######## gnrl_bus_arb2 ########
Fig. 1: gnrl_bus_arb2, metal 4
The bar under the picture is 50 um long.
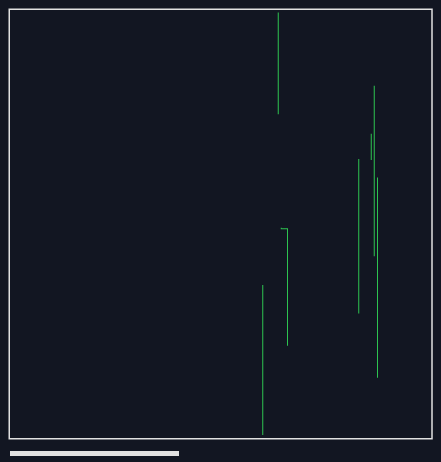

## src/rtl/riscv_bus_pkg.sv

```systemverilog
// rtl/riscv_bus_pkg.sv - shared bus types and default widths for the core memory-port arbiters
package riscv_bus_pkg;

  localparam int BUS_AW = 32;
  localparam int BUS_DW = 32;

  typedef enum logic [1:0] {
    ST_IDLE = 2'd0,
    ST_ADDR = 2'd1,
    ST_WAIT = 2'd2
  } arb_state_e;

endpackage

```

## src/rtl/gnrl_arb2_sel.sv

```systemverilog
// rtl/gnrl_arb2_sel.sv - two-way requester select; prio breaks ties, a lone requester always wins
module gnrl_arb2_sel (
  input  logic req0,
  input  logic req1,
  input  logic prio,
  output logic gnt,
  output logic any
);

  // gnt is 0 when nobody requests; callers qualify it with any
  assign gnt = (req0 & req1) ? prio : req1;
  assign any = req0 | req1;

endmodule

```

## src/rtl/gnrl_dff_arst.sv

```systemverilog
// rtl/gnrl_dff_arst.sv - W-bit register with asynchronous active-low reset to RST
module gnrl_dff_arst #(
  parameter int           W   = 1,
  parameter logic [W-1:0] RST = '0
) (
  input  logic         clk,
  input  logic         rst_n,
  input  logic [W-1:0] d,
  output logic [W-1:0] q
);

  // plain state flop, forced to RST the moment rst_n falls
  always_ff @(posedge clk or negedge rst_n) begin
    if (!rst_n) q <= RST;
    else        q <= d;
  end

endmodule

```

## src/rtl/gnrl_bus_arb2.sv

```systemverilog
// rtl/gnrl_bus_arb2.sv - IFU/LSU round-robin arbiter onto one memory port; ARB_TIMEOUT_EN adds a response timeout
module gnrl_bus_arb2
  import riscv_bus_pkg::*;
#(
  parameter int AW     = BUS_AW,
  parameter int DW     = BUS_DW,
  parameter int TO_CYC = 255
) (
  input  logic            clk,
  input  logic            rst_n,
  input  logic            m0_req_valid,
  output logic            m0_req_ready,
  input  logic [AW-1:0]   m0_req_addr,
  input  logic            m0_req_wen,
  input  logic [DW-1:0]   m0_req_wdata,
  input  logic [DW/8-1:0] m0_req_wstrb,
  output logic            m0_rsp_valid,
  output logic [DW-1:0]   m0_rsp_rdata,
  output logic            m0_rsp_err,
  input  logic            m1_req_valid,
  output logic            m1_req_ready,
  input  logic [AW-1:0]   m1_req_addr,
  input  logic            m1_req_wen,
  input  logic [DW-1:0]   m1_req_wdata,
  input  logic [DW/8-1:0] m1_req_wstrb,
  output logic            m1_rsp_valid,
  output logic [DW-1:0]   m1_rsp_rdata,
  output logic            m1_rsp_err,
  output logic            s_req_valid,
  input  logic            s_req_ready,
  output logic [AW-1:0]   s_req_addr,
  output logic            s_req_wen,
  output logic [DW-1:0]   s_req_wdata,
  output logic [DW/8-1:0] s_req_wstrb,
  input  logic            s_rsp_valid,
  input  logic [DW-1:0]   s_rsp_rdata,
  input  logic            s_rsp_err
);

  arb_state_e state_q, state_d;
  logic [1:0] state_raw;
  logic       gnt_q, gnt_d;
  logic       prio_q, prio_d;
  logic       in_addr, in_wait;
  logic       req_hs, to_hit;
  logic       sel_prio, sel_gnt, sel_any;

  gnrl_dff_arst #(.W(2)) u_state_dff (.clk(clk), .rst_n(rst_n), .d(state_d), .q(state_raw));
  gnrl_dff_arst #(.W(1)) u_gnt_dff   (.clk(clk), .rst_n(rst_n), .d(gnt_d),   .q(gnt_q));
  gnrl_dff_arst #(.W(1)) u_prio_dff  (.clk(clk), .rst_n(rst_n), .d(prio_d),  .q(prio_q));

  assign state_q = arb_state_e'(state_raw);
  assign in_addr = (state_q == ST_ADDR);
  assign in_wait = (state_q == ST_WAIT);
  assign req_hs  = s_req_valid & s_req_ready;

  // On a WAIT->ADDR hand-off the next winner is picked with the priority being written this cycle
  assign sel_prio = in_wait ? ~gnt_q : prio_q;

  gnrl_arb2_sel u_sel (
    .req0(m0_req_valid),
    .req1(m1_req_valid),
    .prio(sel_prio),
    .gnt (sel_gnt),
    .any (sel_any)
  );

`ifdef ARB_TIMEOUT_EN
  localparam int CW = $clog2(TO_CYC + 1);
  logic [CW-1:0] cnt_q, cnt_d;

  gnrl_dff_arst #(.W(CW)) u_cnt_dff (.clk(clk), .rst_n(rst_n), .d(cnt_d), .q(cnt_q));

  // count WAIT cycles from zero at the accept; a real response always beats the timeout
  assign cnt_d  = req_hs ? '0 : (in_wait ? cnt_q + CW'(1) : cnt_q);
  assign to_hit = in_wait & ~s_rsp_valid & (cnt_q == CW'(TO_CYC));
`else
  logic unused_to_cyc;

  // without the timeout TO_CYC has no effect and WAIT only ends on a slave response
  assign unused_to_cyc = ^TO_CYC;
  assign to_hit        = 1'b0;
`endif

  // request path: only the granted master reaches the slave, and only while in ADDR
  always_comb begin
    s_req_valid  = 1'b0;
    s_req_addr   = '0;
    s_req_wen    = 1'b0;
    s_req_wdata  = '0;
    s_req_wstrb  = '0;
    m0_req_ready = 1'b0;
    m1_req_ready = 1'b0;
    if (in_addr) begin
      if (gnt_q) begin
        s_req_valid  = m1_req_valid;
        s_req_addr   = m1_req_addr;
        s_req_wen    = m1_req_wen;
        s_req_wdata  = m1_req_wdata;
        s_req_wstrb  = m1_req_wstrb;
        m1_req_ready = s_req_ready;
      end else begin
        s_req_valid  = m0_req_valid;
        s_req_addr   = m0_req_addr;
        s_req_wen    = m0_req_wen;
        s_req_wdata  = m0_req_wdata;
        s_req_wstrb  = m0_req_wstrb;
        m0_req_ready = s_req_ready;
      end
    end
  end

  // response path: slave responses outside WAIT are stray and never reach a master
  always_comb begin
    m0_rsp_valid = 1'b0;
    m0_rsp_rdata = '0;
    m0_rsp_err   = 1'b0;
    m1_rsp_valid = 1'b0;
    m1_rsp_rdata = '0;
    m1_rsp_err   = 1'b0;
    if (in_wait && s_rsp_valid) begin
      if (gnt_q) begin
        m1_rsp_valid = 1'b1;
        m1_rsp_rdata = s_rsp_rdata;
        m1_rsp_err   = s_rsp_err;
      end else begin
        m0_rsp_valid = 1'b1;
        m0_rsp_rdata = s_rsp_rdata;
        m0_rsp_err   = s_rsp_err;
      end
    end else if (to_hit) begin
      if (gnt_q) begin
        m1_rsp_valid = 1'b1;
        m1_rsp_err   = 1'b1;
      end else begin
        m0_rsp_valid = 1'b1;
        m0_rsp_err   = 1'b1;
      end
    end
  end

  // transaction sequencing; gnt stays put through ADDR even if the master misbehaves
  always_comb begin
    state_d = state_q;
    gnt_d   = gnt_q;
    prio_d  = prio_q;
    case (state_q)
      ST_IDLE: begin
        if (sel_any) begin
          gnt_d   = sel_gnt;
          state_d = ST_ADDR;
        end
      end
      ST_ADDR: begin
        if (req_hs) state_d = ST_WAIT;
      end
      ST_WAIT: begin
        if (s_rsp_valid) begin
          prio_d = ~gnt_q;
          if (sel_any) begin
            gnt_d   = sel_gnt;
            state_d = ST_ADDR;
          end else begin
            state_d = ST_IDLE;
          end
        end else if (to_hit) begin
          prio_d  = ~gnt_q;
          state_d = ST_IDLE;
        end
      end
      default: state_d = ST_IDLE;
    endcase
  end

endmodule
```

## config.mk

```make
export PLATFORM = sky130hd
export DESIGN_NAME = gnrl_bus_arb2
export DESIGN_NICKNAME = d
export VERILOG_FILES = /design/src/rtl/riscv_bus_pkg.sv /design/src/rtl/gnrl_arb2_sel.sv /design/src/rtl/gnrl_dff_arst.sv /design/src/rtl/gnrl_bus_arb2.sv
export SDC_FILE = /design/constraint.sdc
export NUM_CORES = 1
export LEC_CHECK = 0
export CAP_MARGIN = 20
export CORE_AREA = 10 10 115 117
export CTS_CLUSTER_SIZE = 24
export DETAILED_ROUTE_END_ITERATION = 10
export DIE_AREA = 0 0 125 127
export PLACE_DENSITY_LB_ADDON = 0.15
export REMOVE_ABC_BUFFERS = 1
export SLEW_MARGIN = 10
export SYNTH_ARGS = -nofsm -noshare
export SYNTH_HDL_FRONTEND = slang
export SYNTH_SLANG_ARGS = --single-unit
```

## constraint.sdc

```tcl
create_clock -name clk -period 1.5 [get_ports clk]
set_input_delay 0.45 -clock clk [delete_from_list [all_inputs] [get_ports clk]]
set_output_delay 0.45 -clock clk [all_outputs]
set_load 0.01 [all_outputs]
```

######## sort4_ctrl ########
### src/rtl/sort4_ctrl_pkg.sv
// Shared definitions for the bubble-sort sequencer: FSM state encoding,
// element width and the swap-counter width helper.
package sort4_ctrl_pkg;

    localparam int W = 4;

    typedef enum logic [2:0] {
        IDLE = 3'd0,
        CMP  = 3'd1,
        SWAP = 3'd2,
        ADV  = 3'd3,
        DONE = 3'd4
    } state_t;

    // Bits needed to count up to the worst-case N*(N-1)/2 swaps.
    function automatic int cw_of(input int n);
        return $clog2(n * (n - 1) / 2 + 1);
    endfunction

endpackage

### src/rtl/sort4_ctrl_cmp.sv
// Shared 4-bit magnitude comparator cell: exactly one of eq/gt/lt is high.
module sort4_ctrl_cmp
    import sort4_ctrl_pkg::*;
(
    input  logic [W-1:0] a,
    input  logic [W-1:0] b,
    output logic         eq,
    output logic         gt,
    output logic         lt
);

    always_comb begin
        eq = (a == b);
        gt = (a > b);
        lt = (a < b);
    end

endmodule

### src/rtl/sort4_ctrl.sv
// Bubble-sort sequencer for N 4-bit elements built around a single shared
// comparator, with early exit once a pass completes without swaps.
module sort4_ctrl
    import sort4_ctrl_pkg::*;
#(
    parameter int N  = 4,
    parameter int CW = cw_of(N)
) (
    input  logic            clk,
    input  logic            rst,
    input  logic            start,
    input  logic            desc,
    input  logic [W*N-1:0]  din,
    output logic            busy,
    output logic            done,
    output logic [W*N-1:0]  dout,
    output logic [CW-1:0]   swap_cnt
);

    localparam int IW = $clog2(N);

    state_t        state;
    state_t        next_state;
    logic [W-1:0]  r [N];
    logic [IW-1:0] pass;
    logic [IW-1:0] j;
    logic [IW-1:0] jn;
    logic [IW-1:0] last_j;
    logic          swapped;
    logic          desc_q;
    logic          at_end;
    logic          last_pass;
    logic          cmp_eq;
    logic          cmp_gt;
    logic          cmp_lt;
    logic          swap_cond;

    assign jn        = j + IW'(1);
    assign last_j    = IW'(N - 2) - pass;
    assign at_end    = (j == last_j);
    assign last_pass = (pass == IW'(N - 2));

    sort4_ctrl_cmp u_cmp (
        .a  (r[j]),
        .b  (r[jn]),
        .eq (cmp_eq),
        .gt (cmp_gt),
        .lt (cmp_lt)
    );

    // Equal elements never swap, which keeps the sort stable.
    assign swap_cond = !cmp_eq && (desc_q ? cmp_lt : cmp_gt);

    always_ff @(posedge clk or posedge rst) begin
        if (rst) begin
            state <= IDLE;
        end else begin
            state <= next_state;
        end
    end

    always_comb begin
        next_state = state;
        case (state)
            IDLE: if (start) next_state = CMP;
            CMP:  next_state = swap_cond ? SWAP : ADV;
            SWAP: next_state = ADV;
            ADV: begin
                if (at_end && (last_pass || !swapped)) next_state = DONE;
                else                                   next_state = CMP;
            end
            DONE:    next_state = IDLE;
            default: next_state = IDLE;
        endcase
    end

    always_comb begin
        busy = (state != IDLE);
        done = (state == DONE);
    end

    // Element registers and pass/index bookkeeping; all hold outside their state.
    always_ff @(posedge clk or posedge rst) begin
        if (rst) begin
            for (int k = 0; k < N; k++) r[k] <= '0;
            pass     <= '0;
            j        <= '0;
            swapped  <= 1'b0;
            swap_cnt <= '0;
            desc_q   <= 1'b0;
        end else begin
            case (state)
                IDLE: begin
                    if (start) begin
                        for (int k = 0; k < N; k++) r[k] <= din[W*k +: W];
                        desc_q   <= desc;
                        pass     <= '0;
                        j        <= '0;
                        swapped  <= 1'b0;
                        swap_cnt <= '0;
                    end
                end
                SWAP: begin
                    r[j]     <= r[jn];
                    r[jn]    <= r[j];
                    swap_cnt <= swap_cnt + CW'(1);
                    swapped  <= 1'b1;
                end
                ADV: begin
                    if (at_end) begin
                        if (!(last_pass || !swapped)) begin
                            pass    <= pass + IW'(1);
                            j       <= '0;
                            swapped <= 1'b0;
                        end
                    end else begin
                        j <= jn;
                    end
                end
                default: ;
            endcase
        end
    end

    always_comb begin
        dout = '0;
        for (int k = 0; k < N; k++) dout[W*k +: W] = r[k];
    end

endmodule

### config.mk
export PLATFORM = sky130hd
export DESIGN_NAME = sort4_ctrl
export DESIGN_NICKNAME = d
export VERILOG_FILES = /design/src/rtl/sort4_ctrl_pkg.sv /design/src/rtl/sort4_ctrl_cmp.sv /design/src/rtl/sort4_ctrl.sv
export SDC_FILE = /design/constraint.sdc
export NUM_CORES = 1
export LEC_CHECK = 0
export CAP_MARGIN = 20
export CORE_ASPECT_RATIO = 1.5
export CORE_UTILIZATION = 31
export DETAILED_ROUTE_END_ITERATION = 7
export SLEW_MARGIN = 20
export SYNTH_ARGS = -nofsm -noshare
export SYNTH_HDL_FRONTEND = slang
export SYNTH_SLANG_ARGS = --single-unit
### constraint.sdc
create_clock -name clk -period 3.3 [get_ports clk]
set_clock_uncertainty 0.1 [all_clocks]
set_input_delay 0.33 -clock clk [delete_from_list [all_inputs] [get_ports clk]]
set_output_delay 0.33 -clock clk [all_outputs]
set_load 0.03 [all_outputs]
Fig. 2: sort4_ctrl, met2 routing
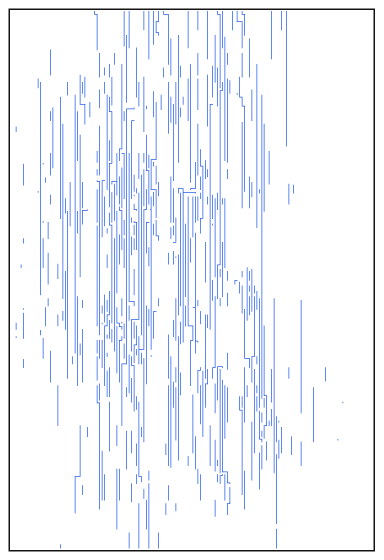
share of all routed wire	54%
wire length on this layer	2920 um
main direction	vertical
nets with wire on the layer	219

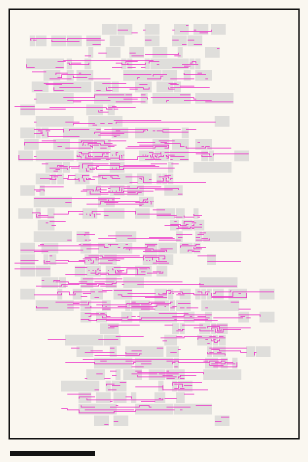
Fig. 3. The metal 1 layer (sort4_ctrl).
The bar under the picture is 20 um long.
nets with wire on the layer	229
main direction	horizontal
longest straight run	34.0 um
share of all routed wire	41%
wire length on this layer	2230 um

==> results.ini, sort4_ctrl <==
[run_status]
status = finished, final reports clean

[route]
route.met3.wl_um = 172
drt_iter0_markers = 126
drtPass1Iterations = 5

[synthesis]
yosysTopAreaCellShare_pct = 34.5
synthArstFlopShare_pct = 100
synthTopCellsByArea = dfrtp_1 (35%), mux2_2 (14%), a222oi_1 (7.9%)
simple_gate_share_pct = 15.4
flop_cell = dfrtp_1
logic_family = multiplexers
xor_share_pct = 1.73
syn_inst = 200
ys_chip_area_mm2 = 0.00203

[placement]
place_ws_ps = 482
gp_congestion = 0.873
postPlaceCellArea_mm2 = 0.00249
place_inst = 304

[floorplan]
chipArea_mm2 = 0.00689
io_pins = 41

[final_timing]
relSlewSlack_pct = 45.0
timing.hold.ws_ps = 325
rsz0062_at_grt = no
min_period_ps = 2910

[cells_and_area]
area_growth_pct = 24.5
drive_gt1_share_pct = 16.3
fin_area_mm2 = 0.00253
flop_area_um2 = 701

[global_route]
grt_usage_pct = 16.9
grt_overflow = 0
grt.met3_usage_pct = 1.36
use_met1_pct = 21.2

[clocking]
post-cts-setup-buffers = 0
cts_tree = yes
clock_path_buffers = 2

[setup_path]
slowest_stage = dfrtp_1
critPathMaxStageDelay_ps = 600
cp_data_arrival_time_ps = 2960

[pwr]
p_sw_share_pct = 48.5
power_switching_uw = 1520

-- sort4_ctrl: final cells by class --
cell class | instances | share of cell area (%)
repair buffers | 43 | 16.7
clock buffers | 3 | 1.63
flip-flops and latches | 28 | 27.7
inverters | 5 | 0.743
multi-input cells | 154 | 49.5
well taps | 74 | 3.66
-- sort4_ctrl: state kept, by name (all words and copies together), names as in the netlist --
signal	count
dout	16
state	3
swap_cnt	3
j	2
pass	2
desc_q	1
swapped	1
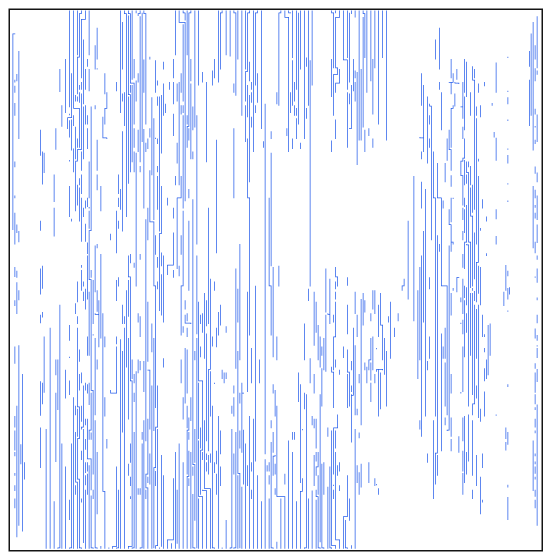
Fig. 4. Met2 routing (gnrl_bus_arb2).
longest straight run	82.3 um
main direction	vertical
wire length on this layer	8600 um

Notes on Fig. 1 above:
share of all routed wire	1.7%
nets with wire on the layer	6
wire length on this layer	273 um

==> results.ini, gnrl_bus_arb2 <==
[cells_and_area]
area_growth_pct = 232
diodes = 0
comb_share_pct = 28.8
nFillCells = 1045
lay_top_count = clkdlybuf4s50_1
layout_top_cells = clkdlybuf4s50_1 (174), buf_6 (75), buf_2 (73), nor2_1 (70), mux2i_1 (65)
clock_area_share_pct = 1.32
fin_cells = 761
largestRegisters = u_state_dff.q x2, u_gnt_dff.q x1, u_prio_dff.q x1
logic_gates = 230
top_register = u_state_dff.q
n_all_inverters = 3
largest_class = buffers

[route]
route.met2.wl_mm = 8.60
drtPass1Iterations = 4
met1_length_mm = 5.55
route.met3.wl_mm = 1.84
ant_nets = 0
drcViolationCount = 0
drt_wl_total_mm = 16.3

[synthesis]
yosys_warnings = 0
ys_cells = 260
ys_seq_share_pct = 5.59
mux_area_share_pct = 39.2
ys.flops = 4
edf_count = 0
ys_sh_aoi_pct = 2.37
logic_family = simple AND/OR/NAND/NOR gates
flop_cell = dfrtp_1
yosysTopAreaCellShare_pct = 38.5
top_cell = nor2_1

[final_timing]
setup_ws_ps = -558
slew_violations = 0
finalSetupViolCount = 140

[setup_path]
critPathCapture = m0_rsp_rdata[28]
path_cells = buf_6 > nor2b_4 > nand2_2 > nor2_4 > buf_12 > buf_16 > and2_1 > buf_2
crit_required_ps = 1050

[clocking]
h-tree-depth = 1
root_buffer = clkbuf_16
clock_path_buffers = 2
cts_buffers = 3
post-cts-setup-buffers = 22
cts.sinks = 4
cts_resized = 609

[pwr]
p_per_area_mw_per_mm2 = 1310

[placement]
place_ws_ps = -1020
place_hpwl_mm = 12.1

[floorplan]
die.size.y_um = 127
core_mm2 = 0.0111
rows = 39
fp.dieW_um = 125
io_pins = 317

[run_status]
status = finished with violations
violations = negative setup slack

[global_route]
grt_max_degree = 35
grt.met3_usage_pct = 9.10
grt_usage_pct = 17.0
top_usage_layer = met2
grt_pass1_vias = 3364
grt_pass1_wl_mm = 21.5

[min_path]
hp-class = input pin to asynchronous set/reset pin

gnrl_bus_arb2: power by group:
group / switching (uW) / total (uW) / internal [uW]
Sequential: 73.8 / 240 / 166
Combinational: 3180 / 7110 / 3930
Clock: 89.6 / 442 / 352
Total: 3350 / 7790 / 4450
gnrl_bus_arb2: metrics by stage:
| step | area (um^2) | util [%] |
|---|---|---|
| 3_3_place_gp | 5170 | 46.4 |
| 2_1_floorplan | 1640 | - |
| 6_report | 5950 | 53.5 |
| 4_1_cts | 5230 | 47.0 |
| 3_5_place_dp | 5170 | 46.4 |
| 5_1_grt | 5950 | 53.5 |

==> gallery <==
Clock routing.
shot_01.png
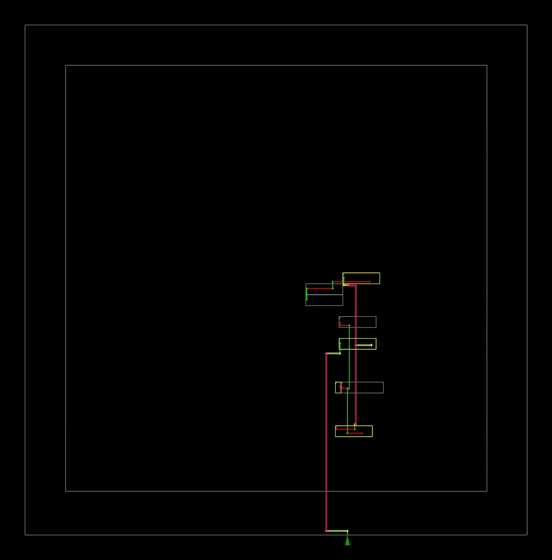
shot_02.png
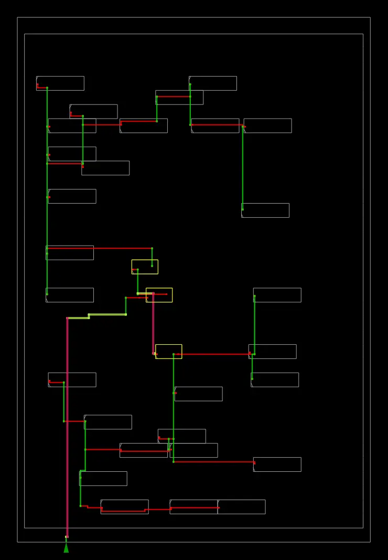
Of these, most sequential cells: shot_02.png
shot_01.png comes from gnrl_bus_arb2.
shot_02.png comes from sort4_ctrl.


######## acc_out_arbiter ########
Fig. 5: acc_out_arbiter, met2 routing
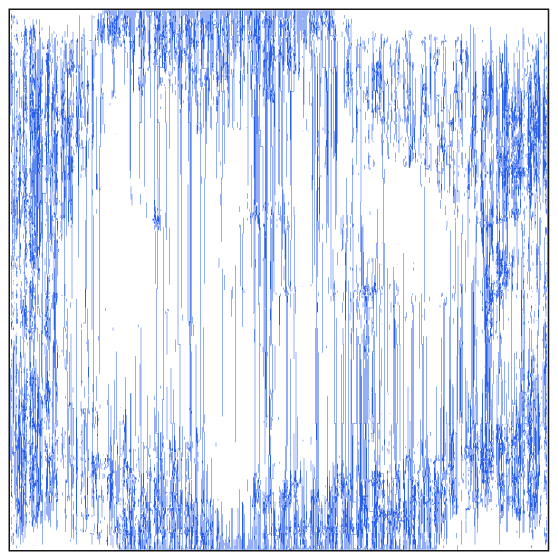

### config.mk
export PLATFORM = sky130hd
export DESIGN_NAME = acc_out_arbiter
export DESIGN_NICKNAME = d
export VERILOG_FILES = /design/src/rtl/acc_out_arbiter.sv
export SDC_FILE = /design/constraint.sdc
export NUM_CORES = 1
export LEC_CHECK = 0
export ABC_AREA = 1
export CAP_MARGIN = 25
export CORE_AREA = 2 2 467 469
export CTS_BUF_LIST = sky130_fd_sc_hd__clkbuf_2
export DETAILED_ROUTE_END_ITERATION = 8
export DIE_AREA = 0 0 469 471
export PLACE_DENSITY_LB_ADDON = 0.3
export RECOVER_POWER = 25
export SLEW_MARGIN = 20
export SYNTH_ARGS = -nofsm -noshare
export SYNTH_HDL_FRONTEND = slang
export SYNTH_SLANG_ARGS = --single-unit
### constraint.sdc
create_clock -name aclk -period 3 [get_ports aclk]
set_input_delay 0.45 -clock aclk [delete_from_list [all_inputs] [get_ports aclk]]
set_output_delay 0.45 -clock aclk [all_outputs]
set_load 0.05 [all_outputs]
### src/rtl/acc_out_arbiter.sv
// rtl/acc_out_arbiter.sv - packet-locked round-robin N:1 AXI-Stream arbiter with registered output
// Define ACC_ARB_FIXED_PRIO_EN for lowest-index-wins arbitration instead of round-robin.
module acc_out_arbiter #(
  parameter int NUM_SLAVES = 16,
  parameter int DATA_WIDTH = 64,
  parameter int DEST_WIDTH = 3,
  parameter int ID_WIDTH   = (NUM_SLAVES > 1) ? $clog2(NUM_SLAVES) : 1
) (
  input  logic                             aclk,
  input  logic                             aresetn,
  input  logic [NUM_SLAVES-1:0]            s_tvalid,
  output logic [NUM_SLAVES-1:0]            s_tready,
  input  logic [NUM_SLAVES*DATA_WIDTH-1:0] s_tdata,
  input  logic [NUM_SLAVES*DEST_WIDTH-1:0] s_tdest,
  input  logic [NUM_SLAVES-1:0]            s_tlast,
  output logic                             m_tvalid,
  input  logic                             m_tready,
  output logic [DATA_WIDTH-1:0]            m_tdata,
  output logic [ID_WIDTH-1:0]              m_tid,
  output logic [DEST_WIDTH-1:0]            m_tdest,
  output logic                             m_tlast,
  output logic                             busy
);

  typedef enum logic {ST_IDLE, ST_LOCK} state_t;

  state_t                r_state;
  state_t                w_state_nxt;
  logic [ID_WIDTH-1:0]   r_grant;
  logic [ID_WIDTH-1:0]   r_rr_ptr;
  logic [ID_WIDTH-1:0]   w_pick;
  logic [ID_WIDTH-1:0]   w_cand;
  logic [ID_WIDTH:0]     w_sum;
  logic                  w_any_req;
  logic                  w_slot_free;
  logic                  w_accept;
  logic                  w_last;
  logic [DATA_WIDTH-1:0] w_data;
  logic [DEST_WIDTH-1:0] w_dest;

  assign w_any_req   = |s_tvalid;
  assign w_slot_free = !m_tvalid || m_tready;
  assign w_last      = s_tlast[r_grant];
  assign w_accept    = (r_state == ST_LOCK) && s_tvalid[r_grant] && w_slot_free;
  assign busy        = (r_state == ST_LOCK);

  // Scan offsets from the far end so the requester closest to rr_ptr is written last and wins.
  always_comb begin
    w_pick = r_grant;
    w_sum  = '0;
    w_cand = '0;
    for (int k = NUM_SLAVES - 1; k >= 0; k--) begin
      w_sum = {1'b0, r_rr_ptr} + (ID_WIDTH + 1)'(k);
      if (w_sum >= (ID_WIDTH + 1)'(NUM_SLAVES)) begin
        w_sum = w_sum - (ID_WIDTH + 1)'(NUM_SLAVES);
      end
      w_cand = w_sum[ID_WIDTH-1:0];
      if (s_tvalid[w_cand]) begin
        w_pick = w_cand;
      end
    end
  end

  always_comb begin
    w_data = '0;
    w_dest = '0;
    for (int k = 0; k < NUM_SLAVES; k++) begin
      if (r_grant == ID_WIDTH'(k)) begin
        w_data = s_tdata[k*DATA_WIDTH +: DATA_WIDTH];
        w_dest = s_tdest[k*DEST_WIDTH +: DEST_WIDTH];
      end
    end
  end

  always_ff @(posedge aclk or negedge aresetn) begin
    if (!aresetn) begin
      r_state <= ST_IDLE;
    end else begin
      r_state <= w_state_nxt;
    end
  end

  always_comb begin
    w_state_nxt = r_state;
    s_tready    = '0;
    case (r_state)
      ST_IDLE: begin
        if (w_any_req) begin
          w_state_nxt = ST_LOCK;
        end
      end
      ST_LOCK: begin
        s_tready[r_grant] = w_slot_free;
        if (w_accept && w_last) begin
          w_state_nxt = ST_IDLE;
        end
      end
      default: w_state_nxt = ST_IDLE;
    endcase
  end

  always_ff @(posedge aclk or negedge aresetn) begin
    if (!aresetn) begin
      r_grant  <= '0;
      r_rr_ptr <= '0;
    end else begin
      if (r_state == ST_IDLE && w_any_req) begin
        r_grant <= w_pick;
      end
      if (w_accept && w_last) begin
`ifdef ACC_ARB_FIXED_PRIO_EN
        r_rr_ptr <= '0;
`else
        r_rr_ptr <= (r_grant == ID_WIDTH'(NUM_SLAVES - 1)) ? '0 : r_grant + 1'b1;
`endif
      end
    end
  end

  always_ff @(posedge aclk or negedge aresetn) begin
    if (!aresetn) begin
      m_tvalid <= 1'b0;
      m_tdata  <= '0;
      m_tid    <= '0;
      m_tdest  <= '0;
      m_tlast  <= 1'b0;
    end else if (w_accept) begin
      m_tvalid <= 1'b1;
      m_tdata  <= w_data;
      m_tid    <= r_grant;
      m_tdest  <= w_dest;
      m_tlast  <= w_last;
    end else if (m_tready) begin
      m_tvalid <= 1'b0;
    end
  end

endmodule

######## phase_det ########
**config.mk**
```make
export PLATFORM = sky130hd
export DESIGN_NAME = phase_det
export DESIGN_NICKNAME = d
export VERILOG_FILES = /design/src/rtl/phase_det.sv
export SDC_FILE = /design/constraint.sdc
export NUM_CORES = 1
export LEC_CHECK = 0
export ABC_AREA = 1
export CAP_MARGIN = 15
export CORE_UTILIZATION = 53
export CTS_CLUSTER_SIZE = 16
export DETAILED_ROUTE_END_ITERATION = 6
export PLACE_DENSITY = 0.77
export SLEW_MARGIN = 40
export SYNTH_ARGS = -nofsm -noshare
export SYNTH_HDL_FRONTEND = slang
export SYNTH_SLANG_ARGS = --single-unit
```
**constraint.sdc**
```tcl
create_clock -name clk -period 2.06 [get_ports clk]
set_clock_uncertainty 0.05 [all_clocks]
set_input_delay 0.515 -clock clk [delete_from_list [all_inputs] [get_ports clk]]
set_output_delay 0.515 -clock clk [all_outputs]
set_load 0.1 [all_outputs]
```
**src/rtl/phase_det.sv**
```systemverilog
// Edge-timing phase detector: counts clk cycles from each ref rise to the next fb rise.
// Define PHASE_DET_SYNC_EN to add a 2-flop synchronizer ahead of the sampling registers.
module phase_det #(
    parameter int PHASE_WIDTH = 10
) (
    input  logic                   clk,
    input  logic                   rst,
    input  logic                   ref_i,
    input  logic                   fb_i,
    output logic [PHASE_WIDTH-1:0] phase_o,
    output logic                   valid_o,
    output logic                   lost_o,
    output logic                   slip_o
);

    localparam logic [PHASE_WIDTH-1:0] MAX = '1;
    localparam logic [PHASE_WIDTH-1:0] ONE = PHASE_WIDTH'(1);

    typedef enum logic {IDLE, COUNT} state_t;

    logic ref_in, fb_in;

`ifdef PHASE_DET_SYNC_EN
    logic [1:0] ref_sync_q, ref_sync_d;
    logic [1:0] fb_sync_q, fb_sync_d;

    always_comb begin
        ref_sync_d = {ref_sync_q[0], ref_i};
        fb_sync_d  = {fb_sync_q[0], fb_i};
    end

    // Reset high so an input already high at release is not mistaken for a rise.
    always_ff @(posedge clk) begin
        if (rst) begin
            ref_sync_q <= 2'b11;
            fb_sync_q  <= 2'b11;
        end else begin
            ref_sync_q <= ref_sync_d;
            fb_sync_q  <= fb_sync_d;
        end
    end

    assign ref_in = ref_sync_q[1];
    assign fb_in  = fb_sync_q[1];
`else
    assign ref_in = ref_i;
    assign fb_in  = fb_i;
`endif

    logic ref_s_q, ref_s_d, ref_p_q, ref_p_d;
    logic fb_s_q, fb_s_d, fb_p_q, fb_p_d;
    logic ref_rise, fb_rise;

    state_t                 state_q, state_d;
    logic [PHASE_WIDTH-1:0] cnt_q, cnt_d;
    logic [PHASE_WIDTH-1:0] phase_q, phase_d;
    logic                   valid_q, valid_d;
    logic                   lost_q, lost_d;
    logic                   slip_q, slip_d;

    always_comb begin
        ref_s_d = ref_in;
        fb_s_d  = fb_in;
        ref_p_d = ref_s_q;
        fb_p_d  = fb_s_q;
    end

    assign ref_rise = ref_s_q & ~ref_p_q;
    assign fb_rise  = fb_s_q & ~fb_p_q;

    always_ff @(posedge clk) begin
        if (rst) begin
            ref_s_q <= 1'b1;
            fb_s_q  <= 1'b1;
            ref_p_q <= 1'b1;
            fb_p_q  <= 1'b1;
            state_q <= IDLE;
            cnt_q   <= '0;
            phase_q <= '0;
            valid_q <= 1'b0;
            lost_q  <= 1'b0;
            slip_q  <= 1'b0;
        end else begin
            ref_s_q <= ref_s_d;
            fb_s_q  <= fb_s_d;
            ref_p_q <= ref_p_d;
            fb_p_q  <= fb_p_d;
            state_q <= state_d;
            cnt_q   <= cnt_d;
            phase_q <= phase_d;
            valid_q <= valid_d;
            lost_q  <= lost_d;
            slip_q  <= slip_d;
        end
    end

    always_comb begin
        state_d = state_q;
        case (state_q)
            IDLE: begin
                if (ref_rise && !fb_rise) state_d = COUNT;
            end
            COUNT: begin
                if (fb_rise)            state_d = ref_rise ? COUNT : IDLE;
                else if (ref_rise)      state_d = COUNT;
                else if (cnt_q == MAX)  state_d = IDLE;
            end
            default: state_d = IDLE;
        endcase
    end

    // fb completes a measurement before a coincident ref restarts the next one.
    always_comb begin
        cnt_d   = cnt_q;
        phase_d = phase_q;
        valid_d = 1'b0;
        lost_d  = 1'b0;
        slip_d  = 1'b0;
        case (state_q)
            IDLE: begin
                if (ref_rise && fb_rise) begin
                    phase_d = '0;
                    valid_d = 1'b1;
                end else if (ref_rise) begin
                    cnt_d = ONE;
                end
            end
            COUNT: begin
                if (fb_rise) begin
                    phase_d = cnt_q;
                    valid_d = 1'b1;
                    if (ref_rise) cnt_d = ONE;
                end else if (ref_rise) begin
                    slip_d = 1'b1;
                    cnt_d  = ONE;
                end else if (cnt_q == MAX) begin
                    phase_d = MAX;
                    valid_d = 1'b1;
                    lost_d  = 1'b1;
                end else begin
                    cnt_d = cnt_q + ONE;
                end
            end
            default: ;
        endcase
    end

    assign phase_o = phase_q;
    assign valid_o = valid_q;
    assign lost_o  = lost_q;
    assign slip_o  = slip_q;

endmodule

```
Fig. 6: acc_out_arbiter, metal 4
The bar under the picture is 100 um long.
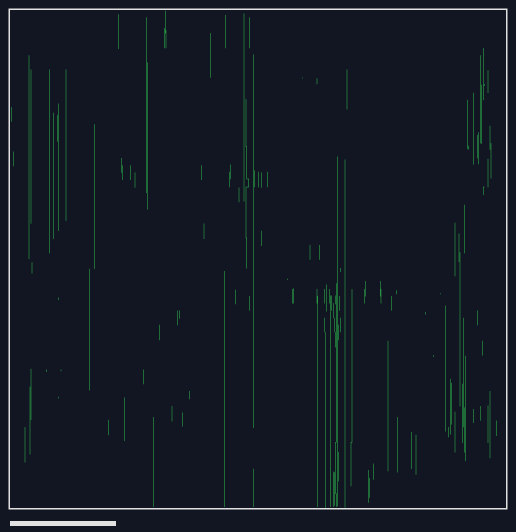
wire length on this layer	7120 um
longest straight run	353 um
main direction	vertical
share of all routed wire	3.1%
nets with wire on the layer	128

## Picture notes: Fig. 5
share of all routed wire	47%
main direction	vertical
longest straight run	352 um
wire length on this layer	109 mm
nets with wire on the layer	4988

==> results.ini, acc_out_arbiter <==
[cells_and_area]
fin_area_mm2 = 0.0427
fin_nets = 5790
clock_area_share_pct = 0.284
postLayoutCoreUtil_pct = 19.8
seq_cell_count = 82
flop_area_mm2 = 0.00206
comb_share_pct = 36.9
nClkBuffers = 9
nFillCells = 24479
logic_gates = 2555

[final_timing]
tns_ps = -25620
setup_ws_ps = -643
fmax_ghz = 0.275
finalSetupViolCount = 79
timing.hold.ws_ps = 203
rsz0062_at_grt = yes

[setup_path]
worstSetupStartpointType = flip-flop
crit_required_ps = 3940
reg2reg_setup_slack_ps = -640
cp_data_arrival_time_ps = 4580
critPathTopFamily = simple AND/OR/NAND/NOR gates
worstSetupStartpoint = r_grant[1]

[clocking]
cts_buffers = 9

[synthesis]
edf_count = 0
top_cell = nand2_1
syn_area_per_cell_um2 = 5.33
synthArstFlopShare_pct = 100
flop_cell = dfrtp_1
ys.flops = 82
synth_cell_types = 42
yosysTopAreaCellShare_pct = 25.0
logic_family = simple AND/OR/NAND/NOR gates

[placement]
gp_congestion = 0.944
place_hpwl_mm = 197
io_buffers = 1196

[global_route]
use_met1_pct = 26.2
globalRouteMet2Util_pct = 33.8
grt_overflow = 0

[run_status]
status = finished with violations
violations = negative setup slack

[floorplan]
core_mm2 = 0.216
die.size.y_um = 471
tapCellCount = 2854
fp.dieW_um = 469

[route]
drt_iter0_markers = 2157
ant_nets = 0
avgViaCountPerCell = 3.89
top_layer_used = met5
route.met3.wl_mm = 15.8
drcViolationCount = 0
drt_wl_total_mm = 233
drtPass1Iterations = 6
route.met2.wl_mm = 109

[min_path]
hold-path-endpoint = m_tdata[17]

[pwr]
peakVddDrop_mv = 0.495

[run]
drv_cap = 0

[acc_out_arbiter: power breakdown]
group          switching, uW  internal [uW]
Clock                    716            204
Sequential               428           1680
Combinational          27600          17500
Total                  28800          19400
[acc_out_arbiter: cells by family (layout without fill, tap and decap cells)]
group	count (synthesis)	after routing
adders and majority gates	11	11
DFF	82	82
other	0	43
buffers and inverters	305	2040
xor gates and xnor gates	8	8
AOI/OAI and AO/OA	287	287
and+or+nand+nor	2249	2249
[acc_out_arbiter: tightest hold or removal path, stage by stage]
cell,delay (ps)
clkdlybuf4s50_1,410
nor2_1,140
nor2_1,100
nand2_1,70
nand2_1,40
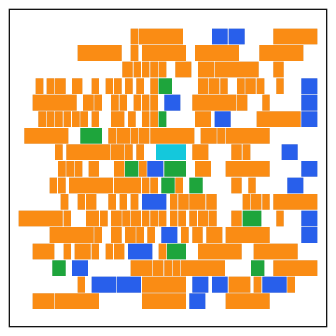
Fig. 7. Cell sizes after repair (phase_det).
colour	size	cells	most used
orange	x1 and smaller	157	nand2_1
blue	x3 and x4	23	buf_4
green	x2	11	nand2_2
cyan	x6 and larger	1	clkbuf_8

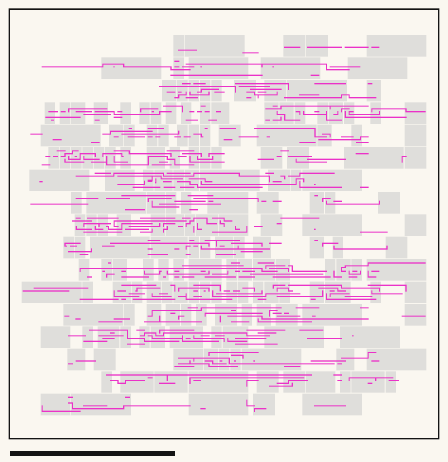
Fig. 8. The metal 1 layer (phase_det).
The bar under the picture is 20 um long.
wire length on this layer	1200 um
longest straight run	24.8 um
main direction	horizontal

==> results.ini, phase_det <==
[run_status]
status = finished, final reports clean

[clocking]
post-cts-setup-buffers = 0
clock_path_buffers = 2
insertion_delay_ps = 330
root_buffer = clkbuf_4
h-tree-depth = 1

[floorplan]
die.size.y_um = 52.0
rows = 17
fp.dieW_um = 52.0
fp-utilization_pct = 58.1

[global_route]
use_met1_pct = 27.8
grt_max_degree = 17
grt_pass1_wl_mm = 4.40

[min_path]
hp-class = flip-flop to flip-flop
hold-path-endpoint = fb_p_q

[synthesis]
xor_share_pct = 0
synth_cell_types = 25
ys_top_cells_by_count = nand2_1 (41), dfxtp_1 (28), inv_1 (26)
synth_area_leader_cell = dfxtp_1
ys_seq_share_pct = 42.4
synthTopCellsByArea = dfxtp_1 (42%), nand2_1 (12%), inv_1 (7.4%)

[final_timing]
relSlewSlack_pct = 74.4
fmax_ghz = 0.527
rsz0062_at_grt = no
slew_violations = 0
report.final.hold_viol_count = 0

[setup_path]
reg2reg_setup_slack_ps = 160
crit_required_ps = 2240
timing.rr.start = cnt_q[0]

[run]
warnings = 26
drv_cap = 0

[pwr]
cellLeakagePower_uw = 0.000633
p_seq_share_pct = 61.4
seq_power_uw = 555
power_leader = registers
power_switching_uw = 220
total_power_uw = 904
pg_comb_uw = 79.5

[cells_and_area]
diodes = 0
fin_area_mm2 = 0.00148

[placement]
io_buffers = 16
gp_congestion = 0.883

[route]
route.met2.wl_mm = 1.24
drtPass1Iterations = 4
drcViolationCount = 0
drt_wl_total_mm = 2.62

phase_det: worst max-delay path: stages (launching register included):
cell and delay [ps]:
dfxtp_1 450, ha_1 200, nand2_1 100, inv_2 90
nand2_2 80, nor2_4 140, nand2_2 80, nand2_2 160
nand2_1 250, nand2_1 160, a21oi_2 60
phase_det: cell type report:
cell class	count	area [um^2]
flip-flops and latches	28	561
repair buffers	18	143
fillers	209	801
clock buffers	4	36.3
multi-input cells	115	599
well taps	28	35.0
inverters	27	101

######## cpu_run_ctrl ########
Fig. 9: cpu_run_ctrl, the metal 1 layer
The bar under the picture is 50 um long.
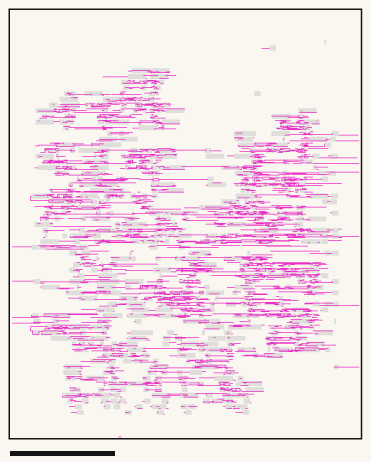

## src/rtl/cpu_run_ctrl.sv

```systemverilog
// cpu_run_ctrl: run/step/halt sequencer for the MIPS CPU clock enable, plus a
// RAM-address scanner for the 7-segment display while the CPU is frozen.
// Everything runs on clk; cpu_ce is a one-cycle enable pulse, never a clock.
module cpu_run_ctrl #(
  parameter int unsigned DIV0        = 10000,
  parameter int unsigned DIV1        = 100000,
  parameter int unsigned DIV2        = 1000000,
  parameter int unsigned DIV3        = 10000000,
  parameter int unsigned SCAN_STEP   = 4,
  parameter int unsigned SCAN_LAST   = 64,
  parameter int unsigned SYNC_STAGES = 2
) (
  input  logic        clk,
  input  logic        clr,
  input  logic [1:0]  hz_sel,
  input  logic        run_mode,
  input  logic        go,
  input  logic        scan_en,
  input  logic        cpu_halt,
  output logic        cpu_ce,
  output logic [31:0] scan_addr,
  output logic [2:0]  state,
  output logic [31:0] cycle_cnt
);

  typedef enum logic [2:0] {
    StIdle = 3'd0,
    StRun  = 3'd1,
    StStep = 3'd2,
    StHalt = 3'd3,
    StScan = 3'd4
  } state_e;

  state_e state_q, state_d, saved_q, saved_d;

  logic [SYNC_STAGES-1:0] go_sync_q, scan_sync_q;
  logic        go_prev_q, go_edge_q, halt_prev_q;
  logic        halt_pend_q, halt_pend_d;
  logic        cpu_ce_q, cpu_ce_d;
  logic [31:0] cnt_q, cnt_d, div_q, div_d, div_sel;
  logic [31:0] scan_addr_q, scan_addr_d, cycle_cnt_q;
  logic        go_s, scan_s, halt_edge, tick, in_timed, timed_next;

  assign go_s      = go_sync_q[SYNC_STAGES-1];
  assign scan_s    = scan_sync_q[SYNC_STAGES-1];
  assign halt_edge = cpu_halt & ~halt_prev_q;
  assign tick      = (cnt_q == div_q - 32'd1);

  // Input synchronisers; go edge is registered so the FSM sees a clean pulse
  always_ff @(posedge clk or negedge clr) begin
    if (!clr) begin
      go_sync_q   <= '0;
      scan_sync_q <= '0;
      go_prev_q   <= 1'b0;
      go_edge_q   <= 1'b0;
      halt_prev_q <= 1'b0;
    end else begin
      go_sync_q   <= {go_sync_q[SYNC_STAGES-2:0], go};
      scan_sync_q <= {scan_sync_q[SYNC_STAGES-2:0], scan_en};
      go_prev_q   <= go_s;
      go_edge_q   <= go_s & ~go_prev_q;
      halt_prev_q <= cpu_halt;
    end
  end

  // Rate decode from the board switches
  always_comb begin
    div_sel = 32'(DIV0);
    unique case (hz_sel)
      2'b00:   div_sel = 32'(DIV0);
      2'b01:   div_sel = 32'(DIV1);
      2'b10:   div_sel = 32'(DIV2);
      default: div_sel = 32'(DIV3);
    endcase
  end

  // Next-state, enable pulse, scan address and pending-halt bookkeeping
  always_comb begin
    state_d     = state_q;
    saved_d     = saved_q;
    halt_pend_d = halt_pend_q;
    cpu_ce_d    = 1'b0;
    scan_addr_d = scan_addr_q;
    // Scan freeze wins over everything except idle and scan itself
    if (state_q != StIdle && state_q != StScan && scan_s) begin
      state_d = StScan;
      saved_d = state_q;
      if (halt_edge) halt_pend_d = 1'b1;
    end else begin
      unique case (state_q)
        StIdle, StHalt: begin
          if (go_edge_q) state_d = run_mode ? StRun : StStep;
        end
        StRun: begin
          if (halt_edge)      state_d = StHalt;
          else if (!run_mode) state_d = StStep;
          else                cpu_ce_d = tick;
        end
        StStep: begin
          if (halt_edge) begin
            state_d = StHalt;
          end else begin
            cpu_ce_d = go_edge_q;
            if (run_mode) state_d = StRun;
          end
        end
        StScan: begin
          if (!scan_s) begin
            scan_addr_d = '0;
            halt_pend_d = 1'b0;
            state_d     = halt_pend_q ? StHalt : saved_q;
          end else begin
            if (tick) begin
              scan_addr_d = (scan_addr_q == 32'(SCAN_LAST)) ? '0
                                                              : scan_addr_q + 32'(SCAN_STEP);
            end
            if (halt_edge) halt_pend_d = 1'b1;
          end
        end
        default: state_d = StIdle;
      endcase
    end
  end

  assign in_timed   = (state_q == StRun) || (state_q == StScan);
  assign timed_next = (state_d == StRun) || (state_d == StScan);

  // Prescaler: rate re-latched only at wrap or on entry, so periods never glitch
  always_comb begin
    cnt_d = '0;
    div_d = div_q;
    if (timed_next && state_d != state_q) begin
      div_d = div_sel;
    end else if (in_timed && state_d == state_q) begin
      if (tick) div_d = div_sel;
      else      cnt_d = cnt_q + 32'd1;
    end
  end

  // State and registered outputs
  always_ff @(posedge clk or negedge clr) begin
    if (!clr) begin
      state_q     <= StIdle;
      saved_q     <= StIdle;
      halt_pend_q <= 1'b0;
      cpu_ce_q    <= 1'b0;
      cnt_q       <= '0;
      div_q       <= 32'(DIV0);
      scan_addr_q <= '0;
      cycle_cnt_q <= '0;
    end else begin
      state_q     <= state_d;
      saved_q     <= saved_d;
      halt_pend_q <= halt_pend_d;
      cpu_ce_q    <= cpu_ce_d;
      cnt_q       <= cnt_d;
      div_q       <= div_d;
      scan_addr_q <= scan_addr_d;
      cycle_cnt_q <= cycle_cnt_q + {31'd0, cpu_ce_d};
    end
  end

  assign cpu_ce    = cpu_ce_q;
  assign scan_addr = scan_addr_q;
  assign state     = state_q;
  assign cycle_cnt = cycle_cnt_q;

endmodule

```

## config.mk

```make
export PLATFORM = sky130hd
export DESIGN_NAME = cpu_run_ctrl
export DESIGN_NICKNAME = d
export VERILOG_FILES = /design/src/rtl/cpu_run_ctrl.sv
export SDC_FILE = /design/constraint.sdc
export NUM_CORES = 1
export LEC_CHECK = 0
export CAP_MARGIN = 20
export CORE_ASPECT_RATIO = 1.25
export CORE_MARGIN = 10
export CORE_UTILIZATION = 23
export CTS_CLUSTER_DIAMETER = 60
export DETAILED_ROUTE_END_ITERATION = 16
export HOLD_SLACK_MARGIN = 0.05
export PLACE_DENSITY_LB_ADDON = 0.12
export SKIP_CTS_REPAIR_TIMING = 1
export SLEW_MARGIN = 40
export SYNTH_ARGS = -nofsm -noshare
export SYNTH_HDL_FRONTEND = slang
export SYNTH_SLANG_ARGS = --single-unit
```

## constraint.sdc

```tcl
create_clock -name clk -period 3.11 [get_ports clk]
set_input_delay 0.4665 -clock clk [delete_from_list [all_inputs] [get_ports clk]]
set_output_delay 0.4665 -clock clk [all_outputs]
set_load 0.02 [all_outputs]
```

######## adc_dual_slope_ctrl ########
### src/rtl/adc_dual_slope_ctrl.sv
// adc_dual_slope_ctrl -- dual-slope ADC sequencer with N-digit BCD counter.
//
// One Moore FSM (IDLE, AZ, INT, DEINT, LOAD) drives the three analog
// switches, runs a separate auto-zero timer and steers a ripple-carry BCD
// counter.  The counter measures the fixed 10^DIGITS integrate phase and
// then the de-integrate time up to the first zero crossing.  The result is
// latched into bcd/ovr as LOAD is entered.
//
// Parameters:
//   DIGITS    - number of BCD digits, full scale 10^DIGITS counts (1..6)
//   AZ_CYCLES - auto-zero phase length in clock cycles (>= 1)
// Ports:
//   ck      in   clock, rising edge
//   rst     in   asynchronous reset, active high
//   inicio  in   start request (level), looked at only in IDLE
//   cont    in   continuous mode, looked at only in LOAD
//   Vint_z  in   integrator zero-crossing comparator, looked at only in DEINT
//   ch_zr   out  zero switch (IDLE, AZ, LOAD)
//   ch_vm   out  input-voltage switch (INT)
//   ch_ref  out  reference switch (DEINT)
//   busy    out  high in every state except IDLE
//   done    out  one-cycle pulse while the new result is presented
//   ovr     out  overrange flag of the last conversion
//   bcd     out  latched result, digit 0 (units) in bits [3:0]
//   sgm     out  seven-segment decode of bcd, 7 bits per digit (a=bit0 ..
//                g=bit6, active high); exists only when ADC_SEG7_EN is defined
//
// Optional feature macro: ADC_SEG7_EN (adds the sgm port and its decoder).

// One BCD digit of the counter.  The carry into the next digit is formed in
// the parent from cin and nine, so the chain stays visible in one place.
module adc_bcd_digit (
  input  logic       ck,
  input  logic       rst,
  input  logic       clr,
  input  logic       cin,
  output logic [3:0] q,
  output logic       nine
);
  assign nine = (q == 4'd9);

  always_ff @(posedge ck or posedge rst)
    if (rst)      q <= 4'd0;
    else if (clr) q <= 4'd0;
    else if (cin) q <= nine ? 4'd0 : q + 4'd1;
endmodule

module adc_dual_slope_ctrl #(
  parameter int DIGITS    = 3,
  parameter int AZ_CYCLES = 16
) (
  input  logic                ck,
  input  logic                rst,
  input  logic                inicio,
  input  logic                cont,
  input  logic                Vint_z,
  output logic                ch_zr,
  output logic                ch_vm,
  output logic                ch_ref,
  output logic                busy,
  output logic                done,
  output logic                ovr,
  output logic [4*DIGITS-1:0] bcd
`ifdef ADC_SEG7_EN
  ,
  output logic [7*DIGITS-1:0] sgm
`endif
);

  localparam int AZW = (AZ_CYCLES > 1) ? $clog2(AZ_CYCLES) : 1;

  typedef enum logic [2:0] {S_IDLE, S_AZ, S_INT, S_DEINT, S_LOAD} state_t;

  state_t                  state, state_nx;
  logic [AZW-1:0]          az_tmr;
  logic [DIGITS-1:0][3:0]  cnt;
  logic [DIGITS-1:0]       nine;
  logic [DIGITS-1:0]       carry;
  logic                    all9;
  logic                    az_last;
  logic                    cnt_clr;
  logic                    cnt_inc;

  assign all9    = &nine;
  assign az_last = (az_tmr == AZW'(AZ_CYCLES - 1));

  // ---------------- BCD counter: ripple carry across digits ----------------
  // Counter is cleared outside INT/DEINT.  INT counts freely (the all-9s
  // wrap brings it back to 0 for DEINT).  DEINT freezes on the zero
  // crossing or at full scale; LOAD then clears it.
  assign cnt_clr = (state == S_IDLE) || (state == S_AZ) || (state == S_LOAD);
  assign cnt_inc = (state == S_INT) ||
                   ((state == S_DEINT) && !Vint_z && !all9);

  assign carry[0] = cnt_inc;
  for (genvar i = 0; i < DIGITS; i++) begin : g_dig
    adc_bcd_digit u_dig (
      .ck   (ck),
      .rst  (rst),
      .clr  (cnt_clr),
      .cin  (carry[i]),
      .q    (cnt[i]),
      .nine (nine[i])
    );
    if (i < DIGITS - 1) begin : g_cy
      assign carry[i+1] = carry[i] & nine[i];
    end
  end

  // ---------------- FSM ----------------
  always_ff @(posedge ck or posedge rst)
    if (rst) state <= S_IDLE;
    else     state <= state_nx;

  always_comb begin
    state_nx = state;
    case (state)
      S_IDLE:  if (inicio)          state_nx = S_AZ;
      S_AZ:    if (az_last)         state_nx = S_INT;
      S_INT:   if (all9)            state_nx = S_DEINT;
      S_DEINT: if (Vint_z || all9)  state_nx = S_LOAD;
      S_LOAD:  state_nx = cont ? S_AZ : S_IDLE;
      default: state_nx = S_IDLE;
    endcase
  end

  // Auto-zero timer: counts only while AZ continues, so it is 0 on every
  // entry into AZ (from IDLE or straight from LOAD in continuous mode).
  always_ff @(posedge ck or posedge rst)
    if (rst)                                     az_tmr <= '0;
    else if (state == S_AZ && state_nx == S_AZ)  az_tmr <= az_tmr + 1'b1;
    else                                         az_tmr <= '0;

  // Outputs are registered from the next state so they change exactly with
  // the state register and never glitch.
  always_ff @(posedge ck or posedge rst)
    if (rst) begin
      ch_zr  <= 1'b1;
      ch_vm  <= 1'b0;
      ch_ref <= 1'b0;
      busy   <= 1'b0;
      done   <= 1'b0;
    end else begin
      ch_zr  <= (state_nx == S_IDLE) || (state_nx == S_AZ) ||
                (state_nx == S_LOAD);
      ch_vm  <= (state_nx == S_INT);
      ch_ref <= (state_nx == S_DEINT);
      busy   <= (state_nx != S_IDLE);
      done   <= (state_nx == S_LOAD);
    end

  // Result latch.  A zero crossing on the all-9s cycle still counts as an
  // in-range result, so Vint_z is tested first.
  always_ff @(posedge ck or posedge rst)
    if (rst) begin
      bcd <= '0;
      ovr <= 1'b0;
    end else if (state == S_DEINT) begin
      if (Vint_z) begin
        bcd <= cnt;
        ovr <= 1'b0;
      end else if (all9) begin
        bcd <= {DIGITS{4'h9}};
        ovr <= 1'b1;
      end
    end

`ifdef ADC_SEG7_EN
  // ---------------- seven-segment decode of the latched result ----------------
  for (genvar i = 0; i < DIGITS; i++) begin : g_seg
    logic [6:0] seg;
    always_comb begin
      seg = 7'h00;                    // non-BCD codes stay blank
      case (bcd[4*i +: 4])
        4'd0: seg = 7'h3F;
        4'd1: seg = 7'h06;
        4'd2: seg = 7'h5B;
        4'd3: seg = 7'h4F;
        4'd4: seg = 7'h66;
        4'd5: seg = 7'h6D;
        4'd6: seg = 7'h7D;
        4'd7: seg = 7'h07;
        4'd8: seg = 7'h7F;
        4'd9: seg = 7'h6F;
        default: seg = 7'h00;
      endcase
    end
    // Overrange shows a dash (segment g) on every digit.
    assign sgm[7*i +: 7] = ovr ? 7'h40 : seg;
  end
`endif

endmodule

### config.mk
export PLATFORM = sky130hd
export DESIGN_NAME = adc_dual_slope_ctrl
export DESIGN_NICKNAME = d
export VERILOG_FILES = /design/src/rtl/adc_dual_slope_ctrl.sv
export SDC_FILE = /design/constraint.sdc
export NUM_CORES = 1
export LEC_CHECK = 0
export CORE_MARGIN = 2
export CORE_UTILIZATION = 54
export DETAILED_ROUTE_END_ITERATION = 7
export HOLD_SLACK_MARGIN = 0.06
export PLACE_DENSITY = 0.85
export SYNTH_ARGS = -nofsm -noshare
export SYNTH_HDL_FRONTEND = slang
export SYNTH_SLANG_ARGS = --single-unit
### constraint.sdc
create_clock -name ck -period 1.9 [get_ports ck]
set_input_delay 0.475 -clock ck [delete_from_list [all_inputs] [get_ports ck]]
set_output_delay 0.475 -clock ck [all_outputs]
set_load 0.05 [all_outputs]
######## wishbone_burst_master_flat ########
$ cat src/rtl/wishbone_burst_master_if.sv
// Wishbone classic bus bundle shared by the burst master and its slave.
// Signals:
//   cyc, stb, we - cycle, strobe, write enable (master -> slave)
//   adr          - byte address (master -> slave)
//   dat_w, sel   - write data and byte select (master -> slave)
//   ack, err     - beat termination (slave -> master)
//   dat_r        - read data (slave -> master)
interface rggen_wishbone_if #(
  parameter int ADDR_WIDTH = 32,
  parameter int DATA_WIDTH = 32
);
  logic                    cyc;
  logic                    stb;
  logic                    we;
  logic [ADDR_WIDTH-1:0]   adr;
  logic [DATA_WIDTH-1:0]   dat_w;
  logic [DATA_WIDTH/8-1:0] sel;
  logic                    ack;
  logic                    err;
  logic [DATA_WIDTH-1:0]   dat_r;

  modport master (
    output cyc, stb, we, adr, dat_w, sel,
    input  ack, err, dat_r
  );

  modport slave (
    input  cyc, stb, we, adr, dat_w, sel,
    output ack, err, dat_r
  );
endinterface

$ cat src/rtl/wishbone_burst_master.sv
// Wishbone burst master: runs an incrementing-address read or write burst of
// up to MAX_BEATS beats, one classic cycle per beat, with cyc held for the
// whole burst. Write data arrives on a valid/ready stream, read data leaves on
// a valid/ready stream.
// Ports:
//   clk, i_rst_n                  - clock, asynchronous active-low reset
//   i_start/i_we/i_addr/i_len/i_sel - burst command
//   i_wdata/i_wvalid/o_wready     - write-data stream into the master
//   o_rdata/o_rvalid/i_rready     - read-data stream out of the master
//   o_busy/o_done/o_err/o_timeout/o_beats - burst status
//   wb_if                         - Wishbone master side
module wishbone_burst_master #(
  parameter int DATA_WIDTH     = 32,
  parameter int ADDR_WIDTH     = 32,
  parameter int MAX_BEATS      = 16,
  parameter int TIMEOUT_CYCLES = 255,
  localparam int LEN_W         = $clog2(MAX_BEATS + 1),
  localparam int STEP          = DATA_WIDTH / 8
) (
  input  logic                    clk,
  input  logic                    i_rst_n,
  input  logic                    i_start,
  input  logic                    i_we,
  input  logic [ADDR_WIDTH-1:0]   i_addr,
  input  logic [LEN_W-1:0]        i_len,
  input  logic [DATA_WIDTH/8-1:0] i_sel,
  input  logic [DATA_WIDTH-1:0]   i_wdata,
  input  logic                    i_wvalid,
  output logic                    o_wready,
  output logic [DATA_WIDTH-1:0]   o_rdata,
  output logic                    o_rvalid,
  input  logic                    i_rready,
  output logic                    o_busy,
  output logic                    o_done,
  output logic                    o_err,
  output logic                    o_timeout,
  output logic [LEN_W-1:0]        o_beats,
  rggen_wishbone_if.master        wb_if
);

  localparam int TMO_W = $clog2(TIMEOUT_CYCLES + 1);
  localparam logic [TMO_W-1:0]      TMO_LAST = TMO_W'(TIMEOUT_CYCLES - 1);
  localparam logic [LEN_W-1:0]      MAX_LEN  = LEN_W'(MAX_BEATS);
  localparam logic [ADDR_WIDTH-1:0] ADR_INC  = ADDR_WIDTH'(STEP);

  typedef enum logic [2:0] {
    IDLE,
    WDATA,
    REQ,
    RESP,
    DONE
  } state_t;

  state_t           state_reg;
  logic [LEN_W-1:0] len_reg;
  logic [TMO_W-1:0] tmo_cnt_reg;
  logic [LEN_W-1:0] eff_len;
  logic [LEN_W-1:0] beats_next;

  assign eff_len    = (i_len > MAX_LEN) ? MAX_LEN : i_len;
  assign beats_next = o_beats + 1'b1;

  // All outputs are registered; each transition sets them to the values of
  // the state being entered, so a state's outputs are valid for its whole stay.
  always_ff @(posedge clk or negedge i_rst_n) begin
    if (!i_rst_n) begin
      state_reg    <= IDLE;
      len_reg      <= '0;
      tmo_cnt_reg  <= '0;
      wb_if.cyc    <= 1'b0;
      wb_if.stb    <= 1'b0;
      wb_if.we     <= 1'b0;
      wb_if.adr    <= '0;
      wb_if.dat_w  <= '0;
      wb_if.sel    <= '0;
      o_wready     <= 1'b0;
      o_rdata      <= '0;
      o_rvalid     <= 1'b0;
      o_busy       <= 1'b0;
      o_done       <= 1'b0;
      o_err        <= 1'b0;
      o_timeout    <= 1'b0;
      o_beats      <= '0;
    end else begin
      o_done <= 1'b0;
      case (state_reg)
        IDLE: begin
          if (i_start) begin
            wb_if.we    <= i_we;
            wb_if.adr   <= i_addr;
            wb_if.sel   <= i_sel;
            len_reg     <= eff_len;
            o_err       <= 1'b0;
            o_timeout   <= 1'b0;
            o_beats     <= '0;
            o_busy      <= 1'b1;
            tmo_cnt_reg <= '0;
            if (eff_len == '0) begin
              // Empty burst: report completion without touching the bus.
              state_reg <= DONE;
              o_done    <= 1'b1;
            end else if (i_we) begin
              state_reg <= WDATA;
              wb_if.cyc <= 1'b1;
              o_wready  <= 1'b1;
            end else begin
              state_reg <= REQ;
              wb_if.cyc <= 1'b1;
              wb_if.stb <= 1'b1;
            end
          end
        end

        WDATA: begin
          if (i_wvalid) begin
            wb_if.dat_w <= i_wdata;
            o_wready    <= 1'b0;
            wb_if.stb   <= 1'b1;
            tmo_cnt_reg <= '0;
            state_reg   <= REQ;
          end
        end

        REQ: begin
          if (wb_if.err) begin
            // err wins over a simultaneous ack; the beat is not counted.
            o_err     <= 1'b1;
            wb_if.stb <= 1'b0;
            wb_if.cyc <= 1'b0;
            o_done    <= 1'b1;
            state_reg <= DONE;
          end else if (wb_if.ack) begin
            o_beats   <= beats_next;
            wb_if.stb <= 1'b0;
            if (!wb_if.we) begin
              o_rdata   <= wb_if.dat_r;
              o_rvalid  <= 1'b1;
              state_reg <= RESP;
            end else if (beats_next == len_reg) begin
              wb_if.cyc <= 1'b0;
              o_done    <= 1'b1;
              state_reg <= DONE;
            end else begin
              wb_if.adr <= wb_if.adr + ADR_INC;
              o_wready  <= 1'b1;
              state_reg <= WDATA;
            end
          end else if (tmo_cnt_reg == TMO_LAST) begin
            o_timeout <= 1'b1;
            wb_if.stb <= 1'b0;
            wb_if.cyc <= 1'b0;
            o_done    <= 1'b1;
            state_reg <= DONE;
          end else begin
            tmo_cnt_reg <= tmo_cnt_reg + 1'b1;
          end
        end

        RESP: begin
          if (i_rready) begin
            o_rvalid <= 1'b0;
            // o_beats already counts the beat just delivered.
            if (o_beats == len_reg) begin
              wb_if.cyc <= 1'b0;
              o_done    <= 1'b1;
              state_reg <= DONE;
            end else begin
              wb_if.adr   <= wb_if.adr + ADR_INC;
              wb_if.stb   <= 1'b1;
              tmo_cnt_reg <= '0;
              state_reg   <= REQ;
            end
          end
        end

        DONE: begin
          o_busy    <= 1'b0;
          state_reg <= IDLE;
        end

        default: begin
          state_reg <= IDLE;
        end
      endcase
    end
  end

endmodule

$ cat src/flat_wrapper.sv
// flat-port wrapper written by rule: the top's interface ports become plain ports
module wishbone_burst_master_flat 
#(
  parameter int DATA_WIDTH     = 32,
  parameter int ADDR_WIDTH     = 32,
  parameter int MAX_BEATS      = 16,
  parameter int TIMEOUT_CYCLES = 255,
  localparam int LEN_W         = $clog2(MAX_BEATS + 1),
  localparam int STEP          = DATA_WIDTH / 8
)
  (clk, i_rst_n, i_start, i_we, i_addr, i_len, i_sel, i_wdata, i_wvalid, o_wready, o_rdata, o_rvalid, i_rready, o_busy, o_done, o_err, o_timeout, o_beats, wb_if_cyc, wb_if_stb, wb_if_we, wb_if_adr, wb_if_dat_w, wb_if_sel, wb_if_ack, wb_if_err, wb_if_dat_r);
  rggen_wishbone_if #(.ADDR_WIDTH(ADDR_WIDTH), .DATA_WIDTH(DATA_WIDTH)) wb_if_i ();
  input  logic clk;
  input  logic i_rst_n;
  input  logic i_start;
  input  logic i_we;
  input  logic [ADDR_WIDTH-1:0] i_addr;
  input  logic [LEN_W-1:0] i_len;
  input  logic [DATA_WIDTH/8-1:0] i_sel;
  input  logic [DATA_WIDTH-1:0] i_wdata;
  input  logic i_wvalid;
  output logic o_wready;
  output logic [DATA_WIDTH-1:0] o_rdata;
  output logic o_rvalid;
  input  logic i_rready;
  output logic o_busy;
  output logic o_done;
  output logic o_err;
  output logic o_timeout;
  output logic [LEN_W-1:0] o_beats;
  output wire logic [$bits(wb_if_i.cyc)-1:0] wb_if_cyc;
  output wire logic [$bits(wb_if_i.stb)-1:0] wb_if_stb;
  output wire logic [$bits(wb_if_i.we)-1:0] wb_if_we;
  output wire logic [$bits(wb_if_i.adr)-1:0] wb_if_adr;
  output wire logic [$bits(wb_if_i.dat_w)-1:0] wb_if_dat_w;
  output wire logic [$bits(wb_if_i.sel)-1:0] wb_if_sel;
  input wire logic [$bits(wb_if_i.ack)-1:0] wb_if_ack;
  input wire logic [$bits(wb_if_i.err)-1:0] wb_if_err;
  input wire logic [$bits(wb_if_i.dat_r)-1:0] wb_if_dat_r;
  assign wb_if_cyc = wb_if_i.cyc;
  assign wb_if_stb = wb_if_i.stb;
  assign wb_if_we = wb_if_i.we;
  assign wb_if_adr = wb_if_i.adr;
  assign wb_if_dat_w = wb_if_i.dat_w;
  assign wb_if_sel = wb_if_i.sel;
  assign wb_if_i.ack = wb_if_ack;
  assign wb_if_i.err = wb_if_err;
  assign wb_if_i.dat_r = wb_if_dat_r;
  wishbone_burst_master #(.DATA_WIDTH(DATA_WIDTH), .ADDR_WIDTH(ADDR_WIDTH), .MAX_BEATS(MAX_BEATS), .TIMEOUT_CYCLES(TIMEOUT_CYCLES)) u_core (.clk(clk), .i_rst_n(i_rst_n), .i_start(i_start), .i_we(i_we), .i_addr(i_addr), .i_len(i_len), .i_sel(i_sel), .i_wdata(i_wdata), .i_wvalid(i_wvalid), .o_wready(o_wready), .o_rdata(o_rdata), .o_rvalid(o_rvalid), .i_rready(i_rready), .o_busy(o_busy), .o_done(o_done), .o_err(o_err), .o_timeout(o_timeout), .o_beats(o_beats), .wb_if(wb_if_i));
endmodule
$ cat config.mk
export PLATFORM = sky130hd
export DESIGN_NAME = wishbone_burst_master_flat
export DESIGN_NICKNAME = d
export VERILOG_FILES = /design/src/rtl/wishbone_burst_master_if.sv /design/src/rtl/wishbone_burst_master.sv /design/src/flat_wrapper.sv
export SDC_FILE = /design/constraint.sdc
export NUM_CORES = 1
export LEC_CHECK = 0
export ABC_AREA = 1
export CAP_MARGIN = 20
export CORE_MARGIN = 5
export CORE_UTILIZATION = 30
export DETAILED_ROUTE_END_ITERATION = 16
export DONT_BUFFER_PORTS = 1
export SYNTH_ARGS = -nofsm -noshare
export SYNTH_HDL_FRONTEND = slang
export SYNTH_SLANG_ARGS = --single-unit
$ cat constraint.sdc
create_clock -name clk -period 2.2 [get_ports clk]
set_clock_uncertainty 0.05 [all_clocks]
set_input_delay 0.44 -clock clk [delete_from_list [all_inputs] [get_ports clk]]
set_output_delay 0.44 -clock clk [all_outputs]
set_load 0.01 [all_outputs]

## Gallery

Met2 routing.
Plate I
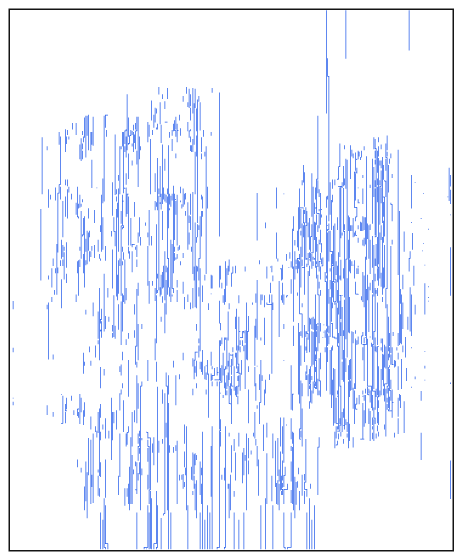
Plate II
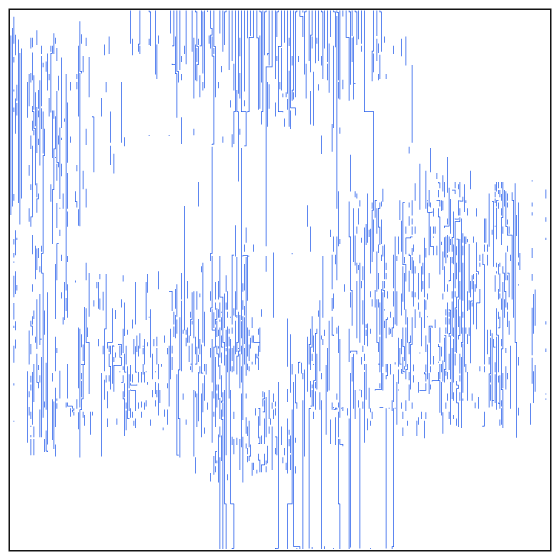
Plate III
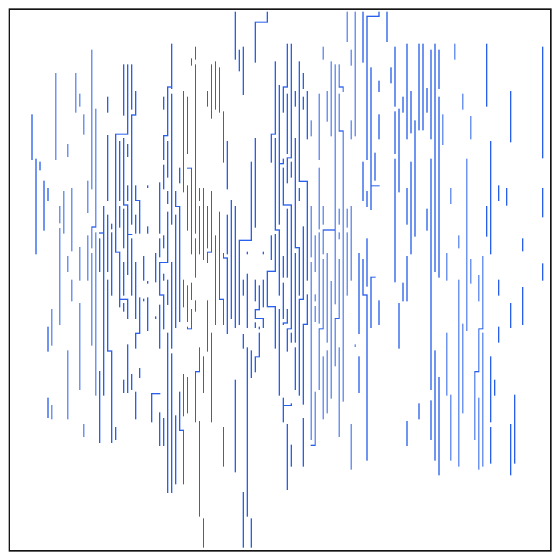
- adc_dual_slope_ctrl = Plate III
- cpu_run_ctrl = Plate I
- wishbone_burst_master_flat = Plate II

Fig. 10: adc_dual_slope_ctrl, signal wires on met3
The bar under the picture is 20 um long.
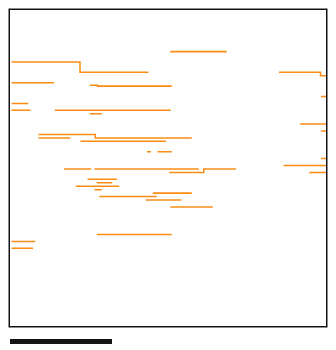
longest straight run	22.5 um
nets with wire on the layer	27
main direction	horizontal

==> results.ini, adc_dual_slope_ctrl <==
[run_status]
status = finished, final reports clean

[floorplan]
fp.dieW_um = 62.3
core_mm2 = 0.00331
chipArea_mm2 = 0.00388
tapCellCount = 46

[pwr]
power_leader = registers
cellLeakagePower_uw = 0.00112
internal_power_uw = 1430
clkPwrFrac_pct = 17.2

[cells_and_area]
n_all_inverters = 9
fin_area_mm2 = 0.00216
flop_area_um2 = 927
nFillCells = 279
combGateArea_um2 = 833
postLayoutCoreUtil_pct = 65.2
largestRegisters = bcd x12, g_dig.u_dig.q x12, az_tmr x4
logic_gates = 111

[final_timing]
relSlewSlack_pct = 67.3
report.final.hold_viol_count = 0
rsz0062_at_grt = no
timing.hold.ws_ps = 446
slew_violations = 0

[route]
avgViaCountPerCell = 5.89
ant_nets = 0
route.met2.wl_mm = 2.07

[setup_path]
critPathTopFamily = AND-OR/OR-AND gates
critPathMaxStageDelay_ps = 390
cp_num_cells = 6
r2r_end = g_dig[1].u_dig.q[2]
cp_data_arrival_time_ps = 2020
worstSetupStartpointType = flip-flop
worst-path-buf-inv = 1

[synthesis]
edf_count = 0
ys_sh_aoi_pct = 19.0
synth-adder-area-share_pct = 4.78
synthArstFlopShare_pct = 100
ys.flops = 37
flop_cell = dfrtp_1
synth_nets = 175

[min_path]
hp-class = input pin to asynchronous set/reset pin

[clocking]
clock_path_buffers = 2
h-tree-depth = 2
ctsHoldBuffers = 0
cts_resized = 0

[global_route]
use_met1_pct = 26.3
globalRouteMet2Util_pct = 40.5

## adc_dual_slope_ctrl: synth_stat cells (3+ instances only)
cell type / n / area (um^2)
dfrtp_1: 36 / 901
nor2_1: 13 / 48.8
nand3_1: 9 / 45.0
a22o_1: 8 / 70.1
nand2_1: 8 / 30.0
ha_1: 7 / 87.6
o22a_1: 7 / 61.3
inv_1: 6 / 22.5
nor3_1: 5 / 25.0
a21oi_1: 3 / 15.0
a31oi_1: 3 / 18.8
and3b_1: 3 / 26.3
buf_4: 3 / 22.5
inv_2: 3 / 11.3
o21ai_0: 3 / 15.0
o31ai_1: 3 / 22.5
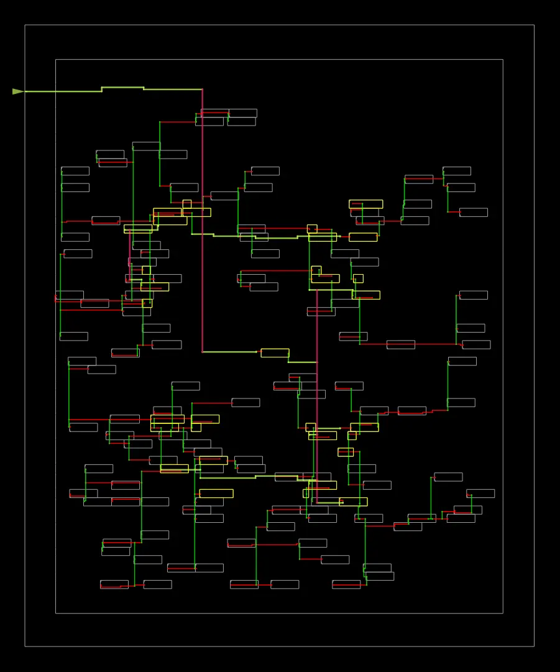
Fig. 11. Clock routing (cpu_run_ctrl).
Late-Pin Clk Latency: 410 ps
clock sink total: 117

About Fig. 9:
main direction	horizontal
share of all routed wire	43%

==> results.ini, cpu_run_ctrl <==
[run_status]
status = finished with violations
violations = negative setup slack

[route]
drt_wl_total_mm = 19.2
top_layer_used = met4
avgViaCountPerCell = 4.79

[placement]
place_hpwl_mm = 14.3
place_ws_ps = -414
gp_congestion = 0.823

[setup_path]
critPathTopFamily = simple AND/OR/NAND/NOR gates
critPathMaxStageDelay_ps = 560
crit_type = flip-flop to flip-flop
r2r_end = cycle_cnt[23]
timing.rr.start = div_q[13]
worstSetupStartpoint = div_q[13]

[synthesis]
syn_area_per_cell_um2 = 9.59
ys_chip_area_mm2 = 0.00626
top_cell = dfrtp_1
yosys_warnings = 0
yosysTopAreaCellShare_pct = 45.9

[floorplan]
core_mm2 = 0.0268
tapCellCount = 345
io_pins = 76

[final_timing]
finalSetupViolCount = 17
finalClockPeriodUsage_pct = 108
setup_ws_ps = -240
slew_violations = 0

[cells_and_area]
fin_nets = 817
area_growth_pct = 38.4
seq_area_share_pct = 33.8
fin_cells = 1156
flop_area_mm2 = 0.00293
nClkBuffers = 18
fin_area_mm2 = 0.00867
clock_area_share_pct = 7.37
nFillCells = 2794
n_all_buffers = 151

[global_route]
grt_max_degree = 50
grt_usage_pct = 11.3
top_usage_layer = met2

[clocking]
clock_path_buffers = 2

==> cpu_run_ctrl: logic make-up (layout without fill, tap and decap cells) <==
family	Yosys count	count (layout)	share of synthesized area [%]
multiplexers	11	11	1.88
other	1	2	0.0599
AND-OR/OR-AND	92	92	9.69
AND/OR/NAND/NOR	303	303	26.2
XOR/XNOR	71	71	9.93
adder cells (fa/ha/maj)	11	11	2.20
buffers and inverters	47	204	3.30
flip-flops	117	117	46.8
==> cpu_run_ctrl: power by group <==
part	leakage, uW	switching, uW	internal, uW
Combinational	0.00170	663	532
Clock	0.000303	755	1370
Sequential	0.00157	116	1650
Total	0.00358	1530	3560
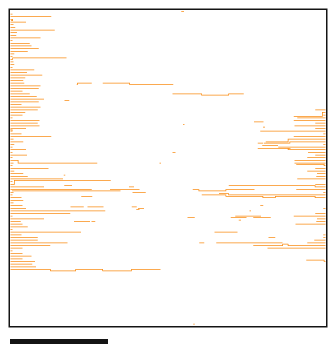
Fig. 12. Signal wires on met3 (wishbone_burst_master_flat).
The bar under the picture is 50 um long.
wire length on this layer	2100 um
longest straight run	55.2 um

==> results.ini, wishbone_burst_master_flat <==
[placement]
place_inst = 1123
io_buffers = 0
gp_congestion = 0.866
postPlaceCellArea_mm2 = 0.00734

[route]
drt_iter0_markers = 301
drtPass1Iterations = 4
avgViaCountPerCell = 4.80

[synthesis]
flop_cell = dfrtp_1
netlist_area_mm2 = 0.00689
ys_seq_share_pct = 47.2
ys_cells = 835

[global_route]
grt.met3_usage_pct = 7.07
grt_overflow = 0
antenna_found_initial = 0
grt_max_degree = 131

[final_timing]
timing.hold.ws_ps = -326
report.final.hold_viol_count = 130

[setup_path]
worstRegToRegCells = 6
crit_type = flip-flop to flip-flop
critPathCapture = u_core.o_rdata[1]
r2r_end = u_core.o_rdata[1]

[floorplan]
chipArea_mm2 = 0.0261

[cells_and_area]
largest_class = combinational gates
logic_gates = 621
nFillCells = 2346
seq_cell_count = 130

[run_status]
status = finished with violations
violations = negative hold slack

[clocking]
insertion_delay_ps = 410
cts_resized = 1

[wishbone_burst_master_flat: power by group through the flow]
| stage | Sequential (uW) | Combinational [uW] | Clock [uW] |
|---|---|---|---|
| after global placement | 5130 | 4510 | 0 |
| after floorplan | 4740 | 3450 | 0 |
| final | 5080 | 4620 | 2830 |
| after CTS | 5120 | 4640 | 2930 |
| after detailed placement | 5130 | 4620 | 0 |
| after global routing | 5270 | 5240 | 3040 |

######## wb_cmd_master ########
Fig. 13: wb_cmd_master, clock routing
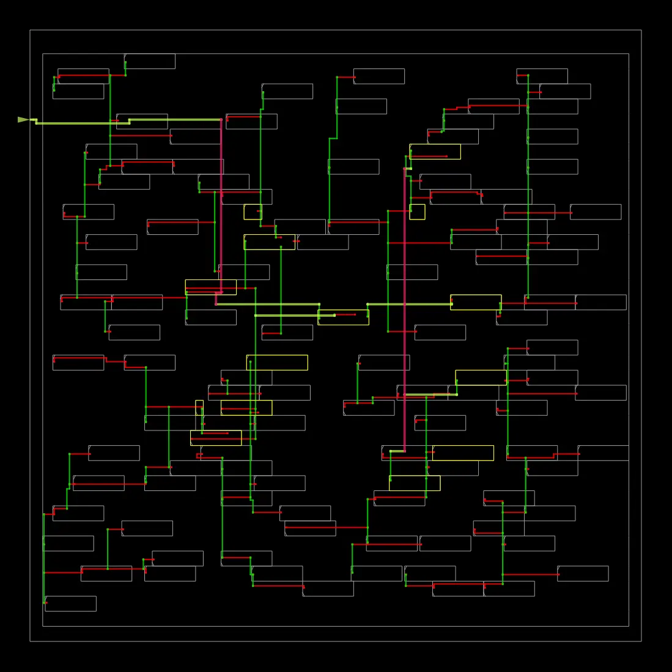

--- src/rtl/wb_pkg.sv ---
// Shared types and widths for the Wishbone command master.
// Optional feature macro used by the master: WB_CMD_MASTER_TIMEOUT_EN.
package wb_pkg;

  localparam int WB_ADR_W = 32;
  localparam int WB_DAT_W = 32;
  localparam int WB_SEL_W = 4;

  // IDLE: accepting a command; BUS: cyc/stb asserted; RESP: holding the response.
  typedef enum logic [1:0] {
    IDLE = 2'd0,
    BUS  = 2'd1,
    RESP = 2'd2
  } wb_mst_state_e;

  typedef struct packed {
    logic                we;
    logic [WB_ADR_W-1:0] adr;
    logic [WB_DAT_W-1:0] wdata;
    logic [WB_SEL_W-1:0] sel;
  } wb_cmd_t;

  typedef struct packed {
    logic [WB_DAT_W-1:0] rdata;
    logic                err;
  } wb_rsp_t;

endpackage

--- src/rtl/wb_watchdog.sv ---
// Bus-cycle watchdog: 16-bit counter cleared by load, advanced while en is
// high, and flagging expiry on the cycle it holds LIMIT-1.
// Only instantiated when WB_CMD_MASTER_TIMEOUT_EN is defined.
module wb_watchdog #(
  parameter int unsigned LIMIT = 256
) (
  input  logic clk,
  input  logic rst_n,
  input  logic load,
  input  logic en,
  output logic expired
);

  localparam logic [15:0] LAST = 16'(LIMIT - 1);

  logic [15:0] cnt;

  // Clear on entry to the bus cycle, then count every cycle spent in it.
  always_ff @(posedge clk or negedge rst_n) begin
    if (!rst_n) begin
      cnt <= '0;
    end else if (load) begin
      cnt <= '0;
    end else if (en) begin
      cnt <= cnt + 16'd1;
    end
  end

  assign expired = en && (cnt == LAST);

endmodule

--- src/rtl/wb_cmd_master.sv ---
// Wishbone B4 classic-cycle master: one command in, one single bus cycle,
// one response out. One transaction outstanding at a time.
// Optional macro WB_CMD_MASTER_TIMEOUT_EN adds a bus-cycle timeout of
// TIMEOUT_CYCLES; without it BUS waits indefinitely for ack/err.
//
// Handshakes: a transfer happens on a rising edge where valid and ready are
// both high; valid holds its payload stable until that edge, and ready never
// depends combinationally on valid.
module wb_cmd_master
  import wb_pkg::*;
#(
  parameter int unsigned TIMEOUT_CYCLES = 256
) (
  input  logic                clk,
  input  logic                rst_n,
  input  logic                cmd_valid,
  output logic                cmd_ready,
  input  logic                cmd_we,
  input  logic [WB_ADR_W-1:0] cmd_adr,
  input  logic [WB_DAT_W-1:0] cmd_wdata,
  input  logic [WB_SEL_W-1:0] cmd_sel,
  output logic                rsp_valid,
  input  logic                rsp_ready,
  output logic [WB_DAT_W-1:0] rsp_rdata,
  output logic                rsp_err,
  output logic                wb_cyc_o,
  output logic                wb_stb_o,
  output logic                wb_we_o,
  output logic [WB_ADR_W-1:0] wb_adr_o,
  output logic [WB_DAT_W-1:0] wb_dat_o,
  output logic [WB_SEL_W-1:0] wb_sel_o,
  input  logic [WB_DAT_W-1:0] wb_dat_i,
  input  logic                wb_ack_i,
  input  logic                wb_err_i
);

  wb_mst_state_e state, state_d;
  wb_cmd_t       cmd_q;
  wb_rsp_t       rsp_q, rsp_d;
  logic          cyc_q;
  logic          rsp_valid_q;
  logic          cmd_ready_q;
  logic          accept;
  logic          finish;
  logic          timeout;

`ifdef WB_CMD_MASTER_TIMEOUT_EN
  wb_watchdog #(
    .LIMIT(TIMEOUT_CYCLES)
  ) u_watchdog (
    .clk    (clk),
    .rst_n  (rst_n),
    .load   (accept),
    .en     (state == BUS),
    .expired(timeout)
  );
`else
  // No timeout: the parameter is kept for interface compatibility only.
  logic unused_timeout_cfg;
  assign unused_timeout_cfg = ^(16'(TIMEOUT_CYCLES));
  assign timeout = 1'b0;
`endif

  // State register.
  always_ff @(posedge clk or negedge rst_n) begin
    if (!rst_n) begin
      state <= IDLE;
    end else begin
      state <= state_d;
    end
  end

  // Next state, handshake strobes and the response to capture.
  // err beats ack, and either beats the timeout.
  always_comb begin
    state_d = state;
    accept  = 1'b0;
    finish  = 1'b0;
    rsp_d   = '0;
    case (state)
      IDLE: begin
        if (cmd_valid && cmd_ready_q) begin
          accept  = 1'b1;
          state_d = BUS;
        end
      end
      BUS: begin
        if (wb_err_i) begin
          finish    = 1'b1;
          rsp_d.err = 1'b1;
        end else if (wb_ack_i) begin
          finish      = 1'b1;
          rsp_d.rdata = cmd_q.we ? '0 : wb_dat_i;
        end else if (timeout) begin
          finish    = 1'b1;
          rsp_d.err = 1'b1;
        end
        if (finish) begin
          state_d = RESP;
        end
      end
      RESP: begin
        if (rsp_ready) begin
          state_d = IDLE;
        end
      end
      default: state_d = IDLE;
    endcase
  end

  // Registered outputs: bus command, cycle control, response and cmd_ready.
  // cmd_ready is registered so it stays low during reset and rises one
  // clock after release.
  always_ff @(posedge clk or negedge rst_n) begin
    if (!rst_n) begin
      cmd_q       <= '0;
      cyc_q       <= 1'b0;
      rsp_q       <= '0;
      rsp_valid_q <= 1'b0;
      cmd_ready_q <= 1'b0;
    end else begin
      cmd_ready_q <= (state_d == IDLE);
      if (accept) begin
        cmd_q <= '{we: cmd_we, adr: cmd_adr, wdata: cmd_wdata, sel: cmd_sel};
        cyc_q <= 1'b1;
      end
      if (finish) begin
        cyc_q       <= 1'b0;
        rsp_q       <= rsp_d;
        rsp_valid_q <= 1'b1;
      end else if (state == RESP && rsp_ready) begin
        rsp_valid_q <= 1'b0;
      end
    end
  end

  assign cmd_ready = cmd_ready_q;
  assign rsp_valid = rsp_valid_q;
  assign rsp_rdata = rsp_q.rdata;
  assign rsp_err   = rsp_q.err;
  assign wb_cyc_o  = cyc_q;
  assign wb_stb_o  = cyc_q;
  assign wb_we_o   = cmd_q.we;
  assign wb_adr_o  = cmd_q.adr;
  assign wb_dat_o  = cmd_q.wdata;
  assign wb_sel_o  = cmd_q.sel;

endmodule

--- config.mk ---
export PLATFORM = sky130hd
export DESIGN_NAME = wb_cmd_master
export DESIGN_NICKNAME = d
export VERILOG_FILES = /design/src/rtl/wb_pkg.sv /design/src/rtl/wb_watchdog.sv /design/src/rtl/wb_cmd_master.sv
export SDC_FILE = /design/constraint.sdc
export NUM_CORES = 1
export LEC_CHECK = 0
export CORE_MARGIN = 2
export CORE_UTILIZATION = 40
export CTS_CLUSTER_DIAMETER = 40
export DETAILED_ROUTE_END_ITERATION = 8
export PLACE_DENSITY_LB_ADDON = 0.1
export SLEW_MARGIN = 20
export SYNTH_ARGS = -nofsm -noshare
export SYNTH_HDL_FRONTEND = slang
export SYNTH_SLANG_ARGS = --single-unit
--- constraint.sdc ---
create_clock -name clk -period 2.3 [get_ports clk]
set_input_delay 0.575 -clock clk [delete_from_list [all_inputs] [get_ports clk]]
set_output_delay 0.575 -clock clk [all_outputs]
set_load 0.02 [all_outputs]
######## io_switch_capture ########
<file path="config.mk">
export PLATFORM = sky130hd
export DESIGN_NAME = io_switch_capture
export DESIGN_NICKNAME = d
export VERILOG_FILES = /design/src/rtl/io_switch_capture.sv
export SDC_FILE = /design/constraint.sdc
export NUM_CORES = 1
export LEC_CHECK = 0
export CAP_MARGIN = 25
export CORE_MARGIN = 4
export CORE_UTILIZATION = 55
export DETAILED_ROUTE_END_ITERATION = 16
export PLACE_DENSITY = 0.95
export SETUP_SLACK_MARGIN = 0.3
export SLEW_MARGIN = 20
export SYNTH_ARGS = -nofsm -noshare
export SYNTH_HDL_FRONTEND = slang
export SYNTH_SLANG_ARGS = --single-unit
</file>
<file path="constraint.sdc">
create_clock -name clk -period 3.33 [get_ports clk]
set_clock_uncertainty 0.05 [all_clocks]
set_input_delay 0.666 -clock clk [delete_from_list [all_inputs] [get_ports clk]]
set_output_delay 0.666 -clock clk [all_outputs]
set_load 0.05 [all_outputs]
</file>
<file path="src/rtl/io_switch_capture.sv">
// Memory-mapped switch input port: synchronise, debounce, capture sticky edges
// into write-1-to-clear registers and raise a maskable level interrupt.
module io_switch_capture #(
    parameter int unsigned WIDTH           = 4,
    parameter int unsigned DEBOUNCE_CYCLES = 100000,
    parameter int unsigned SYNC_STAGES     = 2
) (
    input  logic              clk,
    input  logic              rst,
    input  logic [WIDTH-1:0]  sw,
    input  logic              enable_i,
    input  logic              write_i,
    input  logic [31:0]       addr_i,
    input  logic [31:0]       data_i,
    output logic [31:0]       data_o,
    output logic              irq_o
);

    localparam int unsigned CNT_W = $clog2(DEBOUNCE_CYCLES + 1);
    localparam logic [CNT_W-1:0] CNT_LAST = CNT_W'(DEBOUNCE_CYCLES - 1);

    localparam logic [1:0] ADDR_STATE  = 2'd0;
    localparam logic [1:0] ADDR_RISE   = 2'd1;
    localparam logic [1:0] ADDR_FALL   = 2'd2;
    localparam logic [1:0] ADDR_IRQ_EN = 2'd3;

    logic [WIDTH-1:0] sync_q [SYNC_STAGES];
    logic [CNT_W-1:0] cnt_q  [WIDTH];
    logic [CNT_W-1:0] cnt_d  [WIDTH];
    logic [WIDTH-1:0] sync;
    logic [WIDTH-1:0] stable_q, stable_d;
    logic [WIDTH-1:0] rise_q, rise_d, fall_q, fall_d;
    logic [WIDTH-1:0] irq_en_q, irq_en_d;
    logic [WIDTH-1:0] rise_clr, fall_clr, wdata;
    logic [1:0]       sel;
    logic             wr_en;
    logic             irq_d;
    logic             unused_bus_bits;

    assign sync  = sync_q[SYNC_STAGES-1];
    assign sel   = addr_i[3:2];
    assign wr_en = enable_i & write_i;
    assign wdata = data_i[WIDTH-1:0];
    assign unused_bus_bits = ^{addr_i[31:4], addr_i[1:0], data_i};

    // Synchroniser chain for the asynchronous switch inputs
    always_ff @(posedge clk or negedge rst) begin
        if (!rst) begin
            for (int k = 0; k < SYNC_STAGES; k++) sync_q[k] <= '0;
        end else begin
            sync_q[0] <= sw;
            for (int k = 1; k < SYNC_STAGES; k++) sync_q[k] <= sync_q[k-1];
        end
    end

    // Per-bit debounce: accept a change after DEBOUNCE_CYCLES stable differing samples
    always_comb begin
        stable_d = stable_q;
        for (int i = 0; i < WIDTH; i++) begin
            cnt_d[i] = '0;
            if (sync[i] != stable_q[i]) begin
                if (cnt_q[i] == CNT_LAST) stable_d[i] = sync[i];
                else                      cnt_d[i]    = cnt_q[i] + CNT_W'(1);
            end
        end
    end

    // Sticky edge capture; a set on the same edge as a W1C clear wins
    always_comb begin
        rise_clr = (wr_en && sel == ADDR_RISE) ? wdata : '0;
        fall_clr = (wr_en && sel == ADDR_FALL) ? wdata : '0;
        rise_d   = (rise_q & ~rise_clr) | (stable_d & ~stable_q);
        fall_d   = (fall_q & ~fall_clr) | (~stable_d & stable_q);
        irq_en_d = (wr_en && sel == ADDR_IRQ_EN) ? wdata : irq_en_q;
        irq_d    = |((rise_d | fall_d) & irq_en_d);
    end

    always_ff @(posedge clk or negedge rst) begin
        if (!rst) begin
            for (int i = 0; i < WIDTH; i++) cnt_q[i] <= '0;
            stable_q <= '0;
            rise_q   <= '0;
            fall_q   <= '0;
            irq_en_q <= '0;
            irq_o    <= 1'b0;
        end else begin
            for (int i = 0; i < WIDTH; i++) cnt_q[i] <= cnt_d[i];
            stable_q <= stable_d;
            rise_q   <= rise_d;
            fall_q   <= fall_d;
            irq_en_q <= irq_en_d;
            irq_o    <= irq_d;
        end
    end

    // Read mux, zero-extended and gated by the decoder select
    always_comb begin
        data_o = '0;
        if (enable_i) begin
            unique case (sel)
                ADDR_STATE:  data_o = 32'(stable_q);
                ADDR_RISE:   data_o = 32'(rise_q);
                ADDR_FALL:   data_o = 32'(fall_q);
                ADDR_IRQ_EN: data_o = 32'(irq_en_q);
                default:     data_o = '0;
            endcase
        end
    end

endmodule
</file>
Fig. 14: io_switch_capture, the metal 1 layer
The bar under the picture is 20 um long.
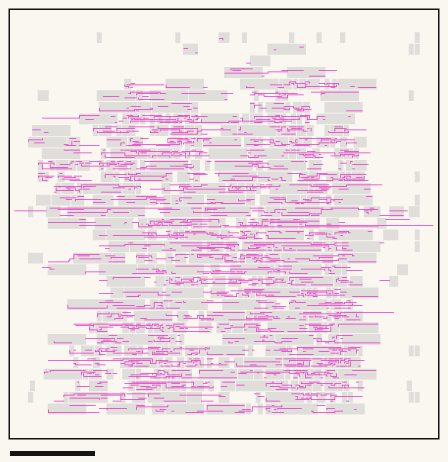
longest straight run	35.9 um
wire length on this layer	3750 um
main direction	horizontal
share of all routed wire	43%

==> results.ini, io_switch_capture <==
[run_status]
status = finished, final reports clean

[synthesis]
yosys_warnings = 0
xor_share_pct = 10.5
syn_inst = 470
top_cell = dfrtp_1
synth_area_leader_cell = dfrtp_1
flop_cell = dfrtp_1
synth_cell_types = 47
edf_count = 0
ys_seq_share_pct = 49.6
mux_area_share_pct = 3.79
ys_top_cells_by_count = dfrtp_1 (93), nor2_1 (79), nand2_1 (39)
yosysTopAreaCellShare_pct = 49.6

[route]
avgViaCountPerCell = 5.54
drt_wl_total_mm = 8.71
route.met2.wl_mm = 4.47
drt_iter0_markers = 153
drt-wirelength-per-cell_um = 14.5

[setup_path]
critPathTopFamily = buffers and inverters
cp_num_cells = 4
worstRegToRegCells = 5
cp_data_arrival_time_ps = 2100
end_kind = primary output
crit_type = input pin to primary output
slowest_stage = clkdlybuf4s50_1
path_cells = clkdlybuf4s50_1 > mux4_2 > and2_1 > buf_4
critPathMaxStageDelay_ps = 690

[cells_and_area]
fin_nets = 565
postLayoutCoreUtil_pct = 60.6
lay_top_count = dfrtp_1
fin_area_mm2 = 0.00500

[global_route]
grt_pass1_vias = 3279
antenna_found_initial = 0
top_usage_layer = met2
grt_overflow = 0
grt.met3_usage_pct = 3.61
use_met1_pct = 24.2
globalRouteMet2Util_pct = 31.7

[placement]
postPlaceCellArea_mm2 = 0.00482

[final_timing]
worst_pin_slew_ps = 676
rsz0062_at_grt = no
fmax_ghz = 0.355
finalClockPeriodUsage_pct = 84.6
report.final.hold_viol_count = 0

[floorplan]
die.size.y_um = 100
fp-utilization_pct = 56.8
fp.dieW_um = 100

[run]
warnings = 84

[clocking]
root_buffer = clkbuf_8
post-cts-setup-buffers = 0
cts_resized = 1
clk_pin_slew_ps = 80

[pwr]
peakVddDrop_mv = 0.267
cellLeakagePower_uw = 0.00215
combPwrFrac_pct = 14.0

## io_switch_capture: power by group through the flow
stage          logic, uW  registers (uW)  clock network, uW
2_1_floorplan        236            1250                  0
3_3_place_gp         301            1230                  0
3_5_place_dp         312            1240                  0
4_1_cts              312            1220                712
5_1_grt              339            1230                767
6_report             312            1220                701
## io_switch_capture: final cells by class
| type | instances | area, um^2 |
|---|---|---|
| clock inverters | 7 | 56.3 |
| flip-flops and latches | 93 | 2330 |
| multi-input cells | 355 | 2140 |
| fillers | 658 | 3260 |
| inverters | 10 | 37.5 |
| well taps | 105 | 131 |
| clock buffers | 9 | 124 |
| repair buffers | 20 | 181 |
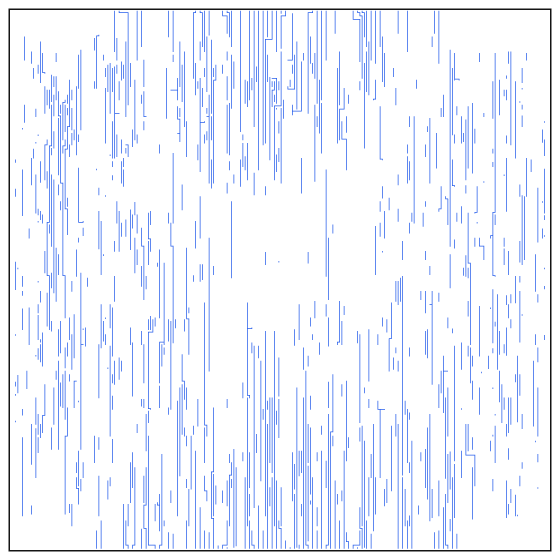
Fig. 15. Met2 routing (wb_cmd_master).
share of all routed wire	46%
nets with wire on the layer	560
longest straight run	40.6 um
main direction	vertical
wire length on this layer	5140 um

About Fig. 13:
TritonCTS Buffers: 9
# clk buffers: 10

==> results.ini, wb_cmd_master <==
[run_status]
status = finished, final reports clean

[global_route]
grt_overflow = 0
grt.met3_usage_pct = 6.23
top_usage_layer = met2
globalRouteMet2Util_pct = 28.9
grt_usage_pct = 18.5
use_met1_pct = 24.6

[synthesis]
synthTopCellsByArea = dfrtp_1 (59%), mux2_4 (22%), nand4_1 (4.3%)
logic_family = multiplexers
xor_share_pct = 0
synth_area_leader_cell = dfrtp_1
synth-adder-area-share_pct = 0
top_cell = dfrtp_1
syn_area_per_cell_um2 = 14.6
synth_cell_types = 24
netlist_area_mm2 = 0.00453

[setup_path]
slowest_stage = clkdlybuf4s50_1
cp_num_cells = 1
cp_max_fo = 4
critPathTopFamily = buffers and inverters
end_kind = primary output
crit_type = flip-flop to primary output
timing.rr.start = state[0]
path_cells = clkdlybuf4s50_1

[cells_and_area]
flop_area_mm2 = 0.00268
layout_top_cells = clkdlybuf4s50_1 (211), dfrtp_1 (107), mux2_4 (67), inv_1 (31), nand4_1 (31)
diodes = 0
fin_area_mm2 = 0.00709

[placement]
place_inst = 652
place_hpwl_mm = 8.06
io_buffers = 212

[clocking]
insertion_delay_ps = 340
clk_pin_slew_ps = 70
clock_path_buffers = 2
ctsHoldBuffers = 0
post-cts-setup-buffers = 0
cts_resized = 0

[route]
top_layer_used = met4
drt_iter0_markers = 151
drtPass1Iterations = 4
drt_wl_total_mm = 11.2
met1_length_mm = 4.89
route.met3.wl_mm = 1.07
route.met2.wl_mm = 5.14

[pwr]
p_seq_share_pct = 31.7
p_per_area_mw_per_mm2 = 1510
power_leader = combinational logic
cellLeakagePower_uw = 0.00304

[floorplan]
die.size.y_um = 110
chipArea_mm2 = 0.0122
fp.dieW_um = 110

[final_timing]
min_period_ps = 1970
finalClockPeriodUsage_pct = 85.8
rsz0062_at_grt = no

[min_path]
hp-class = input pin to asynchronous set/reset pin

[run]
drv_cap = 0

## wb_cmd_master: layout make-up
type	instances	share of cell area (%)
inverters	31	1.64
multi-input cells	148	21.3
clock inverters	4	1.08
well taps	140	2.47
clock buffers	10	3.23
flip-flops and latches	107	37.8
repair buffers	226	32.5
## wb_cmd_master: state kept, by name, summed over array words and instances (netlist names)
name and flops:
rsp_rdata 32, wb_adr_o 32, wb_dat_o 32, wb_sel_o 4, state 2, cmd_ready 1, rsp_err 1, rsp_valid 1
wb_cyc_o 1, wb_we_o 1

######## seq_shift_unit_flat ########
## src/rtl/seq_shift_unit_pkg.sv

```systemverilog
// seq_shift_unit_pkg
//   Shared definitions for the sequential shift/rotate unit:
//   op encodings, FSM state encoding and an op-legality helper.
package seq_shift_unit_pkg;

    typedef enum logic [2:0] {
        OP_SHL  = 3'b000,
        OP_SHR  = 3'b001,
        OP_SHRA = 3'b010,
        OP_ROL  = 3'b011,
        OP_ROR  = 3'b100
    } op_e;

    typedef enum logic [1:0] {
        ST_IDLE  = 2'd0,
        ST_SHIFT = 2'd1,
        ST_DONE  = 2'd2
    } state_e;

    // Encodings above OP_ROR are illegal; they pass the operand through.
    function automatic logic op_legal(input logic [2:0] op);
        return (op <= OP_ROR);
    endfunction

endpackage

```

## src/rtl/seq_shift_unit_if.sv

```systemverilog
// seq_shift_unit_if
//   Request/response bundle of the shift unit.
//   master (control unit): drives start, op, a, b; observes busy, done, result.
//   slave  (shift unit)  : the reverse.
//   With SEQ_SHIFT_FLAGS_EN defined the bundle also carries carry and zero.
interface seq_shift_unit_if #(
    parameter int WIDTH = 32
);
    logic             start;
    logic [2:0]       op;
    logic [WIDTH-1:0] a;
    logic [WIDTH-1:0] b;
    logic             busy;
    logic             done;
    logic [WIDTH-1:0] result;
`ifdef SEQ_SHIFT_FLAGS_EN
    logic             carry;
    logic             zero;

    modport master (output start, op, a, b, input busy, done, result, carry, zero);
    modport slave  (input start, op, a, b, output busy, done, result, carry, zero);
`else
    modport master (output start, op, a, b, input busy, done, result);
    modport slave  (input start, op, a, b, output busy, done, result);
`endif
endinterface

```

## src/rtl/seq_shift_unit_shift_step.sv

```systemverilog
// seq_shift_unit_shift_step
//   Combinational stage: shifts/rotates din by amt bits (0..STEP) for the given op.
//   Ports:
//     op   in  3             operation encoding
//     din  in  WIDTH         value to shift
//     amt  in  $clog2(W)+1   bits to shift this cycle, never above STEP
//     dout out WIDTH         shifted value
//     cout out 1             last bit shifted out / wrapped (0 when amt=0)
module seq_shift_unit_shift_step
    import seq_shift_unit_pkg::*;
#(
    parameter int WIDTH = 32,
    parameter int STEP  = 1
) (
    input  logic [2:0]               op,
    input  logic [WIDTH-1:0]         din,
    input  logic [$clog2(WIDTH):0]   amt,
    output logic [WIDTH-1:0]         dout,
    output logic                     cout
);
    localparam int AW = $clog2(WIDTH) + 1;

    logic [WIDTH-1:0] t;
    logic             c;

    // Unrolled chain of single-bit moves; stages beyond amt are bypassed.
    // The carry simply tracks the bit that crossed the edge in the last active stage.
    always_comb begin
        t = din;
        c = 1'b0;
        for (int i = 0; i < STEP; i++) begin
            if (AW'(i) < amt) begin
                case (op)
                    OP_SHL:  begin c = t[WIDTH-1]; t = {t[WIDTH-2:0], 1'b0};       end
                    OP_SHR:  begin c = t[0];       t = {1'b0, t[WIDTH-1:1]};       end
                    OP_SHRA: begin c = t[0];       t = {t[WIDTH-1], t[WIDTH-1:1]}; end
                    OP_ROL:  begin c = t[WIDTH-1]; t = {t[WIDTH-2:0], t[WIDTH-1]}; end
                    OP_ROR:  begin c = t[0];       t = {t[0], t[WIDTH-1:1]};       end
                    default: ;
                endcase
            end
        end
    end

    assign dout = t;
    assign cout = c;

endmodule

```

## src/rtl/seq_shift_unit.sv

```systemverilog
// seq_shift_unit
//   Multi-cycle shift/rotate unit (SHL/SHR/SHRA/ROL/ROR), STEP bits per clock.
//   Ports:
//     clk  in  rising-edge clock
//     clr  in  asynchronous active-high reset
//     bus  slave modport of seq_shift_unit_if:
//          start/op/a/b in, busy/done/result out
//          (+ carry/zero out when SEQ_SHIFT_FLAGS_EN is defined)
//   Optional feature macro: SEQ_SHIFT_FLAGS_EN (carry and zero flags).
//   Flow: IDLE -> SHIFT -> DONE -> IDLE. A zero amount or illegal op goes
//   straight to DONE with the operand unchanged. result only changes on
//   DONE entry and holds through later operations until the next DONE.
module seq_shift_unit
    import seq_shift_unit_pkg::*;
#(
    parameter int WIDTH = 32,
    parameter int STEP  = 1
) (
    input  logic            clk,
    input  logic            clr,
    seq_shift_unit_if.slave bus
);
    localparam int CNT_W = $clog2(WIDTH);
    localparam int AW    = CNT_W + 1;

    state_e             state_q;
    logic [2:0]         op_q;
    logic [CNT_W-1:0]   rem_q;
    logic [WIDTH-1:0]   work_q;
    logic [WIDTH-1:0]   result_q;
    logic               busy_q;
    logic               done_q;
`ifdef SEQ_SHIFT_FLAGS_EN
    logic               carry_q;
    logic               zero_q;
`endif

    logic [CNT_W-1:0]   amt_in;
    logic [AW-1:0]      step_amt;
    logic               last_step;
    logic [WIDTH-1:0]   work_d;
    logic               carry_d;

    assign amt_in = bus.b[CNT_W-1:0];

    // Shift by min(STEP, remaining); the final step may be partial.
    assign step_amt  = ({1'b0, rem_q} >= AW'(STEP)) ? AW'(STEP) : {1'b0, rem_q};
    assign last_step = ({1'b0, rem_q} == step_amt);

    seq_shift_unit_shift_step #(
        .WIDTH (WIDTH),
        .STEP  (STEP)
    ) u_step (
        .op   (op_q),
        .din  (work_q),
        .amt  (step_amt),
        .dout (work_d),
        .cout (carry_d)
    );

    always_ff @(posedge clk or posedge clr) begin
        if (clr) begin
            state_q  <= ST_IDLE;
            op_q     <= '0;
            rem_q    <= '0;
            work_q   <= '0;
            result_q <= '0;
            busy_q   <= 1'b0;
            done_q   <= 1'b0;
`ifdef SEQ_SHIFT_FLAGS_EN
            carry_q  <= 1'b0;
            zero_q   <= 1'b0;
`endif
        end else begin
            case (state_q)
                ST_IDLE: begin
                    done_q <= 1'b0;
                    if (bus.start) begin
                        op_q   <= bus.op;
                        rem_q  <= amt_in;
                        work_q <= bus.a;
                        busy_q <= 1'b1;
                        if (amt_in != '0 && op_legal(bus.op)) begin
                            state_q <= ST_SHIFT;
                        end else begin
                            // Nothing to shift: publish the operand as-is.
                            state_q  <= ST_DONE;
                            done_q   <= 1'b1;
                            result_q <= bus.a;
`ifdef SEQ_SHIFT_FLAGS_EN
                            carry_q  <= 1'b0;
                            zero_q   <= (bus.a == '0);
`endif
                        end
                    end
                end
                ST_SHIFT: begin
                    work_q <= work_d;
                    rem_q  <= rem_q - step_amt[CNT_W-1:0];
                    if (last_step) begin
                        state_q  <= ST_DONE;
                        done_q   <= 1'b1;
                        result_q <= work_d;
`ifdef SEQ_SHIFT_FLAGS_EN
                        carry_q  <= carry_d;
                        zero_q   <= (work_d == '0);
`endif
                    end
                end
                ST_DONE: begin
                    state_q <= ST_IDLE;
                    busy_q  <= 1'b0;
                    done_q  <= 1'b0;
                end
                default: begin
                    state_q <= ST_IDLE;
                    busy_q  <= 1'b0;
                    done_q  <= 1'b0;
                end
            endcase
        end
    end

    assign bus.busy   = busy_q;
    assign bus.done   = done_q;
    assign bus.result = result_q;
`ifdef SEQ_SHIFT_FLAGS_EN
    assign bus.carry  = carry_q;
    assign bus.zero   = zero_q;

    logic unused_ok;
    assign unused_ok = ^bus.b[WIDTH-1:CNT_W];
`else
    logic unused_ok;
    assign unused_ok = ^{bus.b[WIDTH-1:CNT_W], carry_d};
`endif

endmodule

```

## src/flat_wrapper.sv

```systemverilog
// flat-port wrapper written by rule: the top's interface ports become plain ports
module seq_shift_unit_flat import seq_shift_unit_pkg::*;
#(
    parameter int WIDTH = 32,
    parameter int STEP  = 1
)
  (clk, clr, bus_start, bus_op, bus_a, bus_b, bus_busy, bus_done, bus_result);
  seq_shift_unit_if #(.WIDTH(WIDTH)) bus_i ();
  input  logic clk;
  input  logic clr;
  input wire logic [$bits(bus_i.start)-1:0] bus_start;
  input wire logic [$bits(bus_i.op)-1:0] bus_op;
  input wire logic [$bits(bus_i.a)-1:0] bus_a;
  input wire logic [$bits(bus_i.b)-1:0] bus_b;
  output wire logic [$bits(bus_i.busy)-1:0] bus_busy;
  output wire logic [$bits(bus_i.done)-1:0] bus_done;
  output wire logic [$bits(bus_i.result)-1:0] bus_result;
  assign bus_i.start = bus_start;
  assign bus_i.op = bus_op;
  assign bus_i.a = bus_a;
  assign bus_i.b = bus_b;
  assign bus_busy = bus_i.busy;
  assign bus_done = bus_i.done;
  assign bus_result = bus_i.result;
  seq_shift_unit #(.WIDTH(WIDTH), .STEP(STEP)) u_core (.clk(clk), .clr(clr), .bus(bus_i));
endmodule
```

## config.mk

```make
export PLATFORM = sky130hd
export DESIGN_NAME = seq_shift_unit_flat
export DESIGN_NICKNAME = d
export VERILOG_FILES = /design/src/rtl/seq_shift_unit_pkg.sv /design/src/rtl/seq_shift_unit_if.sv /design/src/rtl/seq_shift_unit_shift_step.sv /design/src/rtl/seq_shift_unit.sv /design/src/flat_wrapper.sv
export SDC_FILE = /design/constraint.sdc
export NUM_CORES = 1
export LEC_CHECK = 0
export CORE_MARGIN = 10
export CORE_UTILIZATION = 50
export DETAILED_ROUTE_END_ITERATION = 16
export HOLD_SLACK_MARGIN = 0.02
export PLACE_DENSITY = 0.84
export SYNTH_ARGS = -nofsm -noshare
export SYNTH_HDL_FRONTEND = slang
export SYNTH_SLANG_ARGS = --single-unit
```

## constraint.sdc

```tcl
create_clock -name clk -period 3.48 [get_ports clk]
set_input_delay 0.696 -clock clk [delete_from_list [all_inputs] [get_ports clk]]
set_output_delay 0.696 -clock clk [all_outputs]
set_load 0.1 [all_outputs]
```

######## counter_updown_mod_flat ########
$ cat src/rtl/counter_updown_mod_if.sv
// Control/status bundle for counter_updown_mod: count controls in, count and flags out.
interface counter_updown_mod_if #(
  parameter int unsigned WIDTH = 16
);
  logic             T;
  logic             UP;
  logic             LD;
  logic [WIDTH-1:0] D;
  logic             OVF_CLR;
  logic [WIDTH-1:0] Q;
  logic             TC;
  logic             OVF;

  modport master (output T, UP, LD, D, OVF_CLR, input Q, TC, OVF);
  modport slave  (input T, UP, LD, D, OVF_CLR, output Q, TC, OVF);
endinterface

$ cat src/rtl/counter_updown_mod.sv
// Parametrised up/down counter with load, enable prescaler, TC pulse and sticky OVF.
// Define COUNTER_SATURATE_EN to hold at the range ends instead of wrapping.
module counter_updown_mod #(
  parameter int unsigned WIDTH    = 16,
  parameter int unsigned MAX      = (2**WIDTH) - 1,
  parameter int unsigned PRESCALE = 1
) (
  input  logic CLK,
  input  logic CLR,
  counter_updown_mod_if.slave bus
);

  localparam int unsigned     PW      = (PRESCALE > 1) ? $clog2(PRESCALE) : 1;
  localparam logic [WIDTH-1:0] MAX_Q   = WIDTH'(MAX);
  localparam logic [PW-1:0]    PS_LAST = PW'(PRESCALE - 1);

  // Value Q takes on a terminal step in each direction.
`ifdef COUNTER_SATURATE_EN
  localparam logic [WIDTH-1:0] UP_END_Q = MAX_Q;
  localparam logic [WIDTH-1:0] DN_END_Q = '0;
`else
  localparam logic [WIDTH-1:0] UP_END_Q = '0;
  localparam logic [WIDTH-1:0] DN_END_Q = MAX_Q;
`endif

  logic [WIDTH-1:0] q_r, q_n;
  logic [PW-1:0]    pc_r, pc_n;
  logic             tc_r, tc_n;
  logic             ovf_r, ovf_n;
  logic             at_end;

  always_comb begin
    q_n    = q_r;
    pc_n   = pc_r;
    tc_n   = 1'b0;
    ovf_n  = ovf_r & ~bus.OVF_CLR;
    at_end = 1'b0;
    if (bus.LD) begin
      q_n  = (bus.D > MAX_Q) ? MAX_Q : bus.D;
      pc_n = '0;
    end else if (bus.T) begin
      if (pc_r == PS_LAST) begin
        pc_n = '0;
        if (bus.UP) begin
          at_end = (q_r == MAX_Q);
          q_n    = at_end ? UP_END_Q : q_r + WIDTH'(1);
        end else begin
          at_end = (q_r == '0);
          q_n    = at_end ? DN_END_Q : q_r - WIDTH'(1);
        end
      end else begin
        pc_n = pc_r + PW'(1);
      end
    end
    // Terminal step sets OVF even against a same-edge clear.
    if (at_end) begin
      tc_n  = 1'b1;
      ovf_n = 1'b1;
    end
  end

  always_ff @(posedge CLK or negedge CLR) begin
    if (!CLR) begin
      q_r   <= '0;
      pc_r  <= '0;
      tc_r  <= 1'b0;
      ovf_r <= 1'b0;
    end else begin
      q_r   <= q_n;
      pc_r  <= pc_n;
      tc_r  <= tc_n;
      ovf_r <= ovf_n;
    end
  end

  assign bus.Q   = q_r;
  assign bus.TC  = tc_r;
  assign bus.OVF = ovf_r;

endmodule

$ cat src/flat_wrapper.sv
// flat-port wrapper written by rule: the top's interface ports become plain ports
module counter_updown_mod_flat 
#(
  parameter int unsigned WIDTH    = 16,
  parameter int unsigned MAX      = (2**WIDTH) - 1,
  parameter int unsigned PRESCALE = 1
)
  (CLK, CLR, bus_T, bus_UP, bus_LD, bus_D, bus_OVF_CLR, bus_Q, bus_TC, bus_OVF);
  counter_updown_mod_if #(.WIDTH(WIDTH)) bus_i ();
  input  logic CLK;
  input  logic CLR;
  input wire logic [$bits(bus_i.T)-1:0] bus_T;
  input wire logic [$bits(bus_i.UP)-1:0] bus_UP;
  input wire logic [$bits(bus_i.LD)-1:0] bus_LD;
  input wire logic [$bits(bus_i.D)-1:0] bus_D;
  input wire logic [$bits(bus_i.OVF_CLR)-1:0] bus_OVF_CLR;
  output wire logic [$bits(bus_i.Q)-1:0] bus_Q;
  output wire logic [$bits(bus_i.TC)-1:0] bus_TC;
  output wire logic [$bits(bus_i.OVF)-1:0] bus_OVF;
  assign bus_i.T = bus_T;
  assign bus_i.UP = bus_UP;
  assign bus_i.LD = bus_LD;
  assign bus_i.D = bus_D;
  assign bus_i.OVF_CLR = bus_OVF_CLR;
  assign bus_Q = bus_i.Q;
  assign bus_TC = bus_i.TC;
  assign bus_OVF = bus_i.OVF;
  counter_updown_mod #(.WIDTH(WIDTH), .MAX(MAX), .PRESCALE(PRESCALE)) u_core (.CLK(CLK), .CLR(CLR), .bus(bus_i));
endmodule
$ cat config.mk
export PLATFORM = sky130hd
export DESIGN_NAME = counter_updown_mod_flat
export DESIGN_NICKNAME = d
export VERILOG_FILES = /design/src/rtl/counter_updown_mod_if.sv /design/src/rtl/counter_updown_mod.sv /design/src/flat_wrapper.sv
export SDC_FILE = /design/constraint.sdc
export NUM_CORES = 1
export LEC_CHECK = 0
export CAP_MARGIN = 20
export CORE_ASPECT_RATIO = 1.25
export CORE_MARGIN = 5
export CORE_UTILIZATION = 46
export CTS_BUF_LIST = sky130_fd_sc_hd__clkbuf_4 sky130_fd_sc_hd__clkbuf_8 sky130_fd_sc_hd__clkbuf_16
export DETAILED_ROUTE_END_ITERATION = 12
export PLACE_DENSITY_LB_ADDON = 0.2
export SKIP_LAST_GASP = 1
export SYNTH_ARGS = -nofsm -noshare
export SYNTH_HDL_FRONTEND = slang
export SYNTH_SLANG_ARGS = --single-unit
$ cat constraint.sdc
create_clock -name CLK -period 1.9 [get_ports CLK]
set_input_delay 0.285 -clock CLK [delete_from_list [all_inputs] [get_ports CLK]]
set_output_delay 0.285 -clock CLK [all_outputs]
set_load 0.02 [all_outputs]
Fig. 16: seq_shift_unit_flat, met2 routing
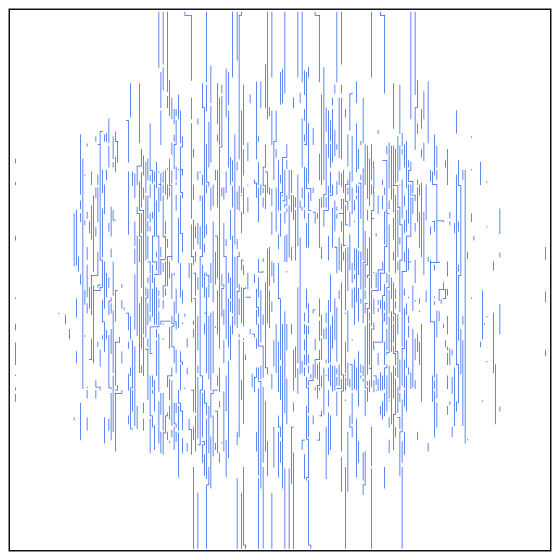
share of all routed wire	49%
longest straight run	57.8 um

==> results.ini, seq_shift_unit_flat <==
[global_route]
grt_usage_pct = 19.0
grt_overflow = 0
grt_max_degree = 48
antenna_found_initial = 0

[cells_and_area]
combGateArea_mm2 = 0.00228
fin_area_mm2 = 0.00538
layout_top_cells = nor2_1 (100), nand2_1 (77), dfrtp_1 (76), a31oi_1 (63), clkdlybuf4s50_1 (63)
nFillCells = 763
flop_area_mm2 = 0.00190

[clocking]
insertion_delay_ps = 360
ctsHoldBuffers = 0
cts_buffers = 9

[min_path]
hold-path-endpoint = u_core.bus.done
worstHoldPathCells = 1

[setup_path]
worstRegToRegCells = 11
cp_max_fo = 47
worstSetupStartpoint = u_core.rem_q[1]
critPathMaxStageDelay_ps = 480
reg2reg_setup_slack_ps = 810
worst-path-buf-inv = 3
critPathTopFamily = simple AND/OR/NAND/NOR gates
crit_required_ps = 3750

[route]
route.met3.wl_mm = 1.01
top_layer_used = met4
drcViolationCount = 0
ant_nets = 0

[placement]
place_ws_ps = 757
place_inst = 693
gp_congestion = 0.831

[run]
drv_cap = 0

[synthesis]
logic_family = AND-OR/OR-AND gates
xor_share_pct = 0.815
syn_area_per_cell_um2 = 8.15
ys_cells = 546
synth-adder-area-share_pct = 0.281
yosys_warnings = 0
edf_count = 0

[run_status]
status = finished, final reports clean

[floorplan]
fp.dieW_um = 114
die.size.y_um = 114
chipArea_mm2 = 0.0131

==> seq_shift_unit_flat: area by class of cell <==
| type | count | area share [%] |
|---|---|---|
| Clock buffer | 11 | 2.63 |
| Clock inverter | 4 | 0.930 |
| Inverter | 6 | 0.418 |
| Multi-Input combinational cell | 412 | 42.3 |
| Sequential cell | 76 | 35.3 |
| Tap cell | 108 | 2.51 |
| Timing Repair Buffer | 91 | 15.8 |
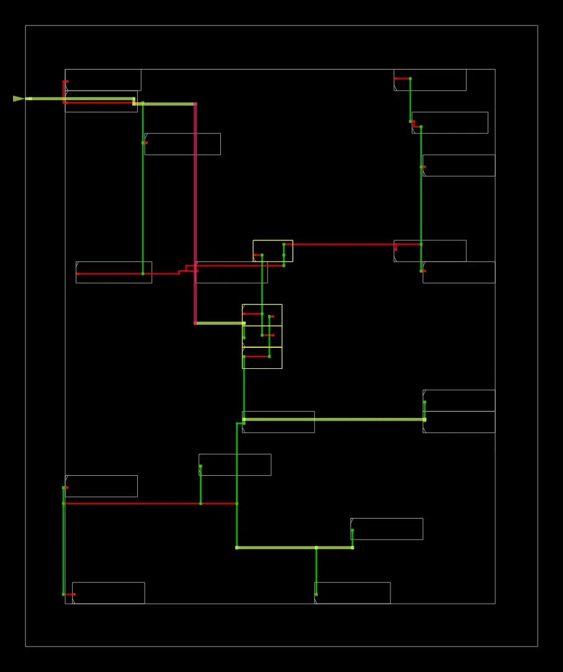
Fig. 17. Clock routing (counter_updown_mod_flat).
# clk buffers: 4
clock skew: 1.53 ps
Late-Pin Clk Latency: 260 ps

==> results.ini, counter_updown_mod_flat <==
[run_status]
status = finished with violations
violations = negative setup slack

[route]
vias = 2154
drt_iter0_markers = 119
drtPass1Iterations = 4

[synthesis]
syn_area_per_cell_um2 = 7.62
synth_area_leader_cell = dfrtp_1
edf_count = 0
synthTopCellsByArea = dfrtp_1 (26%), a21oi_1 (6.3%), nand4_1 (4.6%)
synth_cell_types = 59
ys.flops = 18
yosysTopAreaCellShare_pct = 25.7
ys_cells = 230
top_cell = a21oi_1
netlist_area_mm2 = 0.00175

[setup_path]
r2r_end = u_core.bus.Q[8]
cp_max_fo = 6
path_cells = inv_2 > ha_4 > or3b_4 > or4_4 > o311ai_2 > a221oi_2 > a21oi_2
slowest_stage = or3b_4
timing.rr.start = u_core.bus.Q[1]

[cells_and_area]
layout_top_cells = buf_4 (49), clkdlybuf4s50_1 (39), a21oi_1 (21), nor2_1 (17), nand3_1 (15)
fin_cells = 345
clock_area_share_pct = 2.01
n_all_inverters = 11
fin_area_mm2 = 0.00274
logic_gates = 180
n_all_buffers = 92
diodes = 0
lay_top_count = buf_4
seq_area_share_pct = 16.7
combGateArea_mm2 = 0.00131

[global_route]
top_usage_layer = met2
grt_pass1_vias = 2205
globalRouteMet2Util_pct = 47.0
grt_max_degree = 19

[floorplan]
die.size.y_um = 79.0
core_mm2 = 0.00372
io_pins = 40
chipArea_mm2 = 0.00515

[final_timing]
setup_ws_ps = -11.5
finalSetupViolCount = 2
slew_violations = 0
fmax_ghz = 0.523

[clocking]
clk_pin_slew_ps = 80
root_buffer = clkbuf_8
h-tree-depth = 1
ctsHoldBuffers = 0
cts.sinks = 18

[run]
drv_cap = 0

[placement]
place_hpwl_mm = 4.83
place_inst = 339
place_ws_ps = -83.7

-- counter_updown_mod_flat: logic make-up after synthesis --
| logic type | synth area share, % |
|---|---|
| multiplexers | 1.21 |
| flip-flops | 25.7 |
| AND/OR/NAND/NOR | 34.5 |
| AND-OR/OR-AND | 27.1 |
| adder cells (fa/ha/maj) | 2.14 |
| XOR/XNOR | 1.50 |
| buffers and inverters | 7.85 |
-- counter_updown_mod_flat: metal layers --
metal | vias to the layer above | wire length, um
met1 | 1022 | 2650
met2 | 93 | 3390
met4 | 0 | 110
li1 | 1029 | -
met5 | - | 0
met3 | 10 | 411


==> screenshots <==
Clock routing.
picture 1
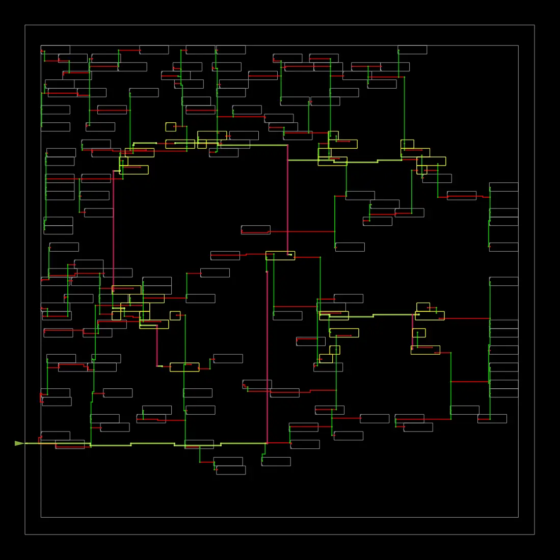
picture 2
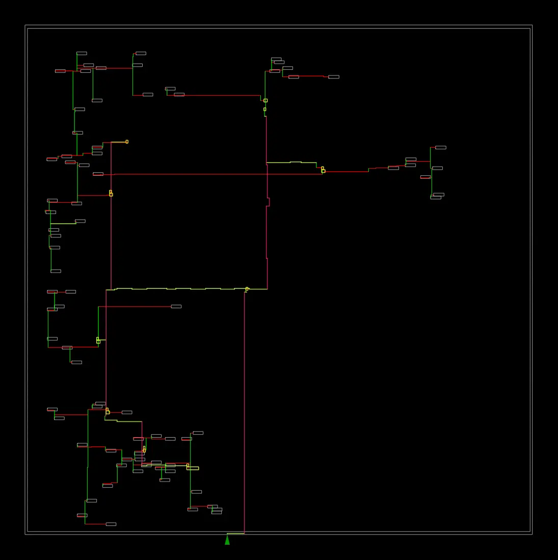
picture 3
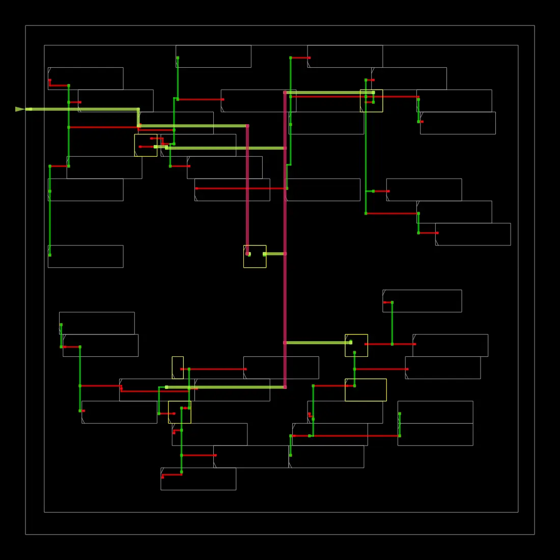
picture 4
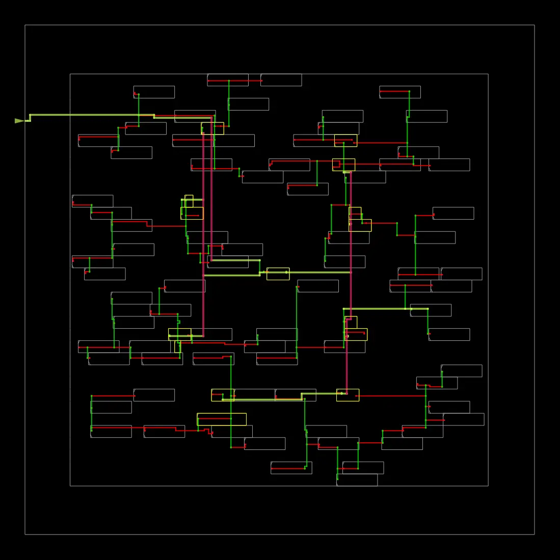
picture 5
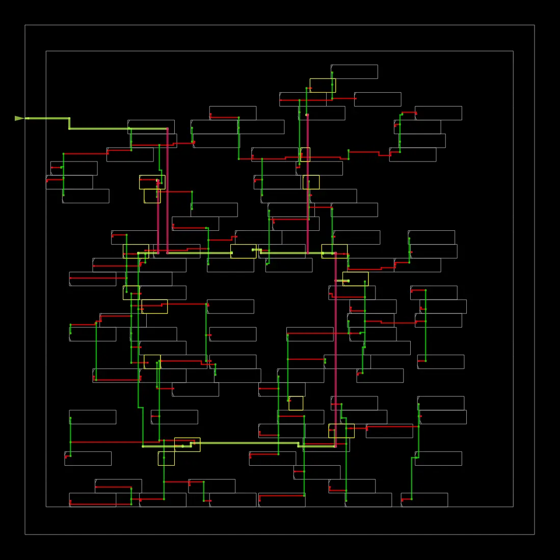
picture 6
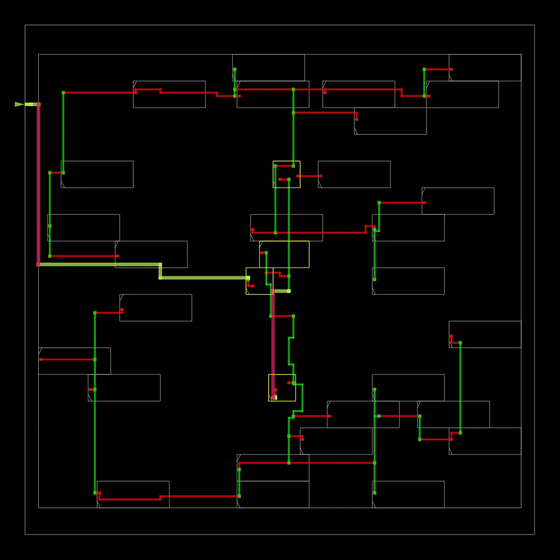
For adc_dual_slope_ctrl, see picture 3.
For phase_det, see picture 6.
For io_switch_capture, see picture 5.
For acc_out_arbiter, see picture 2.
For seq_shift_unit_flat, see picture 4.
For wishbone_burst_master_flat, see picture 1.


==> layout pictures side by side <==
Met2 routing.
panel A
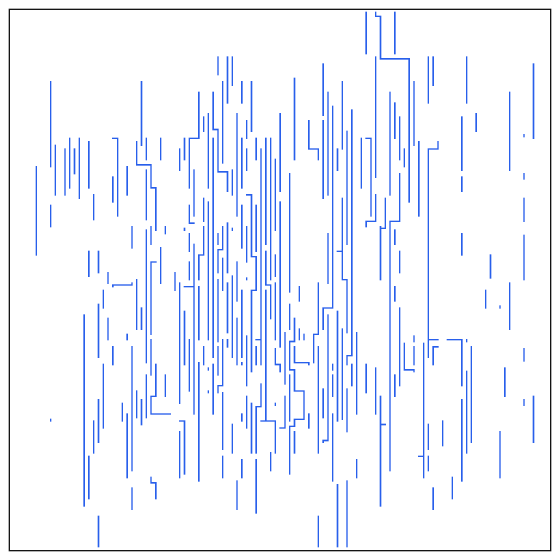
panel B
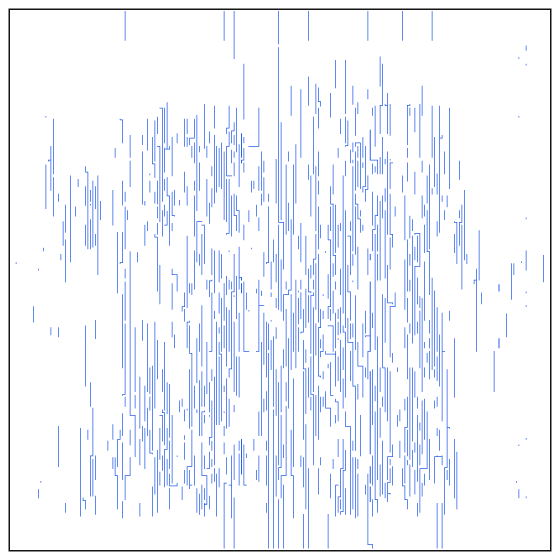
panel C
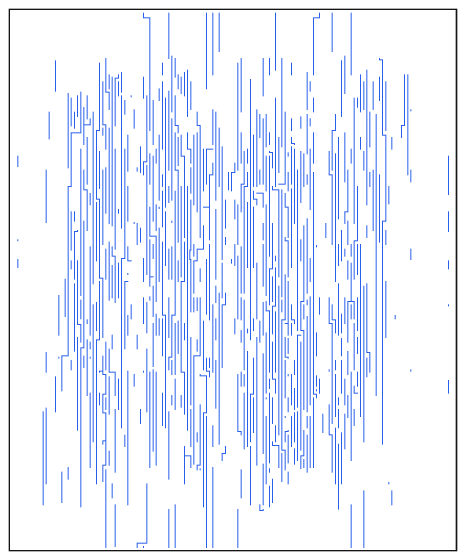
- phase_det = panel A
- io_switch_capture = panel B
- counter_updown_mod_flat = panel C

Key to panel A:
share of all routed wire	47%
longest straight run	24.0 um

Power figures rest on the tool's default switching activity, not on a simulated workload.
